######## block 1 ########
Fig. 1: block 1, met2 routing
Scale bar: 50 um.
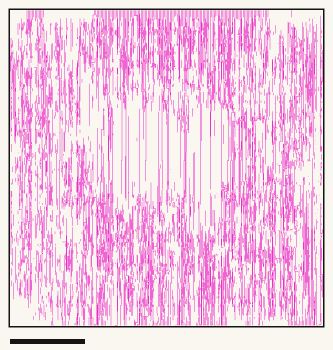

<file path="src/rtl/extender_part_collector_if.sv">
// Stream bundle between the Extender output and the part collector.
// Carries the part input handshake and the fragment output handshake.
// master: the surrounding environment (part source + fragment sink).
// slave:  the collector itself.
interface extender_part_collector_if #(
  parameter int unsigned BASE_LEN    = 2,
  parameter int unsigned ONE_HOT_LEN = 4,
  parameter int unsigned PART_COUNT  = 2,
  parameter int unsigned FRAG_LEN    = 256,
  parameter int unsigned LEN_W       = $clog2(FRAG_LEN + 1)
);
  logic                              in_valid;
  logic                              in_ready;
  logic [PART_COUNT*ONE_HOT_LEN-1:0] in_part;
  logic                              in_last;
  logic                              out_valid;
  logic                              out_ready;
  logic [BASE_LEN*FRAG_LEN-1:0]      out_frag;
  logic [LEN_W-1:0]                  out_len;
  logic                              out_err;

  modport master (
    output in_valid, in_part, in_last, out_ready,
    input  in_ready, out_valid, out_frag, out_len, out_err
  );

  modport slave (
    input  in_valid, in_part, in_last, out_ready,
    output in_ready, out_valid, out_frag, out_len, out_err
  );
endinterface

</file>
<file path="src/rtl/extender_part_collector.sv">
// Extender part collector: accepts one-hot encoded parts, decodes each base
// to BASE_LEN bits, packs them into a FRAG_LEN-base fragment and presents the
// fragment with a valid/ready handshake.
// Optional build macro ONE_HOT_CHECK_EN: when defined, non-one-hot codes decode
// to 0 and raise a sticky per-fragment error on out_err; when undefined, codes
// are OR-encoded without checking and out_err is tied low.
module extender_part_collector #(
  parameter int unsigned BASE_LEN       = 2,
  parameter int unsigned ONE_HOT_LEN    = 4,
  parameter int unsigned PART_COUNT     = 2,
  parameter int unsigned FRAG_LEN       = 256,
  parameter int unsigned PARTS_PER_FRAG = FRAG_LEN / PART_COUNT,
  parameter int unsigned LEN_W          = $clog2(FRAG_LEN + 1)
) (
  input logic                     clk,
  input logic                     rst,
  extender_part_collector_if.slave bus
);

  localparam int unsigned FRAG_W = BASE_LEN * FRAG_LEN;
  localparam int unsigned PART_W = BASE_LEN * PART_COUNT;
  localparam int unsigned IDX_W  = $clog2(FRAG_W);
  localparam int unsigned CNT_W  = $clog2(PARTS_PER_FRAG + 1);

  typedef enum logic {
    COLLECT,
    HOLD
  } state_t;

  state_t            state;
  state_t            state_d;
  logic [CNT_W-1:0]  cnt;
  logic [CNT_W-1:0]  cnt_d;
  logic [FRAG_W-1:0] frag;
  logic [FRAG_W-1:0] frag_d;
  logic [IDX_W-1:0]  part_idx;
  logic [PART_W-1:0] dec_part;
  logic              take;
  logic              closing;

  // Index of the highest set bit position, OR-combined: exact for one-hot codes
  function automatic logic [BASE_LEN-1:0] or_encode(input logic [ONE_HOT_LEN-1:0] code);
    logic [BASE_LEN-1:0] base;
    base = '0;
    for (int unsigned j = 0; j < ONE_HOT_LEN; j++) begin
      if (code[j]) base = base | BASE_LEN'(j);
    end
    return base;
  endfunction

`ifdef ONE_HOT_CHECK_EN
  function automatic logic is_one_hot(input logic [ONE_HOT_LEN-1:0] code);
    int unsigned ones;
    ones = 0;
    for (int unsigned j = 0; j < ONE_HOT_LEN; j++) begin
      ones = ones + 32'(code[j]);
    end
    return ones == 1;
  endfunction

  logic [PART_COUNT-1:0] dec_bad;
  logic                  any_bad;
  logic                  err;
`endif

  // Per-base decoders; base p of the part lands at the lower base index for lower p
  for (genvar p = 0; p < PART_COUNT; p++) begin : g_dec
    logic [ONE_HOT_LEN-1:0] code;
    assign code = bus.in_part[p*ONE_HOT_LEN +: ONE_HOT_LEN];
`ifdef ONE_HOT_CHECK_EN
    assign dec_bad[p] = !is_one_hot(code);
    assign dec_part[p*BASE_LEN +: BASE_LEN] = dec_bad[p] ? '0 : or_encode(code);
`else
    assign dec_part[p*BASE_LEN +: BASE_LEN] = or_encode(code);
`endif
  end

`ifdef ONE_HOT_CHECK_EN
  assign any_bad = |dec_bad;
`endif

  assign take     = bus.in_valid && bus.in_ready;
  assign part_idx = IDX_W'(32'(cnt) * PART_W);

  // State, part counter and fragment storage
  always_ff @(posedge clk) begin
    if (rst) begin
      state <= COLLECT;
      cnt   <= '0;
      frag  <= '0;
    end else begin
      state <= state_d;
      cnt   <= cnt_d;
      frag  <= frag_d;
    end
  end

  // Next-state: collect parts until in_last or a full fragment, then hold for the sink
  always_comb begin
    state_d = state;
    cnt_d   = cnt;
    frag_d  = frag;
    closing = 1'b0;
    unique case (state)
      COLLECT: begin
        if (take) begin
          frag_d[part_idx +: PART_W] = dec_part;
          cnt_d   = cnt + 1'b1;
          closing = bus.in_last || (cnt == CNT_W'(PARTS_PER_FRAG - 1));
          if (closing) state_d = HOLD;
        end
      end
      HOLD: begin
        if (bus.out_ready) begin
          state_d = COLLECT;
          cnt_d   = '0;
          frag_d  = '0;
        end
      end
      default: state_d = COLLECT;
    endcase
  end

`ifdef ONE_HOT_CHECK_EN
  // Sticky invalid-code flag, cleared when the fragment is handed off
  always_ff @(posedge clk) begin
    if (rst) begin
      err <= 1'b0;
    end else if (state == HOLD && bus.out_ready) begin
      err <= 1'b0;
    end else if (take && any_bad) begin
      err <= 1'b1;
    end
  end

  assign bus.out_err = err;
`else
  assign bus.out_err = 1'b0;
`endif

  assign bus.in_ready  = (state == COLLECT) && !rst;
  assign bus.out_valid = (state == HOLD);
  assign bus.out_frag  = frag;
  assign bus.out_len   = LEN_W'(32'(cnt) * PART_COUNT);

endmodule

</file>
<file path="src/flat_wrapper.sv">
// flat-port wrapper written by rule: the top's interface ports become plain ports
module extender_part_collector_flat 
#(
  parameter int unsigned BASE_LEN       = 2,
  parameter int unsigned ONE_HOT_LEN    = 4,
  parameter int unsigned PART_COUNT     = 2,
  parameter int unsigned FRAG_LEN       = 256,
  parameter int unsigned PARTS_PER_FRAG = FRAG_LEN / PART_COUNT,
  parameter int unsigned LEN_W          = $clog2(FRAG_LEN + 1)
)
  (clk, rst, bus_in_valid, bus_in_part, bus_in_last, bus_out_ready, bus_in_ready, bus_out_valid, bus_out_frag, bus_out_len, bus_out_err);
  extender_part_collector_if #(.BASE_LEN(BASE_LEN), .ONE_HOT_LEN(ONE_HOT_LEN), .PART_COUNT(PART_COUNT), .FRAG_LEN(FRAG_LEN), .LEN_W(LEN_W)) bus_i ();
  input logic clk;
  input logic rst;
  input wire logic [$bits(bus_i.in_valid)-1:0] bus_in_valid;
  input wire logic [$bits(bus_i.in_part)-1:0] bus_in_part;
  input wire logic [$bits(bus_i.in_last)-1:0] bus_in_last;
  input wire logic [$bits(bus_i.out_ready)-1:0] bus_out_ready;
  output wire logic [$bits(bus_i.in_ready)-1:0] bus_in_ready;
  output wire logic [$bits(bus_i.out_valid)-1:0] bus_out_valid;
  output wire logic [$bits(bus_i.out_frag)-1:0] bus_out_frag;
  output wire logic [$bits(bus_i.out_len)-1:0] bus_out_len;
  output wire logic [$bits(bus_i.out_err)-1:0] bus_out_err;
  assign bus_i.in_valid = bus_in_valid;
  assign bus_i.in_part = bus_in_part;
  assign bus_i.in_last = bus_in_last;
  assign bus_i.out_ready = bus_out_ready;
  assign bus_in_ready = bus_i.in_ready;
  assign bus_out_valid = bus_i.out_valid;
  assign bus_out_frag = bus_i.out_frag;
  assign bus_out_len = bus_i.out_len;
  assign bus_out_err = bus_i.out_err;
  extender_part_collector #(.BASE_LEN(BASE_LEN), .ONE_HOT_LEN(ONE_HOT_LEN), .PART_COUNT(PART_COUNT), .FRAG_LEN(FRAG_LEN), .PARTS_PER_FRAG(PARTS_PER_FRAG), .LEN_W(LEN_W)) u_core (.clk(clk), .rst(rst), .bus(bus_i));
endmodule
</file>
<file path="config.mk">
export PLATFORM = sky130hd
export DESIGN_NAME = extender_part_collector_flat
export DESIGN_NICKNAME = d
export VERILOG_FILES = /design/src/rtl/extender_part_collector_if.sv /design/src/rtl/extender_part_collector.sv /design/src/flat_wrapper.sv
export SDC_FILE = /design/constraint.sdc
export NUM_CORES = 1
export LEC_CHECK = 0
export ABC_AREA = 0
export CAP_MARGIN = 10
export CORE_AREA = 2 2 207 209
export CTS_CLUSTER_SIZE = 20
export DETAILED_ROUTE_END_ITERATION = 8
export DIE_AREA = 0 0 209 211
export PLACE_DENSITY = 0.74
export SYNTH_ARGS = -nofsm -noshare
export SYNTH_HDL_FRONTEND = slang
export SYNTH_SLANG_ARGS = --single-unit
export TNS_END_PERCENT = 5
</file>
<file path="constraint.sdc">
create_clock -name clk -period 4.2 [get_ports clk]
set_input_delay 1.26 -clock clk [delete_from_list [all_inputs] [get_ports clk]]
set_output_delay 1.26 -clock clk [all_outputs]
set_load 0.02 [all_outputs]
</file>
######## block 2 ########
`src/rtl/seg7_scan_driver.sv`:
```
// rtl/seg7_scan_driver.sv - multiplexed 7-segment scan driver with shadow/active buffers and dead time
module seg7_scan_driver #(
   parameter int N_DIGITS       = 8,
   parameter int REFRESH_CYCLES = 100000,
   parameter int DEAD_CYCLES    = 16,
   parameter int ACTIVE_LOW     = 1,
   localparam int AW            = (N_DIGITS > 1) ? $clog2(N_DIGITS) : 1
) (
   input  logic                clk,
   input  logic                rst,
   input  logic                wr_en,
   input  logic [AW-1:0]       wr_addr,
   input  logic [7:0]          wr_data,
   input  logic                wr_hex,
   input  logic                commit,
   input  logic [N_DIGITS-1:0] blank_mask,
   output logic [7:0]          s7,
   output logic [N_DIGITS-1:0] an,
   output logic [AW-1:0]       digit_idx,
   output logic                frame_done
);

   localparam int   CMAX  = (REFRESH_CYCLES > DEAD_CYCLES) ? REFRESH_CYCLES : DEAD_CYCLES;
   localparam int   CW    = $clog2(CMAX + 1);
   localparam logic INACT = 1'(ACTIVE_LOW != 0);

   typedef enum logic {SHOW, DEAD} state_t;

   state_t              state_q, state_d;
   logic [CW-1:0]       cnt_q, cnt_d;
   logic [AW-1:0]       idx_q, idx_d;
   logic                frame_done_q;
   logic                pending_q, pending_d;
   logic                advance, wrap, copy;
   logic                wr_ok;
   logic [7:0]          wr_val;
   logic [7:0]          s7_q, s7_d;
   logic [N_DIGITS-1:0] an_q, an_d;
   logic [7:0]          shadow_q [N_DIGITS];
   logic [7:0]          active_q [N_DIGITS];

   function automatic logic [6:0] hex_glyph(input logic [3:0] n);
      case (n)
         4'h0: hex_glyph = 7'h3F;
         4'h1: hex_glyph = 7'h06;
         4'h2: hex_glyph = 7'h5B;
         4'h3: hex_glyph = 7'h4F;
         4'h4: hex_glyph = 7'h66;
         4'h5: hex_glyph = 7'h6D;
         4'h6: hex_glyph = 7'h7D;
         4'h7: hex_glyph = 7'h07;
         4'h8: hex_glyph = 7'h7F;
         4'h9: hex_glyph = 7'h6F;
         4'hA: hex_glyph = 7'h77;
         4'hB: hex_glyph = 7'h7C;
         4'hC: hex_glyph = 7'h39;
         4'hD: hex_glyph = 7'h5E;
         4'hE: hex_glyph = 7'h79;
         default: hex_glyph = 7'h71;
      endcase
   endfunction

   // Next-state for the SHOW/DEAD scan, commit bookkeeping and the pin values for the next cycle
   always_comb begin
      state_d   = state_q;
      cnt_d     = cnt_q + 1'b1;
      idx_d     = idx_q;
      advance   = 1'b0;
      pending_d = pending_q;
      s7_d      = {8{INACT}};
      an_d      = {N_DIGITS{INACT}};
      case (state_q)
         SHOW: begin
            if (cnt_q == CW'(REFRESH_CYCLES - 1)) begin
               cnt_d = '0;
               if (DEAD_CYCLES == 0) advance = 1'b1;
               else                  state_d = DEAD;
            end
            if (!blank_mask[idx_q]) begin
               an_d = (N_DIGITS'(1) << idx_q) ^ {N_DIGITS{INACT}};
               s7_d = active_q[idx_q] ^ {8{INACT}};
            end
         end
         default: begin
            if (cnt_q == CW'(DEAD_CYCLES - 1)) begin
               cnt_d   = '0;
               advance = 1'b1;
               state_d = SHOW;
            end
         end
      endcase
      wrap = advance && (idx_q == AW'(N_DIGITS - 1));
      if (advance) idx_d = wrap ? '0 : idx_q + 1'b1;
      copy = wrap && (pending_q || commit);
      if (wrap)        pending_d = 1'b0;
      else if (commit) pending_d = 1'b1;
   end

   // Scan state, registered pins and frame pulse
   always_ff @(posedge clk or posedge rst) begin
      if (rst) begin
         state_q      <= SHOW;
         cnt_q        <= '0;
         idx_q        <= '0;
         frame_done_q <= 1'b0;
         pending_q    <= 1'b0;
         s7_q         <= {8{INACT}};
         an_q         <= {N_DIGITS{INACT}};
      end else begin
         state_q      <= state_d;
         cnt_q        <= cnt_d;
         idx_q        <= idx_d;
         frame_done_q <= wrap;
         pending_q    <= pending_d;
         s7_q         <= s7_d;
         an_q         <= an_d;
      end
   end

   assign wr_ok  = wr_en && (32'(wr_addr) < 32'(N_DIGITS));
   assign wr_val = wr_hex ? {wr_data[7], hex_glyph(wr_data[3:0])} : wr_data;

   // Shadow takes CPU writes; active reloads from the pre-write shadow only at a frame wrap
   always_ff @(posedge clk or posedge rst) begin
      if (rst) begin
         for (int i = 0; i < N_DIGITS; i++) begin
            shadow_q[i] <= 8'h00;
            active_q[i] <= 8'h00;
         end
      end else begin
         if (copy) begin
            for (int i = 0; i < N_DIGITS; i++) active_q[i] <= shadow_q[i];
         end
         if (wr_ok) shadow_q[wr_addr] <= wr_val;
      end
   end

   assign s7         = s7_q;
   assign an         = an_q;
   assign digit_idx  = idx_q;
   assign frame_done = frame_done_q;

endmodule

```
`config.mk`:
```
export PLATFORM = sky130hd
export DESIGN_NAME = seg7_scan_driver
export DESIGN_NICKNAME = d
export VERILOG_FILES = /design/src/rtl/seg7_scan_driver.sv
export SDC_FILE = /design/constraint.sdc
export NUM_CORES = 1
export LEC_CHECK = 0
export CELL_PAD_IN_SITES_DETAIL_PLACEMENT = 0
export CELL_PAD_IN_SITES_GLOBAL_PLACEMENT = 2
export CORE_MARGIN = 3
export CORE_UTILIZATION = 41
export DETAILED_ROUTE_END_ITERATION = 6
export PLACE_DENSITY = 0.8
export SLEW_MARGIN = 20
export SYNTH_ARGS = -nofsm -noshare
export SYNTH_HDL_FRONTEND = slang
export SYNTH_SLANG_ARGS = --single-unit
```
`constraint.sdc`:
```
create_clock -name clk -period 6.3 [get_ports clk]
set_clock_uncertainty 0.05 [all_clocks]
set_input_delay 1.26 -clock clk [delete_from_list [all_inputs] [get_ports clk]]
set_output_delay 1.26 -clock clk [all_outputs]
set_load 0.05 [all_outputs]
```

## Gallery

Clock nets.
panel A
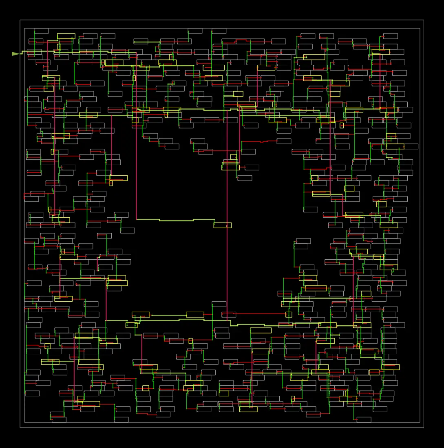
panel B
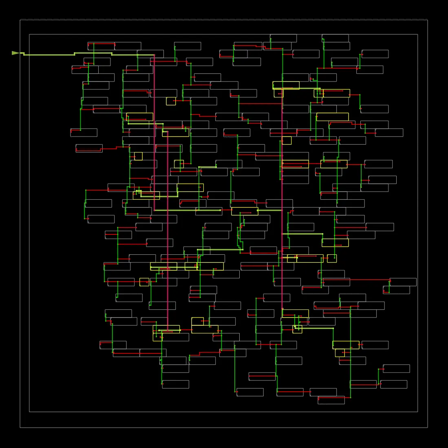
The one with the most clock buffers is panel A.
The one with the most sequential cells is panel A.
block 1 -> panel A
block 2 -> panel B

Fig. 2: block 1, the metal 3 layer
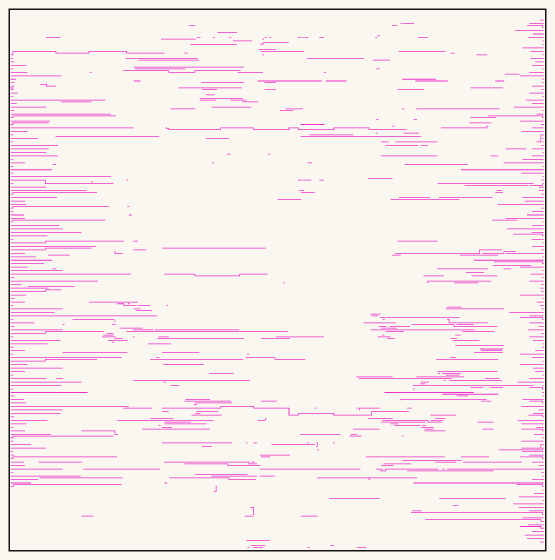
wire length on this layer: 6390 um
longest straight run: 62.8 um
main direction: horizontal

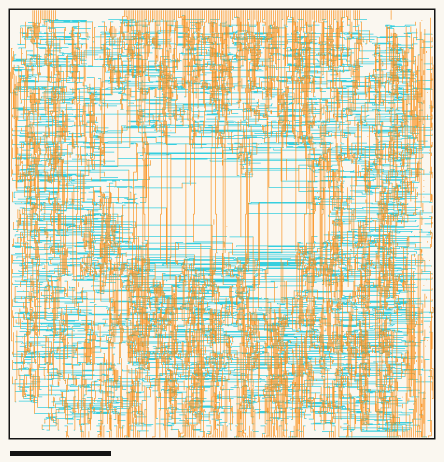
Fig. 3. Signal wires by layer (block 1).
Scale bar: 50 um. Only two layers are drawn.
legend:
  cyan:
    layer: met1
    wire_length: 28.2 mm
  orange:
    layer: met2
    wire_length: 33.1 mm
via count: 16763
DRT Wirelength: 70000 um
routed len/inst: 24.5 um
GRT Util Overall: 30.7%

## Picture notes: Fig. 1
wire length on this layer: 33.1 mm
longest straight run: 108 um
main direction: vertical
share of all routed wire: 47%
met2 usage in global routing: 50.3%

==> flow_metrics.env, block 1 <==
# yosys + openroad results
export IMPL_drv_slew=0
export IMPL_num_antenna_cells=3
export IMPL_final_fill_count=3283
export IMPL_maxUsedRoutingLayer="met5"
export IMPL_grt_busiest_layer="met2"
export IMPL_yosys_cells=1717
export IMPL_status="complete, no violations"
export IMPL_cp_slowest_cell="clkdlybuf4s50_1"
export IMPL_required_ns=2.94
export IMPL_clock_skew_ns=0.0207
export IMPL_hold_path_end="u_core.bus.out_frag[162]"
export IMPL_p_seq_uw=4950
export IMPL_viasPerCell=5.86
export IMPL_fin_area_sq_um=26900
export IMPL_grt_ovfl_total=0
export IMPL_area_leaders="dfxtp_1 (56%), a22o_1 (16%), mux2i_1 (6.6%), nand2_1 (3.7%), clkbuf_1 (2.0%)"
export IMPL_syn_area_sq_um=18700
export IMPL_cts_max_path_buffers=3
export IMPL_cp_buffers_inverters=3
export IMPL_wl_met2_um=33100
export IMPL_yosys_area_sq_um=18700
export IMPL_pwr_share_seq_pct=47.3
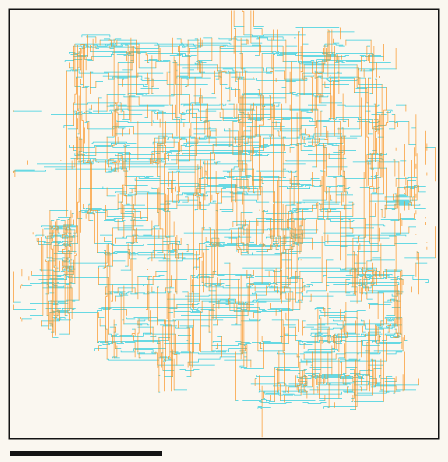
Fig. 4. Signal wires by layer (block 2).
Scale bar: 50 um. Only two layers are drawn.
legend:
  cyan:
    layer: met1
    wire_length: 7100 um
  orange:
    layer: met2
    wire_length: 7040 um

==> flow_metrics.env, block 2 <==
# yosys + openroad results
export IMPL_status="complete, no violations"
export IMPL_grt_usage_pct=16.3
export IMPL_wl_met3_um=747
export IMPL_clock_latency_late_pin_ns=0.43
export IMPL_edf_count=0
export IMPL_wl_met1_um=7100
export IMPL_maxUsedRoutingLayer="met4"
export IMPL_wl_met2_um=7040
export IMPL_total_power_uw=2390
export IMPL_ctsResizeCount=0
export IMPL_fmax_ghz=0.291
export IMPL_aoi_share_pct=5.86
export IMPL_cp_buffers_inverters=1
export IMPL_port_buffers=43
export IMPL_nNonClkBuffers=49
export IMPL_yosys_area_top_type_share_pct=50.6
export IMPL_finalWirelength_um=15100
export IMPL_ir_worst_vdd_mv=0.189
export IMPL_postCtsSetupBuffers=0
export IMPL_seq_share_pct=48.4
export IMPL_rsz0062_at_grt="false"
export IMPL_syn_area_sq_um=7470
export IMPL_synthArstFlopShare_pct=100
export IMPL_dp_hpwl_um=10200
export IMPL_cts_max_path_buffers=2
export IMPL_simple_gate_area_share_pct=11.3
export IMPL_cp_slowest_cell="clkdlybuf4s50_1"
export IMPL_drtPass1Iterations=4
export IMPL_finalNetCount=678
export IMPL_ios=44
export IMPL_power_group_top="registers"
export IMPL_syn_to_final_growth_pct=16.1
export IMPL_cts_sinks=167
export IMPL_reg2reg_slack_ns=3.13
export IMPL_clock_power_share_pct=42.8
export IMPL_top_cell="dfrtp_1"
export IMPL_hold_ws_ns=0.429
export IMPL_grt_ovfl_total=0
export IMPL_logic_area_sq_um=3080

######## block 3 ########
Fig. 5: block 3, signal wires by layer
Scale bar: 20 um. Only two layers are drawn.
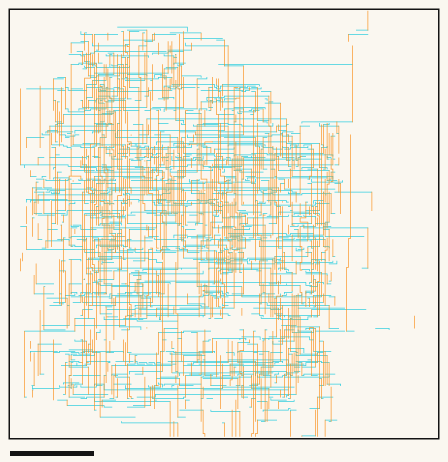

$ cat config.mk
export PLATFORM = sky130hd
export DESIGN_NAME = hex_rate_ctrl
export DESIGN_NICKNAME = d
export VERILOG_FILES = /design/src/rtl/hex_ctrl_pkg.sv /design/src/rtl/seg7_hex.sv /design/src/rtl/hex_rate_ctrl.sv
export SDC_FILE = /design/constraint.sdc
export NUM_CORES = 1
export LEC_CHECK = 0
export ABC_AREA = 1
export ABC_CLOCK_PERIOD_IN_PS = 1600
export CAP_MARGIN = 10
export CORE_MARGIN = 2
export CORE_UTILIZATION = 30
export DETAILED_ROUTE_END_ITERATION = 8
export PLACE_DENSITY_LB_ADDON = 0.25
export SYNTH_ARGS = -nofsm -noshare
export SYNTH_HDL_FRONTEND = slang
export SYNTH_SLANG_ARGS = --single-unit
$ cat constraint.sdc
create_clock -name CLOCK_50 -period 1.6 [get_ports CLOCK_50]
set_input_delay 0.4 -clock CLOCK_50 [delete_from_list [all_inputs] [get_ports CLOCK_50]]
set_output_delay 0.4 -clock CLOCK_50 [all_outputs]
set_load 0.05 [all_outputs]
$ cat src/rtl/hex_ctrl_pkg.sv
// hex_ctrl_pkg
// Shared definitions for the HEX digit rate controller family:
//   - controller state codes (IDLE / RUN / PAUSE)
//   - speed switch codes
//   - default board-rate divider constants for a 50 MHz clock
package hex_ctrl_pkg;

    typedef logic [1:0] state_t;

    localparam state_t ST_IDLE  = 2'd0;
    localparam state_t ST_RUN   = 2'd1;
    localparam state_t ST_PAUSE = 2'd2;

    localparam logic [1:0] SPD_R1   = 2'b00;  // tick every cycle
    localparam logic [1:0] SPD_DIV1 = 2'b01;
    localparam logic [1:0] SPD_DIV2 = 2'b10;
    localparam logic [1:0] SPD_DIV3 = 2'b11;

    localparam int DEF_DIV1  = 50_000_000;
    localparam int DEF_DIV2  = 100_000_000;
    localparam int DEF_DIV3  = 200_000_000;
    localparam int DEF_CNT_W = 28;

endpackage

$ cat src/rtl/seg7_hex.sv
// seg7_hex
// Purely combinational hex-to-7-segment decoder, reusable for any HEX digit.
// Ports:
//   i_val   [3:0]  value 0..15
//   o_seg_n [6:0]  active-low segments {g,f,e,d,c,b,a}, glyphs 0-9, A, b, C, d, E, F
module seg7_hex (
    input  logic [3:0] i_val,
    output logic [6:0] o_seg_n
);

    // Glyph lookup table.
    always_comb begin
        case (i_val)
            4'h0:    o_seg_n = 7'b1000000;
            4'h1:    o_seg_n = 7'b1111001;
            4'h2:    o_seg_n = 7'b0100100;
            4'h3:    o_seg_n = 7'b0110000;
            4'h4:    o_seg_n = 7'b0011001;
            4'h5:    o_seg_n = 7'b0010010;
            4'h6:    o_seg_n = 7'b0000010;
            4'h7:    o_seg_n = 7'b1111000;
            4'h8:    o_seg_n = 7'b0000000;
            4'h9:    o_seg_n = 7'b0010000;
            4'hA:    o_seg_n = 7'b0001000;
            4'hB:    o_seg_n = 7'b0000011;
            4'hC:    o_seg_n = 7'b1000110;
            4'hD:    o_seg_n = 7'b0100001;
            4'hE:    o_seg_n = 7'b0000110;
            4'hF:    o_seg_n = 7'b0001110;
            default: o_seg_n = 7'b1111111;
        endcase
    end

endmodule

$ cat src/rtl/hex_rate_ctrl.sv
// hex_rate_ctrl
// Run/pause controller for a single hex digit. A down-counting divider
// produces a one-cycle count-enable tick at a switch-selected rate; the digit
// counter advances on each tick while in RUN. Everything is on CLOCK_50.
// Ports:
//   CLOCK_50        system clock
//   clear_b         asynchronous active-low reset
//   speed   [1:0]   rate select (00 = every cycle, 01/10/11 = DIV1/DIV2/DIV3)
//   start, stop     level run/resume and pause/idle requests
//   clr             synchronous digit clear (state kept)
//   tick            one-cycle pulse in the cycle digit shows its new value
//   digit   [3:0]   current count
//   running         high while in RUN
//   HEX0    [6:0]   active-low segments of digit
module hex_rate_ctrl
    import hex_ctrl_pkg::*;
#(
    parameter int DIV1  = DEF_DIV1,
    parameter int DIV2  = DEF_DIV2,
    parameter int DIV3  = DEF_DIV3,
    parameter int CNT_W = DEF_CNT_W
) (
    input  logic       CLOCK_50,
    input  logic       clear_b,
    input  logic [1:0] speed,
    input  logic       start,
    input  logic       stop,
    input  logic       clr,
    output logic       tick,
    output logic [3:0] digit,
    output logic       running,
    output logic [6:0] HEX0
);

    // Divider reload value R(s)-1. The active rate is carried only by what
    // was loaded into r_cnt, so a switch change cannot shorten a period.
    function automatic logic [CNT_W-1:0] reload_val(input logic [1:0] s);
        logic [CNT_W-1:0] v;
        case (s)
            SPD_R1:   v = '0;
            SPD_DIV1: v = CNT_W'(DIV1 - 1);
            SPD_DIV2: v = CNT_W'(DIV2 - 1);
            SPD_DIV3: v = CNT_W'(DIV3 - 1);
            default:  v = '0;
        endcase
        return v;
    endfunction

    state_t           r_state;
    logic [CNT_W-1:0] r_cnt;
    logic [3:0]       r_digit;
    logic             r_tick;
    logic             r_running;

    state_t           w_state_nxt;
    logic [CNT_W-1:0] w_cnt_nxt;
    logic [3:0]       w_digit_nxt;
    logic             w_tick_nxt;
    logic [CNT_W-1:0] w_reload;

    assign w_reload = reload_val(speed);

    // Next-state logic; priority is clr > stop > start > count.
    always_comb begin
        w_state_nxt = r_state;
        w_cnt_nxt   = r_cnt;
        w_digit_nxt = r_digit;
        w_tick_nxt  = 1'b0;
        if (clr) begin
            // State kept: RUN continues from a fresh period.
            w_digit_nxt = 4'd0;
            w_cnt_nxt   = w_reload;
        end else begin
            case (r_state)
                ST_IDLE: begin
                    // Keep the divider preloaded so start begins a full period.
                    w_cnt_nxt = w_reload;
                    if (start && !stop) begin
                        w_state_nxt = ST_RUN;
                    end else begin
                        w_state_nxt = ST_IDLE;
                    end
                end
                ST_RUN: begin
                    if (stop) begin
                        // Freeze cnt and digit; a due tick is dropped.
                        w_state_nxt = ST_PAUSE;
                    end else if (r_cnt == '0) begin
                        w_tick_nxt  = 1'b1;
                        w_digit_nxt = r_digit + 4'd1;
                        w_cnt_nxt   = w_reload;
                    end else begin
                        w_cnt_nxt = r_cnt - CNT_W'(1);
                    end
                end
                ST_PAUSE: begin
                    if (stop) begin
                        w_state_nxt = ST_IDLE;
                    end else if (start) begin
                        w_state_nxt = ST_RUN;
                    end else begin
                        w_state_nxt = ST_PAUSE;
                    end
                end
                default: begin
                    w_state_nxt = ST_IDLE;
                    w_cnt_nxt   = w_reload;
                end
            endcase
        end
    end

    // State, divider, digit and registered outputs.
    always_ff @(posedge CLOCK_50 or negedge clear_b) begin
        if (!clear_b) begin
            r_state   <= ST_IDLE;
            r_cnt     <= '0;
            r_digit   <= 4'd0;
            r_tick    <= 1'b0;
            r_running <= 1'b0;
        end else begin
            r_state   <= w_state_nxt;
            r_cnt     <= w_cnt_nxt;
            r_digit   <= w_digit_nxt;
            r_tick    <= w_tick_nxt;
            r_running <= (w_state_nxt == ST_RUN);
        end
    end

    assign tick    = r_tick;
    assign digit   = r_digit;
    assign running = r_running;

    seg7_hex u_seg7 (
        .i_val   (r_digit),
        .o_seg_n (HEX0)
    );

endmodule

######## block 4 ########
`src/rtl/csa_pkg.sv`:
```
// Shared definitions for the pipelined carry-select adder/subtractor.
// Optional signed-overflow output is enabled with CSA_OVERFLOW_EN.
package csa_pkg;

    localparam logic OP_ADD = 1'b0;
    localparam logic OP_SUB = 1'b1;

    function automatic int csa_num_blocks(input int width, input int block);
        return width / block;
    endfunction

endpackage

```
`src/rtl/csa_block.sv`:
```
// One carry-select slice: both carry-in outcomes precomputed, then selected.
// With CSA_OVERFLOW_EN the carry into the slice's top bit is also exported.
module csa_block #(
    parameter int BLOCK = 4
) (
    input  logic [BLOCK-1:0] a,
    input  logic [BLOCK-1:0] b,
    input  logic             cin,
    output logic [BLOCK-1:0] sum,
    output logic             cout
`ifdef CSA_OVERFLOW_EN
    ,
    output logic             msb_cin
`endif
);

    logic [BLOCK:0] r0;
    logic [BLOCK:0] r1;

    assign r0 = {1'b0, a} + {1'b0, b};
    assign r1 = {1'b0, a} + {1'b0, b} + (BLOCK+1)'(1);

    assign {cout, sum} = cin ? r1 : r0;

`ifdef CSA_OVERFLOW_EN
    // Top-bit sum = a ^ b ^ carry_in, so the carry in is recoverable.
    assign msb_cin = a[BLOCK-1] ^ b[BLOCK-1] ^ sum[BLOCK-1];
`endif

endmodule

```
`src/rtl/carry_select_adder_pipe.sv`:
```
// Pipelined carry-select adder/subtractor, one register stage per slice.
// Define CSA_OVERFLOW_EN to add the registered signed Overflow output.
module carry_select_adder_pipe
    import csa_pkg::*;
#(
    parameter int WIDTH = 16,
    parameter int BLOCK = 4
) (
    input  logic             clk,
    input  logic             rst,
    input  logic             in_valid,
    output logic             in_ready,
    input  logic [WIDTH-1:0] A,
    input  logic [WIDTH-1:0] B,
    input  logic             Cin,
    input  logic             Sub,
    output logic             out_valid,
    input  logic             out_ready,
    output logic [WIDTH-1:0] Sum,
    output logic             Carry
`ifdef CSA_OVERFLOW_EN
    ,
    output logic             Overflow
`endif
);

    localparam int NB = csa_num_blocks(WIDTH, BLOCK);

    logic             adv;
    logic [WIDTH-1:0] b_eff;
    logic             c0;

    logic             v_q  [NB];
    logic             c_q  [NB];
    logic [WIDTH-1:0] a_q  [NB];
    logic [WIDTH-1:0] b_q  [NB];
    logic [WIDTH-1:0] s_q  [NB];

    logic             v_nx [NB];
    logic [WIDTH-1:0] a_nx [NB];
    logic [WIDTH-1:0] b_nx [NB];
    logic [WIDTH-1:0] s_nx [NB];

    logic [BLOCK-1:0] sl_a [NB];
    logic [BLOCK-1:0] sl_b [NB];
    logic [BLOCK-1:0] sl_s [NB];
    logic             sl_ci[NB];
    logic             sl_co[NB];
`ifdef CSA_OVERFLOW_EN
    logic             sl_mc[NB];
`endif

    assign adv      = !out_valid || out_ready;
    assign in_ready = adv;
    assign b_eff    = (Sub == OP_SUB) ? ~B : B;
    assign c0       = (Sub == OP_SUB) ? 1'b1 : Cin;

    // Pending operands shift down a slice per stage; finished sum bits
    // enter at the top so the full word is aligned at the last stage.
    for (genvar k = 0; k < NB; k++) begin : g_stage
        if (k == 0) begin : g_head
            assign sl_a[k]  = A[BLOCK-1:0];
            assign sl_b[k]  = b_eff[BLOCK-1:0];
            assign sl_ci[k] = c0;
            assign a_nx[k]  = A >> BLOCK;
            assign b_nx[k]  = b_eff >> BLOCK;
            assign s_nx[k]  = WIDTH'(sl_s[k]) << (WIDTH - BLOCK);
            assign v_nx[k]  = in_valid;
        end else begin : g_body
            assign sl_a[k]  = a_q[k-1][BLOCK-1:0];
            assign sl_b[k]  = b_q[k-1][BLOCK-1:0];
            assign sl_ci[k] = c_q[k-1];
            assign a_nx[k]  = a_q[k-1] >> BLOCK;
            assign b_nx[k]  = b_q[k-1] >> BLOCK;
            assign s_nx[k]  = (s_q[k-1] >> BLOCK)
                            | (WIDTH'(sl_s[k]) << (WIDTH - BLOCK));
            assign v_nx[k]  = v_q[k-1];
        end

        csa_block #(
            .BLOCK(BLOCK)
        ) u_blk (
            .a   (sl_a[k]),
            .b   (sl_b[k]),
            .cin (sl_ci[k]),
            .sum (sl_s[k]),
            .cout(sl_co[k])
`ifdef CSA_OVERFLOW_EN
            ,
            .msb_cin(sl_mc[k])
`endif
        );
    end

    always_ff @(posedge clk or posedge rst) begin
        if (rst) begin
            for (int k = 0; k < NB; k++) begin
                v_q[k] <= 1'b0;
                c_q[k] <= 1'b0;
                a_q[k] <= '0;
                b_q[k] <= '0;
                s_q[k] <= '0;
            end
        end else if (adv) begin
            for (int k = 0; k < NB; k++) begin
                v_q[k] <= v_nx[k];
                c_q[k] <= sl_co[k];
                a_q[k] <= a_nx[k];
                b_q[k] <= b_nx[k];
                s_q[k] <= s_nx[k];
            end
        end
    end

    assign out_valid = v_q[NB-1];
    assign Sum       = s_q[NB-1];
    assign Carry     = c_q[NB-1];

`ifdef CSA_OVERFLOW_EN
    logic ov_q;

    always_ff @(posedge clk or posedge rst) begin
        if (rst) begin
            ov_q <= 1'b0;
        end else if (adv) begin
            ov_q <= sl_mc[NB-1] ^ sl_co[NB-1];
        end
    end

    assign Overflow = ov_q;
`endif

endmodule

```
`config.mk`:
```
export PLATFORM = sky130hd
export DESIGN_NAME = carry_select_adder_pipe
export DESIGN_NICKNAME = d
export VERILOG_FILES = /design/src/rtl/csa_pkg.sv /design/src/rtl/csa_block.sv /design/src/rtl/carry_select_adder_pipe.sv
export SDC_FILE = /design/constraint.sdc
export NUM_CORES = 1
export LEC_CHECK = 0
export ABC_AREA = 0
export CAP_MARGIN = 5
export CORE_ASPECT_RATIO = 0.6
export CORE_MARGIN = 1
export CORE_UTILIZATION = 30
export CTS_CLUSTER_SIZE = 12
export DETAILED_ROUTE_END_ITERATION = 8
export GPL_ROUTABILITY_DRIVEN = 0
export SLEW_MARGIN = 15
export SYNTH_ARGS = -nofsm -noshare
export SYNTH_HDL_FRONTEND = slang
export SYNTH_SLANG_ARGS = --single-unit
```
`constraint.sdc`:
```
create_clock -name clk -period 3.7 [get_ports clk]
set_input_delay 0.555 -clock clk [delete_from_list [all_inputs] [get_ports clk]]
set_output_delay 0.555 -clock clk [all_outputs]
set_load 0.1 [all_outputs]
```
Fig. 6: block 4, the metal 3 layer
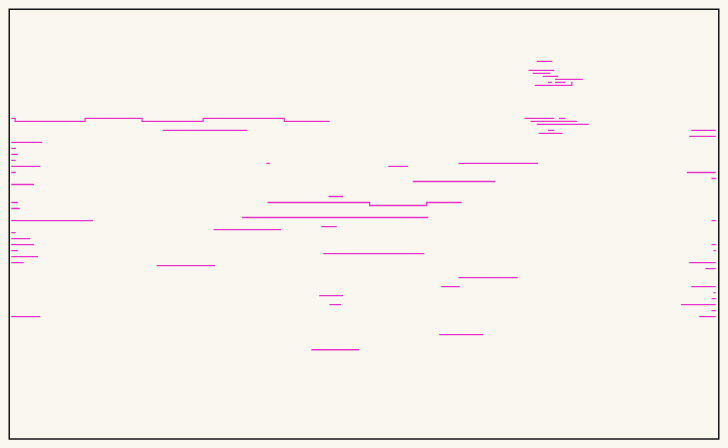
wire length on this layer: 503 um
main direction: horizontal
nets with wire on the layer: 54
share of all routed wire: 5.2%

==> flow_metrics.env, block 4 <==
# yosys + openroad results
export IMPL_grt_start_max_net_pins=116
export IMPL_seq_share_pct=42.4
export IMPL_pwr_density_cell_nw_per_um2=955
export IMPL_nNonClkBuffers=63
export IMPL_yosys_area_top_type_share_pct=53.3
export IMPL_syn_avg_cell_area_sq_um=9.07
export IMPL_fin_area_sq_um=5660
export IMPL_aoi_share_pct=6.91
export IMPL_openroad_warnings=28
export IMPL_wl_met1_um=5030
export IMPL_fp_util_pct=30.9
export IMPL_logic_area_sq_um=2000
export IMPL_fp_dieH_um=97.0
export IMPL_crit_type="input port to flip-flop"
export IMPL_r2r_end="c_q[2]"
export IMPL_powerClk_uw=1060
export IMPL_syn_instance_count=497
export IMPL_cts_root_buffer="clkbuf_16"
export IMPL_p_leak_uw=0.00269
export IMPL_clock_area_share_pct=6.06
export IMPL_utilization_pct=38.8
export IMPL_logic_gates=372
export IMPL_pwr_share_seq_pct=33.6
export IMPL_whs_path_depth=2
export IMPL_setup_ws_ns=0.820
export IMPL_maxSlewHeadroom_pct=31.8
export IMPL_status="complete, no violations"
export IMPL_tightest_slew_ns=1.02
export IMPL_tap_cells=198
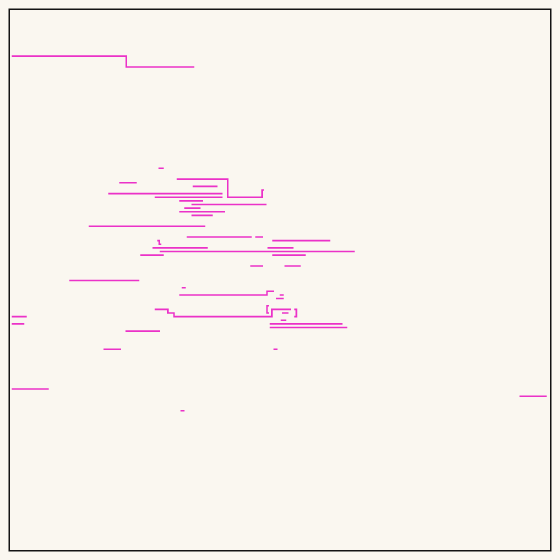
Fig. 7. The metal 3 layer (block 3).
longest straight run: 36.3 um
wire length on this layer: 363 um
main direction: horizontal
share of all routed wire: 3.7%
nets with wire on the layer: 34
M3 GR Usage: 2.48%
via count: 3262
DRT Wirelength: 9730 um

About Fig. 5:
legend:
  cyan:
    layer: met1
    wire_length: 4430 um
  orange:
    layer: met2
    wire_length: 4790 um
routed len/inst: 14.5 um
GRT Util Overall: 18.5%

==> flow_metrics.env, block 3 <==
# yosys + openroad results
export IMPL_setup_viol=29
export IMPL_simple_gate_area_share_pct=36.5
export IMPL_total_power_uw=3380
export IMPL_fp_util_pct=30.9
export IMPL_drc_errors=0
export IMPL_cts_sinks=36
export IMPL_yosys_cells=411
export IMPL_wl_met1_um=4430
export IMPL_hold_ws_ns=0.454
export IMPL_tap_cells=129
export IMPL_postCtsSetupBuffers=13
export IMPL_syn_nets=430
export IMPL_rr_startpoint="r_cnt[12]"
export IMPL_drt_iter0_markers=179
export IMPL_reg2reg_slack_ns=-0.11
export IMPL_status="finished with violations"
export IMPL_fin_setup_tns_ns=-3.36
export IMPL_pwr_density_cell_nw_per_um2=680
export IMPL_violations="negative setup slack"
export IMPL_chipArea_sq_um=10300
export IMPL_setup_ws_ns=-0.382
export IMPL_powerClk_uw=848
export IMPL_ant_nets=0
export IMPL_nNonClkBuffers=130
export IMPL_path_max_fanout=6
export IMPL_p_seq_uw=1180
export IMPL_p_switching_uw=1280

######## block 5 ########
Fig. 8: block 5, the metal 3 layer
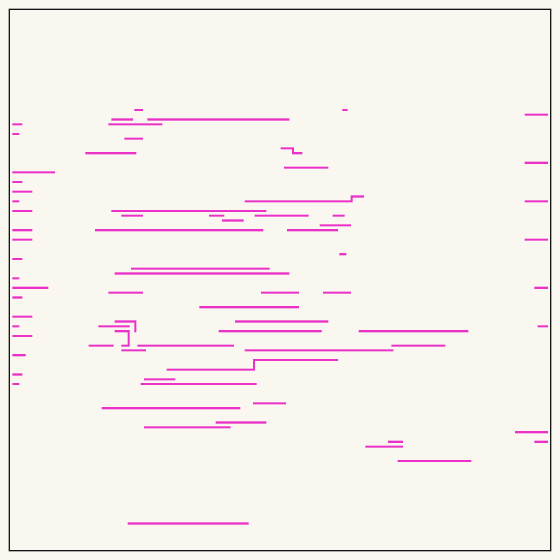

`config.mk`:
```
export PLATFORM = sky130hd
export DESIGN_NAME = unique_4_serializer
export DESIGN_NICKNAME = d
export VERILOG_FILES = /design/src/rtl/unique_4_serializer.sv
export SDC_FILE = /design/constraint.sdc
export NUM_CORES = 1
export LEC_CHECK = 0
export ABC_AREA = 1
export CAP_MARGIN = 15
export CORE_UTILIZATION = 45
export CTS_CLUSTER_SIZE = 14
export DETAILED_ROUTE_END_ITERATION = 6
export GPL_TIMING_DRIVEN = 0
export PLACE_DENSITY = 0.72
export SLEW_MARGIN = 20
export SYNTH_ARGS = -nofsm -noshare
export SYNTH_HDL_FRONTEND = slang
export SYNTH_SLANG_ARGS = --single-unit
```
`constraint.sdc`:
```
create_clock -name clk -period 7.4 [get_ports clk]
set_input_delay 0.74 -clock clk [delete_from_list [all_inputs] [get_ports clk]]
set_output_delay 0.74 -clock clk [all_outputs]
set_load 0.02 [all_outputs]
```
`src/rtl/unique_4_serializer.sv`:
```
// unique_4_serializer
// Snapshots the four unique-value slots on a start request and streams the
// valid entries, lowest slot first, onto a single valid/ready byte channel.
// Optional build macro: UNIQUE_SER_PARITY_EN adds the m_parity output
// (even parity of m_data, registered alongside it, 0 while m_valid is low).
//
// state | meaning
// ------+--------------------------------------------------------------
// IDLE  | waiting for start; snapshot taken when start is sampled
// SEND  | presenting snapshot entries; advance on each handshake
module unique_4_serializer #(
    parameter int DATA_W = 8
) (
    input  logic              clk,
    input  logic              rst,
    input  logic              start,
    input  logic [DATA_W-1:0] in_0,
    input  logic [DATA_W-1:0] in_1,
    input  logic [DATA_W-1:0] in_2,
    input  logic [DATA_W-1:0] in_3,
    input  logic [1:0]        in_valid_0,
    input  logic [1:0]        in_valid_1,
    input  logic [1:0]        in_valid_2,
    input  logic [1:0]        in_valid_3,
    input  logic              m_ready,
    output logic [DATA_W-1:0] m_data,
    output logic              m_valid,
    output logic              m_last,
    output logic              busy,
    output logic [2:0]        snap_cnt,
    output logic              empty_snap,
    output logic              done
`ifdef UNIQUE_SER_PARITY_EN
    ,
    output logic              m_parity
`endif
);

    typedef enum logic {
        IDLE = 1'b0,
        SEND = 1'b1
    } state_t;

    state_t            state;
    logic [DATA_W-1:0] snap_data [4];
    // Valid slots of the snapshot that have not been presented yet.
    logic [3:0]        pend;

    logic [DATA_W-1:0] in_arr [4];
    logic [3:0]        in_mask;
    logic [2:0]        in_cnt;
    logic [1:0]        in_idx;
    logic [3:0]        in_rest;
    logic [DATA_W-1:0] in_first;
    logic [1:0]        pend_idx;
    logic [3:0]        pend_rest;
    logic [DATA_W-1:0] pend_data;
    logic              handshake;

    function automatic logic [1:0] low_idx(input logic [3:0] m);
        if (m[0])      return 2'd0;
        else if (m[1]) return 2'd1;
        else if (m[2]) return 2'd2;
        else           return 2'd3;
    endfunction

    // Slot decode: valid mask, popcount, and the next entry to present from
    // either the live inputs (at start) or the pending snapshot (in SEND).
    always_comb begin
        in_arr[0] = in_0;
        in_arr[1] = in_1;
        in_arr[2] = in_2;
        in_arr[3] = in_3;
        in_mask   = {|in_valid_3, |in_valid_2, |in_valid_1, |in_valid_0};
        in_cnt    = {2'b00, in_mask[0]} + {2'b00, in_mask[1]}
                  + {2'b00, in_mask[2]} + {2'b00, in_mask[3]};
        in_idx    = low_idx(in_mask);
        in_rest   = in_mask & (in_mask - 4'd1);
        in_first  = in_arr[in_idx];
        pend_idx  = low_idx(pend);
        pend_rest = pend & (pend - 4'd1);
        pend_data = snap_data[pend_idx];
        handshake = m_valid & m_ready;
    end

    // Control FSM with registered channel and status outputs.
    always_ff @(posedge clk) begin
        if (rst) begin
            state      <= IDLE;
            pend       <= 4'd0;
            m_data     <= '0;
            m_valid    <= 1'b0;
            m_last     <= 1'b0;
            busy       <= 1'b0;
            snap_cnt   <= 3'd0;
            empty_snap <= 1'b0;
            done       <= 1'b0;
            for (int i = 0; i < 4; i++) snap_data[i] <= '0;
`ifdef UNIQUE_SER_PARITY_EN
            m_parity   <= 1'b0;
`endif
        end else begin
            empty_snap <= 1'b0;
            done       <= 1'b0;
            case (state)
                IDLE: begin
                    if (start) begin
                        for (int i = 0; i < 4; i++) snap_data[i] <= in_arr[i];
                        snap_cnt <= in_cnt;
                        if (in_mask != 4'd0) begin
                            state   <= SEND;
                            busy    <= 1'b1;
                            m_valid <= 1'b1;
                            m_data  <= in_first;
                            m_last  <= (in_rest == 4'd0);
                            pend    <= in_rest;
`ifdef UNIQUE_SER_PARITY_EN
                            m_parity <= ^in_first;
`endif
                        end else begin
                            empty_snap <= 1'b1;
                        end
                    end
                end
                SEND: begin
                    if (handshake) begin
                        if (m_last) begin
                            state   <= IDLE;
                            busy    <= 1'b0;
                            m_valid <= 1'b0;
                            m_last  <= 1'b0;
                            done    <= 1'b1;
`ifdef UNIQUE_SER_PARITY_EN
                            m_parity <= 1'b0;
`endif
                        end else begin
                            m_data <= pend_data;
                            m_last <= (pend_rest == 4'd0);
                            pend   <= pend_rest;
`ifdef UNIQUE_SER_PARITY_EN
                            m_parity <= ^pend_data;
`endif
                        end
                    end
                end
                default: state <= IDLE;
            endcase
        end
    end

endmodule

```
######## block 6 ########
**src/rtl/ps2_host_tx.sv**
```systemverilog
// ps2_host_tx: host-to-device PS/2 command transmitter.
// Pulls the open-drain clock low to inhibit the device and then issues a
// request-to-send. It shifts one command byte out on the device-generated
// clock and reports the device ACK as tx_done, or a NACK/timeout as tx_error.
// Optional build macro PS2_TX_RETRY_EN: a failed attempt is retried from the
// inhibit phase with the same byte, up to two times, before tx_error is raised.
module ps2_host_tx #(
    parameter int INHIBIT_CYC = 3240,
    parameter int REQ_CYC     = 27,
    parameter int TIMEOUT_CYC = 540000
) (
    input  logic       CLOCK_27,
    input  logic       RESET,
    input  logic [7:0] tx_data,
    input  logic       tx_valid,
    output logic       tx_ready,
    output logic       tx_done,
    output logic       tx_error,
    input  logic       ps2_clk_in,
    input  logic       ps2_dat_in,
    output logic       ps2_clk_oe,
    output logic       ps2_dat_oe,
    output logic       rx_inhibit
);

    // One shared cycle counter serves the inhibit, request and timeout
    // phases, so it is sized for the largest of the three.
    localparam int MAX_AB  = (INHIBIT_CYC > REQ_CYC) ? INHIBIT_CYC : REQ_CYC;
    localparam int MAX_CYC = (TIMEOUT_CYC > MAX_AB) ? TIMEOUT_CYC : MAX_AB;
    localparam int CNT_W   = $clog2(MAX_CYC + 1);

    localparam logic [CNT_W-1:0] INH_LAST = CNT_W'(INHIBIT_CYC - 1);
    localparam logic [CNT_W-1:0] REQ_LAST = CNT_W'(REQ_CYC - 1);
    localparam logic [CNT_W-1:0] TMO_LAST = CNT_W'(TIMEOUT_CYC - 1);

    typedef enum logic [2:0] {
        ST_IDLE      = 3'd0,
        ST_INHIBIT   = 3'd1,
        ST_REQ       = 3'd2,
        ST_SHIFT     = 3'd3,
        ST_ACK       = 3'd4,
        ST_WAIT_IDLE = 3'd5,
        ST_FAIL      = 3'd6
    } state_t;

    // Odd parity: the parity bit makes the total count of ones odd.
    function automatic logic odd_parity(input logic [7:0] value);
        return ~^value;
    endfunction

    // Saturating increment so a stuck counter can never wrap back to zero.
    function automatic logic [CNT_W-1:0] sat_inc(input logic [CNT_W-1:0] value);
        if (value == {CNT_W{1'b1}}) begin
            return value;
        end else begin
            return value + CNT_W'(1);
        end
    endfunction

    state_t           state_r;
    logic [CNT_W-1:0] cnt_r;
    logic [3:0]       bit_idx_r;
    logic [9:0]       frame_r;      // {stop, parity, d7..d0}, sent LSB first
`ifdef PS2_TX_RETRY_EN
    logic [1:0]       retry_cnt_r;
`endif

    logic clk_sync1_r;
    logic clk_sync2_r;
    logic clk_prev_r;
    logic dat_sync1_r;
    logic dat_sync2_r;

    logic clk_fall_s;
    logic timeout_hit_s;
    logic attempt_failed_s;

    // Two-flop synchronisers for both pins plus a delayed clock copy for
    // edge detection; reset to the released (high) bus level.
    always_ff @(posedge CLOCK_27) begin
        if (RESET) begin
            clk_sync1_r <= 1'b1;
            clk_sync2_r <= 1'b1;
            clk_prev_r  <= 1'b1;
            dat_sync1_r <= 1'b1;
            dat_sync2_r <= 1'b1;
        end else begin
            clk_sync1_r <= ps2_clk_in;
            clk_sync2_r <= clk_sync1_r;
            clk_prev_r  <= clk_sync2_r;
            dat_sync1_r <= ps2_dat_in;
            dat_sync2_r <= dat_sync1_r;
        end
    end

    assign clk_fall_s    = clk_prev_r & ~clk_sync2_r;
    assign timeout_hit_s = (cnt_r == TMO_LAST);

    // An attempt fails on timeout in any device-clocked state, or when the
    // device leaves data high at the ACK clock edge.
    always_comb begin
        attempt_failed_s = 1'b0;
        case (state_r)
            ST_SHIFT, ST_WAIT_IDLE: begin
                attempt_failed_s = timeout_hit_s;
            end
            ST_ACK: begin
                attempt_failed_s = timeout_hit_s | (clk_fall_s & dat_sync2_r);
            end
            default: begin
                attempt_failed_s = 1'b0;
            end
        endcase
    end

    // Transmit sequencer: owns state, counters and every registered output.
    always_ff @(posedge CLOCK_27) begin
        if (RESET) begin
            state_r     <= ST_IDLE;
            cnt_r       <= '0;
            bit_idx_r   <= 4'd0;
            frame_r     <= 10'd0;
`ifdef PS2_TX_RETRY_EN
            retry_cnt_r <= 2'd0;
`endif
            tx_ready    <= 1'b1;
            tx_done     <= 1'b0;
            tx_error    <= 1'b0;
            ps2_clk_oe  <= 1'b0;
            ps2_dat_oe  <= 1'b0;
            rx_inhibit  <= 1'b0;
        end else begin
            tx_done  <= 1'b0;
            tx_error <= 1'b0;
            if (attempt_failed_s) begin
`ifdef PS2_TX_RETRY_EN
                if (retry_cnt_r < 2'd2) begin
                    // Restart the whole request with the same latched frame.
                    retry_cnt_r <= retry_cnt_r + 2'd1;
                    state_r     <= ST_INHIBIT;
                    cnt_r       <= '0;
                    bit_idx_r   <= 4'd0;
                    ps2_clk_oe  <= 1'b1;
                    ps2_dat_oe  <= 1'b0;
                end else begin
                    state_r    <= ST_FAIL;
                    cnt_r      <= '0;
                    ps2_clk_oe <= 1'b0;
                    ps2_dat_oe <= 1'b0;
                end
`else
                state_r    <= ST_FAIL;
                cnt_r      <= '0;
                ps2_clk_oe <= 1'b0;
                ps2_dat_oe <= 1'b0;
`endif
            end else begin
                case (state_r)
                    ST_IDLE: begin
                        ps2_clk_oe <= 1'b0;
                        ps2_dat_oe <= 1'b0;
                        if (tx_valid && tx_ready) begin
                            frame_r     <= {1'b1, odd_parity(tx_data), tx_data};
                            tx_ready    <= 1'b0;
                            rx_inhibit  <= 1'b1;
                            ps2_clk_oe  <= 1'b1;
                            cnt_r       <= '0;
                            bit_idx_r   <= 4'd0;
`ifdef PS2_TX_RETRY_EN
                            retry_cnt_r <= 2'd0;
`endif
                            state_r     <= ST_INHIBIT;
                        end else begin
                            // Rises one cycle after a done/error pulse.
                            tx_ready   <= 1'b1;
                            rx_inhibit <= 1'b0;
                        end
                    end
                    ST_INHIBIT: begin
                        if (cnt_r == INH_LAST) begin
                            cnt_r      <= '0;
                            ps2_dat_oe <= 1'b1;
                            state_r    <= ST_REQ;
                        end else begin
                            cnt_r <= sat_inc(cnt_r);
                        end
                    end
                    ST_REQ: begin
                        if (cnt_r == REQ_LAST) begin
                            // Release clock; data stays low as the start bit.
                            cnt_r      <= '0;
                            bit_idx_r  <= 4'd0;
                            ps2_clk_oe <= 1'b0;
                            state_r    <= ST_SHIFT;
                        end else begin
                            cnt_r <= sat_inc(cnt_r);
                        end
                    end
                    ST_SHIFT: begin
                        cnt_r <= sat_inc(cnt_r);
                        if (clk_fall_s) begin
                            ps2_dat_oe <= ~frame_r[bit_idx_r];
                            if (bit_idx_r == 4'd9) begin
                                bit_idx_r <= 4'd0;
                                state_r   <= ST_ACK;
                            end else begin
                                bit_idx_r <= bit_idx_r + 4'd1;
                            end
                        end else begin
                            bit_idx_r <= bit_idx_r;
                        end
                    end
                    ST_ACK: begin
                        cnt_r <= sat_inc(cnt_r);
                        if (clk_fall_s) begin
                            // Data high here is handled as a failed attempt.
                            state_r <= ST_WAIT_IDLE;
                        end else begin
                            state_r <= ST_ACK;
                        end
                    end
                    ST_WAIT_IDLE: begin
                        if (clk_sync2_r && dat_sync2_r) begin
                            tx_done    <= 1'b1;
                            rx_inhibit <= 1'b0;
                            cnt_r      <= '0;
                            state_r    <= ST_IDLE;
                        end else begin
                            cnt_r <= sat_inc(cnt_r);
                        end
                    end
                    ST_FAIL: begin
                        tx_error   <= 1'b1;
                        rx_inhibit <= 1'b0;
                        ps2_clk_oe <= 1'b0;
                        ps2_dat_oe <= 1'b0;
                        cnt_r      <= '0;
                        state_r    <= ST_IDLE;
                    end
                    default: begin
                        ps2_clk_oe <= 1'b0;
                        ps2_dat_oe <= 1'b0;
                        rx_inhibit <= 1'b0;
                        cnt_r      <= '0;
                        state_r    <= ST_IDLE;
                    end
                endcase
            end
        end
    end

endmodule
```
**config.mk**
```make
export PLATFORM = sky130hd
export DESIGN_NAME = ps2_host_tx
export DESIGN_NICKNAME = d
export VERILOG_FILES = /design/src/rtl/ps2_host_tx.sv
export SDC_FILE = /design/constraint.sdc
export NUM_CORES = 1
export LEC_CHECK = 0
export CORE_ASPECT_RATIO = 1.25
export CORE_MARGIN = 2
export CORE_UTILIZATION = 28
export DETAILED_ROUTE_END_ITERATION = 8
export GPL_ROUTABILITY_DRIVEN = 0
export PLACE_DENSITY = 0.44
export SLEW_MARGIN = 15
export SYNTH_ARGS = -nofsm -noshare
export SYNTH_HDL_FRONTEND = slang
export SYNTH_SLANG_ARGS = --single-unit
```
**constraint.sdc**
```tcl
create_clock -name CLOCK_27 -period 2.2 [get_ports CLOCK_27]
set_clock_uncertainty 0.1 [all_clocks]
set_input_delay 0.44 -clock CLOCK_27 [delete_from_list [all_inputs] [get_ports CLOCK_27]]
set_output_delay 0.44 -clock CLOCK_27 [all_outputs]
set_load 0.05 [all_outputs]
```
######## block 7 ########
==> src/rtl/mealy_seq_detect_ctrl.sv <==
// Programmable overlapping Mealy pattern detector with arm/count/stop control.
// Optional idle-cycle timeout is enabled by defining MATCH_TIMEOUT_EN.
module mealy_seq_detect_ctrl #(
  parameter int MAX_LEN     = 8,
  parameter int LEN_W       = 4,
  parameter int CNT_W       = 8,
  parameter int TIMEOUT_CYC = 64
) (
  input  logic               clk,
  input  logic               rst,
  input  logic               cfg_valid,
  output logic               cfg_ready,
  input  logic [MAX_LEN-1:0] cfg_pattern,
  input  logic [LEN_W-1:0]   cfg_len,
  input  logic [CNT_W-1:0]   cfg_target,
  input  logic               start,
  input  logic               stop,
  input  logic               x,
  output logic               z,
  output logic               busy,
  output logic               done,
  output logic [CNT_W-1:0]   match_cnt,
  output logic               timeout
);

  typedef enum logic [1:0] {
    S_IDLE,
    S_ARMED,
    S_DONE
  } state_e;

  state_e state_q, state_d;

  logic [MAX_LEN-1:0] pat_q, pat_d;
  logic [LEN_W-1:0]   len_q, len_d;
  logic [CNT_W-1:0]   tgt_q, tgt_d;
  logic [MAX_LEN-2:0] hist_q, hist_d;
  logic [LEN_W-1:0]   fill_q, fill_d;
  logic [CNT_W-1:0]   cnt_q, cnt_d;

  logic [LEN_W-1:0]   len_clamp;
  logic [MAX_LEN-1:0] word;
  logic [MAX_LEN-1:0] mask;
  logic               armed;
  logic               cap;
  logic               hit;
  logic               z_int;

`ifdef MATCH_TIMEOUT_EN
  localparam int IDLE_W = $clog2(TIMEOUT_CYC) + 1;
  logic [IDLE_W-1:0] idle_q, idle_d;
  logic              to_q, to_d;
  logic              idle_exp;
  assign idle_exp = idle_q == IDLE_W'(TIMEOUT_CYC - 1);
  assign timeout  = to_q;
`else
  assign timeout  = 1'b0;
`endif

  always_comb begin
    len_clamp = cfg_len;
    if (cfg_len == '0)
      len_clamp = LEN_W'(1);
    else if (cfg_len > LEN_W'(MAX_LEN))
      len_clamp = LEN_W'(MAX_LEN);
  end

  always_comb begin
    mask = '0;
    for (int i = 0; i < MAX_LEN; i++)
      mask[i] = (i < int'(len_q));
  end

  assign armed = state_q == S_ARMED;
  assign word  = {hist_q, x};
  assign cap   = cfg_valid & ~armed;

  // Newest bit x lines up with pattern bit 0.
  assign z_int = armed
              && (fill_q >= len_q - LEN_W'(1))
              && (((word ^ pat_q) & mask) == '0);

  assign hit = z_int && (tgt_q != '0)
            && (({1'b0, cnt_q} + {{CNT_W{1'b0}}, 1'b1})
                == {1'b0, tgt_q});

  always_comb begin
    state_d = state_q;
    pat_d   = pat_q;
    len_d   = len_q;
    tgt_d   = tgt_q;
    hist_d  = hist_q;
    fill_d  = fill_q;
    cnt_d   = cnt_q;
`ifdef MATCH_TIMEOUT_EN
    idle_d  = idle_q;
    to_d    = to_q;
`endif
    if (cap) begin
      pat_d = cfg_pattern;
      len_d = len_clamp;
      tgt_d = cfg_target;
    end
    unique case (state_q)
      S_IDLE, S_DONE: begin
        if (stop) begin
          state_d = S_IDLE;
        end else if (start) begin
          state_d = S_ARMED;
          hist_d  = '0;
          fill_d  = '0;
          cnt_d   = '0;
`ifdef MATCH_TIMEOUT_EN
          idle_d  = '0;
          to_d    = 1'b0;
`endif
        end
      end
      S_ARMED: begin
        hist_d = word[MAX_LEN-2:0];
        if (fill_q != LEN_W'(MAX_LEN - 1))
          fill_d = fill_q + LEN_W'(1);
        if (z_int && cnt_q != '1)
          cnt_d = cnt_q + CNT_W'(1);
`ifdef MATCH_TIMEOUT_EN
        if (z_int)
          idle_d = '0;
        else if (!idle_exp)
          idle_d = idle_q + IDLE_W'(1);
`endif
        if (stop)
          state_d = S_IDLE;
        else if (hit)
          state_d = S_DONE;
`ifdef MATCH_TIMEOUT_EN
        else if (!z_int && idle_exp) begin
          state_d = S_DONE;
          to_d    = 1'b1;
        end
`endif
      end
      default: state_d = S_IDLE;
    endcase
  end

  always_ff @(posedge clk or negedge rst) begin
    if (!rst) begin
      state_q <= S_IDLE;
      pat_q   <= '0;
      len_q   <= LEN_W'(1);
      tgt_q   <= '0;
      hist_q  <= '0;
      fill_q  <= '0;
      cnt_q   <= '0;
`ifdef MATCH_TIMEOUT_EN
      idle_q  <= '0;
      to_q    <= 1'b0;
`endif
    end else begin
      state_q <= state_d;
      pat_q   <= pat_d;
      len_q   <= len_d;
      tgt_q   <= tgt_d;
      hist_q  <= hist_d;
      fill_q  <= fill_d;
      cnt_q   <= cnt_d;
`ifdef MATCH_TIMEOUT_EN
      idle_q  <= idle_d;
      to_q    <= to_d;
`endif
    end
  end

  assign z         = z_int;
  assign busy      = armed;
  assign done      = state_q == S_DONE;
  assign cfg_ready = ~armed;
  assign match_cnt = cnt_q;

endmodule

==> config.mk <==
export PLATFORM = sky130hd
export DESIGN_NAME = mealy_seq_detect_ctrl
export DESIGN_NICKNAME = d
export VERILOG_FILES = /design/src/rtl/mealy_seq_detect_ctrl.sv
export SDC_FILE = /design/constraint.sdc
export NUM_CORES = 1
export LEC_CHECK = 0
export CAP_MARGIN = 10
export CORE_UTILIZATION = 57
export CTS_CLUSTER_DIAMETER = 40
export CTS_CLUSTER_SIZE = 16
export DETAILED_ROUTE_END_ITERATION = 12
export PLACE_DENSITY = 0.85
export SYNTH_ARGS = -nofsm -noshare
export SYNTH_HDL_FRONTEND = slang
export SYNTH_SLANG_ARGS = --single-unit
==> constraint.sdc <==
create_clock -name clk -period 7.1 [get_ports clk]
set_input_delay 1.42 -clock clk [delete_from_list [all_inputs] [get_ports clk]]
set_output_delay 1.42 -clock clk [all_outputs]
set_load 0.02 [all_outputs]
######## block 8 ########
File: src/rtl/spi_reg_ctrl.sv
// Register-bank access controller for the SPI slave path: config writes, read fetches, pointer auto-increment, and an illegal-access counter.
// Optional feature: define SPI_REG_WRITE_LOCK_EN so that bit0 of address RO_BASE-1 write-protects the other config registers.
module spi_reg_ctrl #(
    parameter int RO_BASE = 7'h60
) (
    input  logic                        spi_clk,
    input  logic                        rstn,
    input  logic                        cmd_valid,
    input  logic                        is_write,
    input  logic [6:0]                  addr,
    input  logic                        data_valid,
    input  logic [7:0]                  wdata,
    input  logic [(128-RO_BASE)*8-1:0]  status_flat,
    output logic [RO_BASE*8-1:0]        cfg_flat,
    output logic [7:0]                  tx_byte,
    output logic                        tx_load,
    output logic [7:0]                  err_cnt
);

    localparam logic [6:0] RO_BASE_A = 7'(RO_BASE);
    localparam logic [6:0] LOCK_A    = 7'(RO_BASE - 1);
    localparam int         LOCK_IDX  = RO_BASE - 1;

    typedef enum logic [1:0] {
        ST_IDLE  = 2'd0,
        ST_WRITE = 2'd1,
        ST_READ  = 2'd2
    } state_e;

    state_e     state_q, state_d;
    logic [6:0] ptr_q, ptr_d;
    logic [7:0] cfg_q [RO_BASE];
    logic [7:0] cfg_d [RO_BASE];
    logic [7:0] tx_byte_q, tx_byte_d;
    logic       tx_load_q, tx_load_d;
    logic [7:0] err_cnt_q, err_cnt_d;

    logic [7:0] rd_map_s [128];
    logic       wr_ok_s;
    logic       wr_en_s;
    logic       err_inc_s;

    // Full 128-byte read map: config below RO_BASE, live status inputs above.
    for (genvar g = 0; g < 128; g++) begin : g_map
        if (g < RO_BASE) begin : g_cfg
            assign rd_map_s[g] = cfg_q[g];
        end else begin : g_stat
            assign rd_map_s[g] = status_flat[(g-RO_BASE)*8 +: 8];
        end
    end

    for (genvar g = 0; g < RO_BASE; g++) begin : g_flat
        assign cfg_flat[g*8 +: 8] = cfg_q[g];
    end

`ifdef SPI_REG_WRITE_LOCK_EN
    // The lock register stays writable so a locked bank can always be unlocked.
    assign wr_ok_s = (ptr_q < RO_BASE_A) && (!cfg_q[LOCK_IDX][0] || (ptr_q == LOCK_A));
`else
    assign wr_ok_s = (ptr_q < RO_BASE_A);
`endif

    // Next-state: command decode has priority, then burst continuation per state.
    always_comb begin
        state_d   = state_q;
        ptr_d     = ptr_q;
        tx_byte_d = tx_byte_q;
        tx_load_d = 1'b0;
        wr_en_s   = 1'b0;
        err_inc_s = 1'b0;
        if (cmd_valid) begin
            ptr_d = addr;
            if (is_write) begin
                state_d = ST_WRITE;
            end else begin
                state_d   = ST_READ;
                tx_byte_d = rd_map_s[addr];
                tx_load_d = 1'b1;
                ptr_d     = addr + 7'd1;
            end
        end else if (data_valid) begin
            case (state_q)
                ST_IDLE: begin
                    err_inc_s = 1'b1;
                end
                ST_WRITE: begin
                    if (wr_ok_s) begin
                        wr_en_s = 1'b1;
                    end else begin
                        err_inc_s = 1'b1;
                    end
                    ptr_d = ptr_q + 7'd1;
                end
                ST_READ: begin
                    tx_byte_d = rd_map_s[ptr_q];
                    tx_load_d = 1'b1;
                    ptr_d     = ptr_q + 7'd1;
                end
                default: begin
                    state_d = ST_IDLE;
                end
            endcase
        end else begin
            state_d = state_q;
        end

        if (err_inc_s && (err_cnt_q != 8'hFF)) begin
            err_cnt_d = err_cnt_q + 8'd1;
        end else begin
            err_cnt_d = err_cnt_q;
        end

        for (int i = 0; i < RO_BASE; i++) begin
            if (wr_en_s && (ptr_q == 7'(i))) begin
                cfg_d[i] = wdata;
            end else begin
                cfg_d[i] = cfg_q[i];
            end
        end
    end

    // State, pointer, config bank and registered outputs.
    always_ff @(posedge spi_clk or negedge rstn) begin
        if (!rstn) begin
            state_q   <= ST_IDLE;
            ptr_q     <= 7'd0;
            tx_byte_q <= 8'h00;
            tx_load_q <= 1'b0;
            err_cnt_q <= 8'h00;
            for (int i = 0; i < RO_BASE; i++) begin
                cfg_q[i] <= 8'h00;
            end
        end else begin
            state_q   <= state_d;
            ptr_q     <= ptr_d;
            tx_byte_q <= tx_byte_d;
            tx_load_q <= tx_load_d;
            err_cnt_q <= err_cnt_d;
            cfg_q     <= cfg_d;
        end
    end

    assign tx_byte = tx_byte_q;
    assign tx_load = tx_load_q;
    assign err_cnt = err_cnt_q;

endmodule

File: config.mk
export PLATFORM = sky130hd
export DESIGN_NAME = spi_reg_ctrl
export DESIGN_NICKNAME = d
export VERILOG_FILES = /design/src/rtl/spi_reg_ctrl.sv
export SDC_FILE = /design/constraint.sdc
export NUM_CORES = 2
export LEC_CHECK = 0
export ABC_AREA = 1
export CAP_MARGIN = 10
export CORE_UTILIZATION = 28
export DETAILED_ROUTE_END_ITERATION = 10
export PLACE_DENSITY = 0.48
export SLEW_MARGIN = 20
export SYNTH_ARGS = -nofsm -noshare
export SYNTH_HDL_FRONTEND = slang
export SYNTH_SLANG_ARGS = --single-unit
File: constraint.sdc
create_clock -name spi_clk -period 3.7 [get_ports spi_clk]
set_input_delay 0.74 -clock spi_clk [delete_from_list [all_inputs] [get_ports spi_clk]]
set_output_delay 0.74 -clock spi_clk [all_outputs]
set_load 0.1 [all_outputs]

==> gallery <==
Signal wires by layer.
(a)
Scale bar: 20 um. Only two layers are drawn.
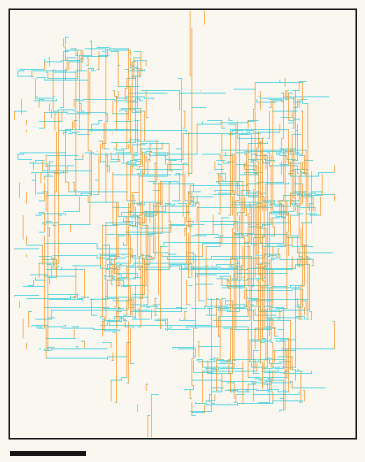
(b)
Scale bar: 20 um. Only two layers are drawn.
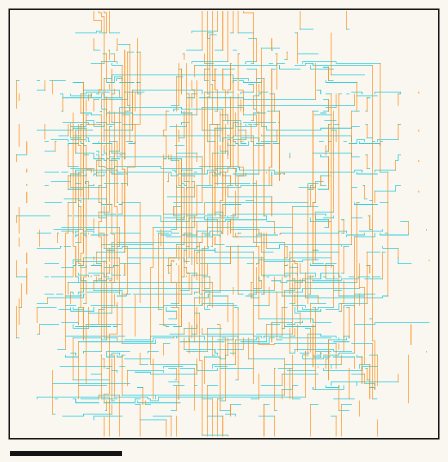
(c)
Scale bar: 20 um. Only two layers are drawn.
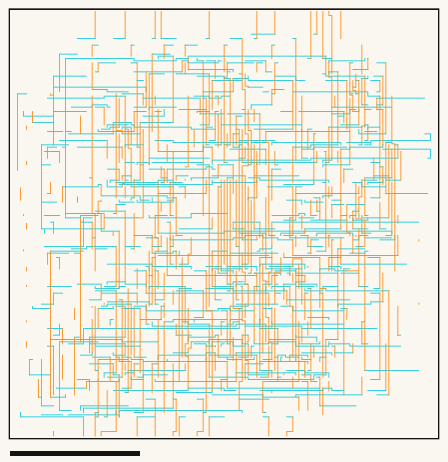
(d)
Scale bar: 100 um. Only two layers are drawn.
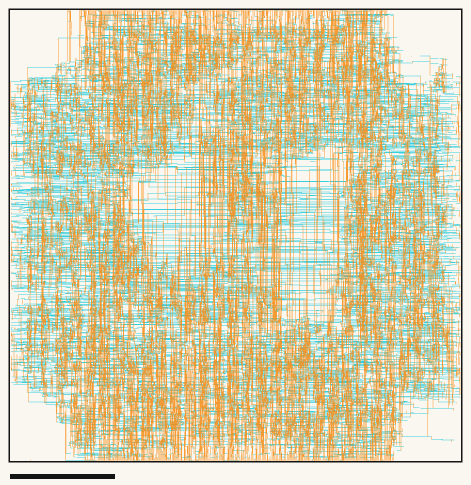
- block 7 = (c)
- block 6 = (a)
- block 5 = (b)
- block 8 = (d)
Of these, smallest die: (c)

Fig. 9: block 5, clock nets
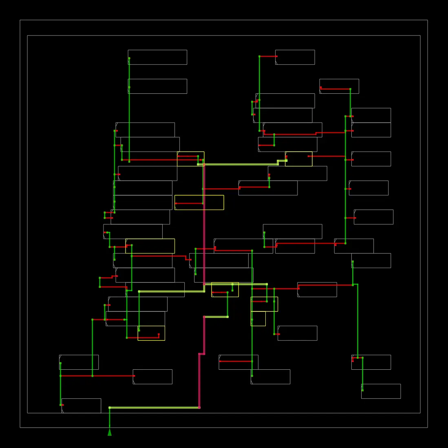
Insertion Delay late pin: 0.30 ns
final setup skew: 0.00189 ns

## Picture notes: Fig. 8
share of all routed wire: 8.3%
wire length on this layer: 493 um
nets with wire on the layer: 64
main direction: horizontal
longest straight run: 24.4 um

==> flow_metrics.env, block 5 <==
# yosys + openroad results
export IMPL_edf_count=24
export IMPL_top_cells_by_count="nand2_1 (55), inv_1 (45), nand3_1 (45)"
export IMPL_hp_class="flip-flop to flip-flop"
export IMPL_vias=2200
export IMPL_cp_slowest_cell="fa_1"
export IMPL_grt_first_pass_wirelength_um=9360
export IMPL_worstPathArrival_ns=2.93
export IMPL_ys_sh_xor_pct=0
export IMPL_layout_top_cell="clkdlybuf4s50_1"
export IMPL_flop_area_sq_um=1100
export IMPL_placed_area_sq_um=3200
export IMPL_whs_path_depth=2
export IMPL_top_register="snap_data"
export IMPL_pwr_density_cell_nw_per_um2=187
export IMPL_top_regs="snap_data: 24 flops, m_data: 8 flops"
export IMPL_ys_seq_share_pct=44.3
export IMPL_cts_max_path_buffers=2
export IMPL_logic_family="simple AND/OR/NAND/NOR gates"
export IMPL_status="complete, no violations"
export IMPL_yosysTopAreaCell="edfxtp_1"
export IMPL_ys_seq_elements=43
export IMPL_p_switching_uw=177
export IMPL_ios=60
export IMPL_utilization_pct=64.0
export IMPL_design_seq_count=43
export IMPL_aoi_share_pct=9.76
export IMPL_comb_power_share_pct=23.9
export IMPL_ant_nets=0
export IMPL_rows=26
export IMPL_ir_worst_vdd_mv=0.0832
export IMPL_rsz0062_at_grt="false"
export IMPL_inv_count=46
export IMPL_reg2reg_slack_ns=6.03
export IMPL_postCtsSetupBuffers=0
export IMPL_maxUsedRoutingLayer="met4"
export IMPL_final_cell_mix="clkdlybuf4s50_1 (59), nand2_1 (55), inv_1 (45), nand3_1 (45), nor2_1 (32)"
export IMPL_use_met2_pct=35.0
export IMPL_fp_util_pct=47.8
export IMPL_min_from="m_data[7]"
export IMPL_syn_instance_count=308
export IMPL_maxSlewHeadroom_pct=57.6
export IMPL_dp_slack_ns=4.34
export IMPL_wl_met1_um=2500
export IMPL_grt_util_met3_pct=3.23
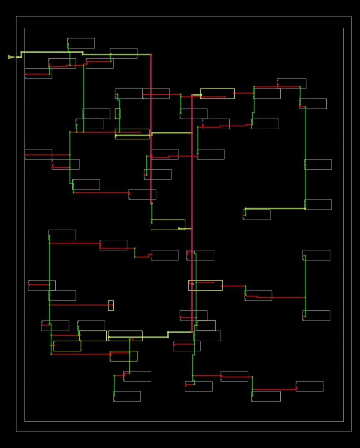
Fig. 10. Clock nets (block 6).
clkbuf count: 8
Clock Power: 792 uW
clk sinks: 48

==> flow_metrics.env, block 6 <==
# yosys + openroad results
export IMPL_yosys_cells=327
export IMPL_reg2reg_slack_ns=-0.07
export IMPL_total_power_uw=3150
export IMPL_reg2reg_depth=6
export IMPL_status="finished with violations"
export IMPL_layout_drive_gt1_share_pct=25.1
export IMPL_drtPass1Iterations=4
export IMPL_violations="negative setup slack"
export IMPL_p_switching_uw=1140
export IMPL_syn_nets=344
export IMPL_final_fill_count=953
export IMPL_cpMostUsedCell="or4_4"
export IMPL_drc_errors=0
export IMPL_ios=19
export IMPL_ys_seq_share_pct=36.8
export IMPL_viasPerCell=4.99
export IMPL_fin_setup_tns_ns=-0.555
export IMPL_hold_path_end="clk_sync2_r"
export IMPL_hp_class="flip-flop to flip-flop"
export IMPL_setup_viol=15
export IMPL_aoi_share_pct=19.3
export IMPL_setup_ws_ns=-0.0664
export IMPL_rows=39
export IMPL_finalCriticalPeriod_ns=2.27
export IMPL_comb_power_share_pct=42.0
export IMPL_hold_ws_ns=0.307
export IMPL_num_antenna_cells=0
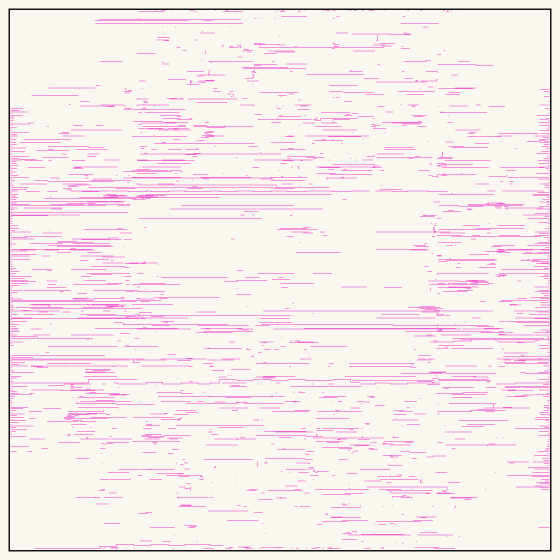
Fig. 11. The metal 3 layer (block 8).
longest straight run: 182 um
main direction: horizontal
nets with wire on the layer: 1226
share of all routed wire: 7.4%
via count: 58580
DRT Wirelength: 311000 um
M3 GR Usage: 5.52%

==> flow_metrics.env, block 8 <==
# yosys + openroad results
export IMPL_status="complete, no violations"
export IMPL_grt_pass1_vias=54475
export IMPL_p_switching_uw=12100
export IMPL_logic_area_sq_um=26000
export IMPL_syn_instance_count=7730
export IMPL_inv_count=576
export IMPL_openroad_warnings=41
export IMPL_critPathMaxStageDelay_ns=1.21
export IMPL_hp_class="flip-flop to flip-flop"
export IMPL_htreeDepth=3
export IMPL_antenna_found_initial=27
export IMPL_top_cells_by_count="nand2_1 (2667), o21ai_0 (1197), dfrtp_1 (794)"
export IMPL_reg2reg_depth=17
export IMPL_fin_cells=11003
export IMPL_ys_seq_share_pct=39.1
export IMPL_postCtsSetupBuffers=0
export IMPL_drv_cap=0
export IMPL_maxUsedRoutingLayer="met5"
export IMPL_startpoint_type="flip-flop"
export IMPL_setup_ws_ns=0.472
export IMPL_period_used_pct=87.2
export IMPL_layout_drive_gt1_share_pct=9.41
export IMPL_drtPass1Iterations=6
export IMPL_switching_share_pct=40.8
export IMPL_yosysTopAreaCell="dfrtp_1"
export IMPL_drt_iter0_markers=7111
export IMPL_reg2reg_slack_ns=0.51
export IMPL_num_antenna_cells=15
export IMPL_area_leaders="dfrtp_1 (39%), nand2_1 (20%), o21ai_0 (12%), o211ai_1 (4.6%), nor2_1 (4.5%)"
export IMPL_path_delay_family="buffers and inverters"
export IMPL_layout_top_cell="nand2_1"
export IMPL_hold_ws_ns=0.516
export IMPL_hold_violations=0
export IMPL_logic_family="simple AND/OR/NAND/NOR gates"
export IMPL_ir_worst_vdd_mv=0.360
export IMPL_muxShareOfSynthArea_pct=0.0222
export IMPL_required_ns=2.96
export IMPL_flop_area_sq_um=19900
export IMPL_rsz0062_at_grt="false"
export IMPL_adder_share_pct=0.246
export IMPL_cts_tree="done"
export IMPL_comb_share_pct=38.6
export IMPL_rr_startpoint="ptr_q[0]"
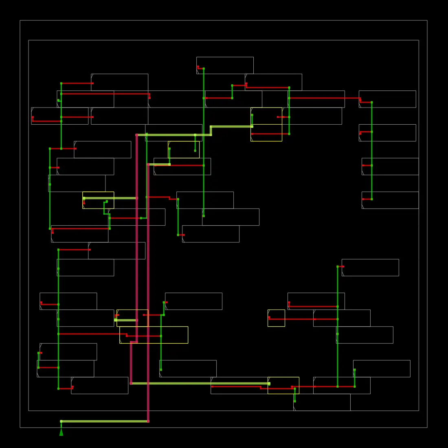
Fig. 12. Clock nets (block 7).
Clock Power: 196 uW
seq_cells: 41
Insertion Delay late pin: 0.30 ns
clkbuf count: 6

==> flow_metrics.env, block 7 <==
# yosys + openroad results
export IMPL_pwr_share_seq_pct=46.7
export IMPL_total_power_uw=636
export IMPL_logic_gates=172
export IMPL_final_cell_mix="dfrtp_1 (40), clkdlybuf4s50_1 (36), nand2_1 (27)"
export IMPL_buffer_area_share_pct=12.9
export IMPL_port_buffers=37
export IMPL_top_cells_by_count="dfrtp_1 (40), nand2_1 (27), mux2_2 (17)"
export IMPL_nNonClkBuffers=37
export IMPL_muxShareOfSynthArea_pct=9.13
export IMPL_wl_met2_um=2220
export IMPL_status="complete, no violations"
export IMPL_wl_met1_um=2150
export IMPL_drtPass1Iterations=4
export IMPL_area_leaders="dfrtp_1 (43%), mux2_2 (8.3%), xnor2_1 (4.9%), ha_1 (4.9%), nand2_1 (4.4%)"
export IMPL_grt_first_pass_wirelength_um=7730
export IMPL_cp_slowest_cell="clkdlybuf4s50_1"


==> screenshots <==
Power grid.
shot_01.png
Scale bar: 20 um. Pins as bars on the die edge.
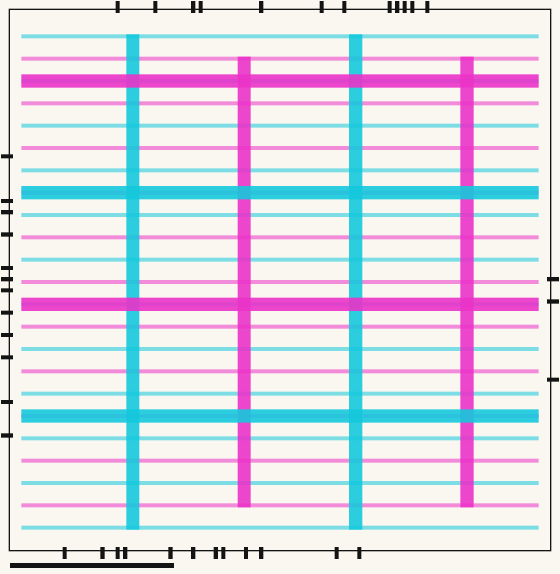
shot_02.png
Scale bar: 50 um. Pins as bars on the die edge.
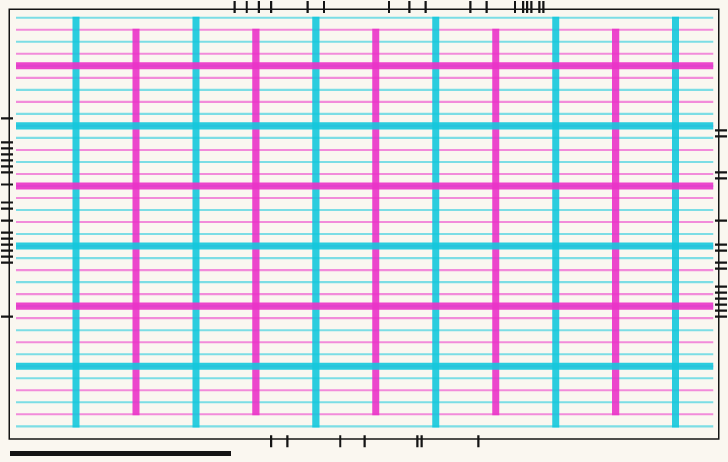
shot_03.png
Scale bar: 20 um. Pins as bars on the die edge.
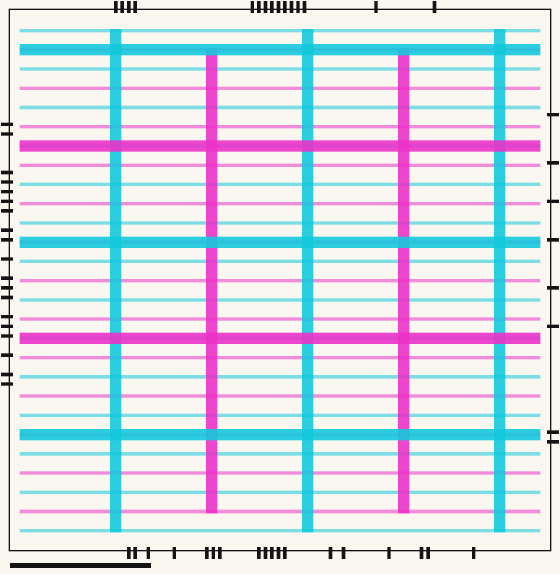
shot_04.png
Scale bar: 50 um. Pins as bars on the die edge.
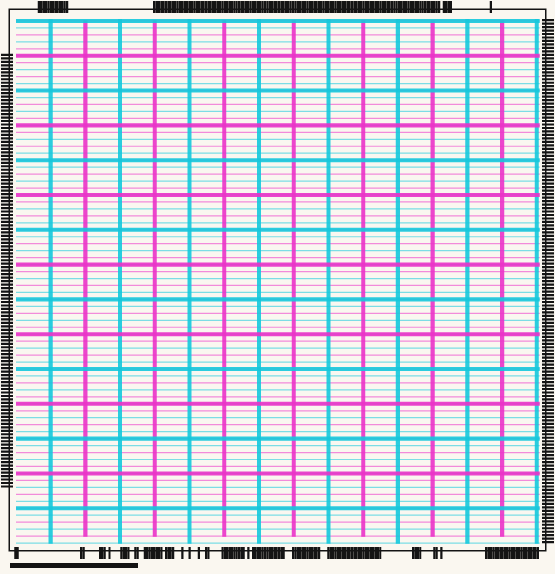
shot_05.png
Scale bar: 20 um. Pins as bars on the die edge.
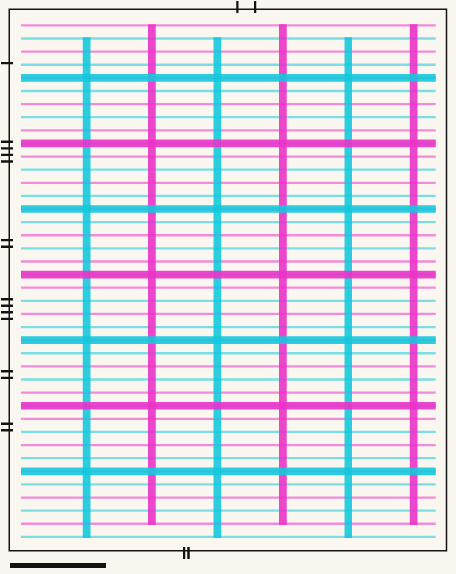
shot_06.png
Scale bar: 20 um. Pins as bars on the die edge.
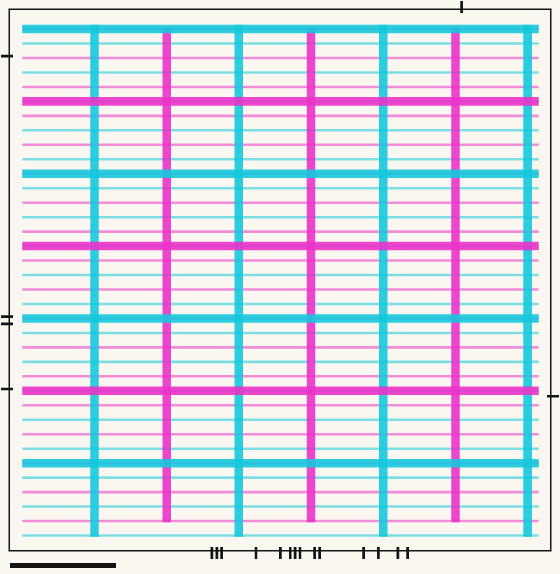
- block 5 = shot_03.png
- block 6 = shot_05.png
- block 1 = shot_04.png
- block 4 = shot_02.png
- block 3 = shot_06.png
- block 7 = shot_01.png

Key to shot_02.png:
legend:
  cyan:
    net: VSS
  magenta:
    net: VDD
signal pins: 57
met5 straps: 6


## Gallery

The metal 3 layer.
image #1
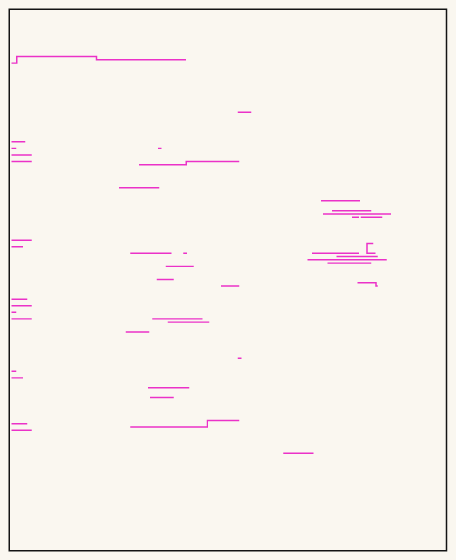
image #2
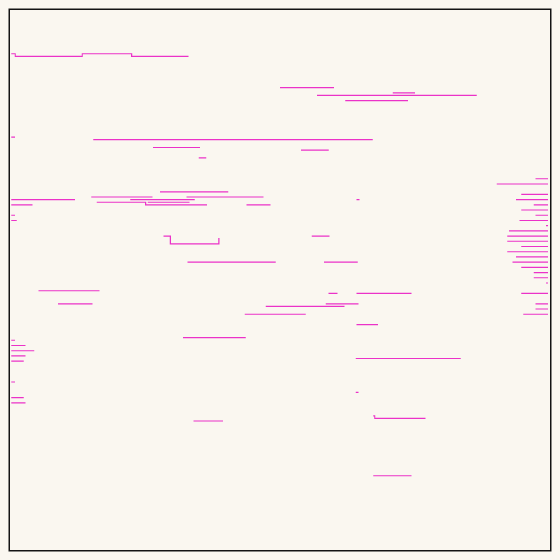
image #3
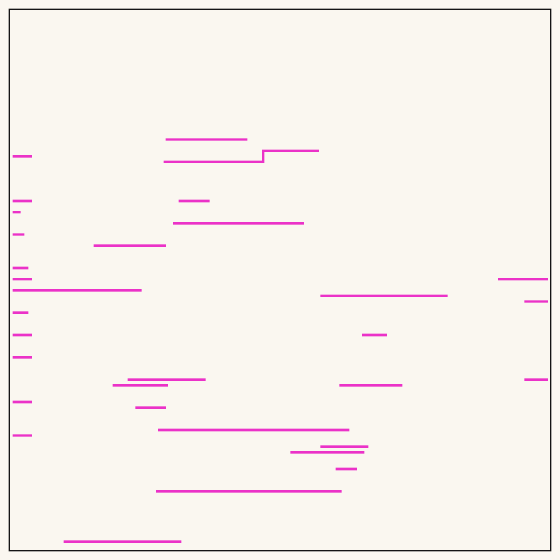
For block 6, see image #1.
For block 7, see image #3.
For block 2, see image #2.

Key to image #1:
longest straight run: 18.4 um
main direction: horizontal
nets with wire on the layer: 35
wire length on this layer: 281 um
share of all routed wire: 3.9%

Power and IR drop assume default switching activity.
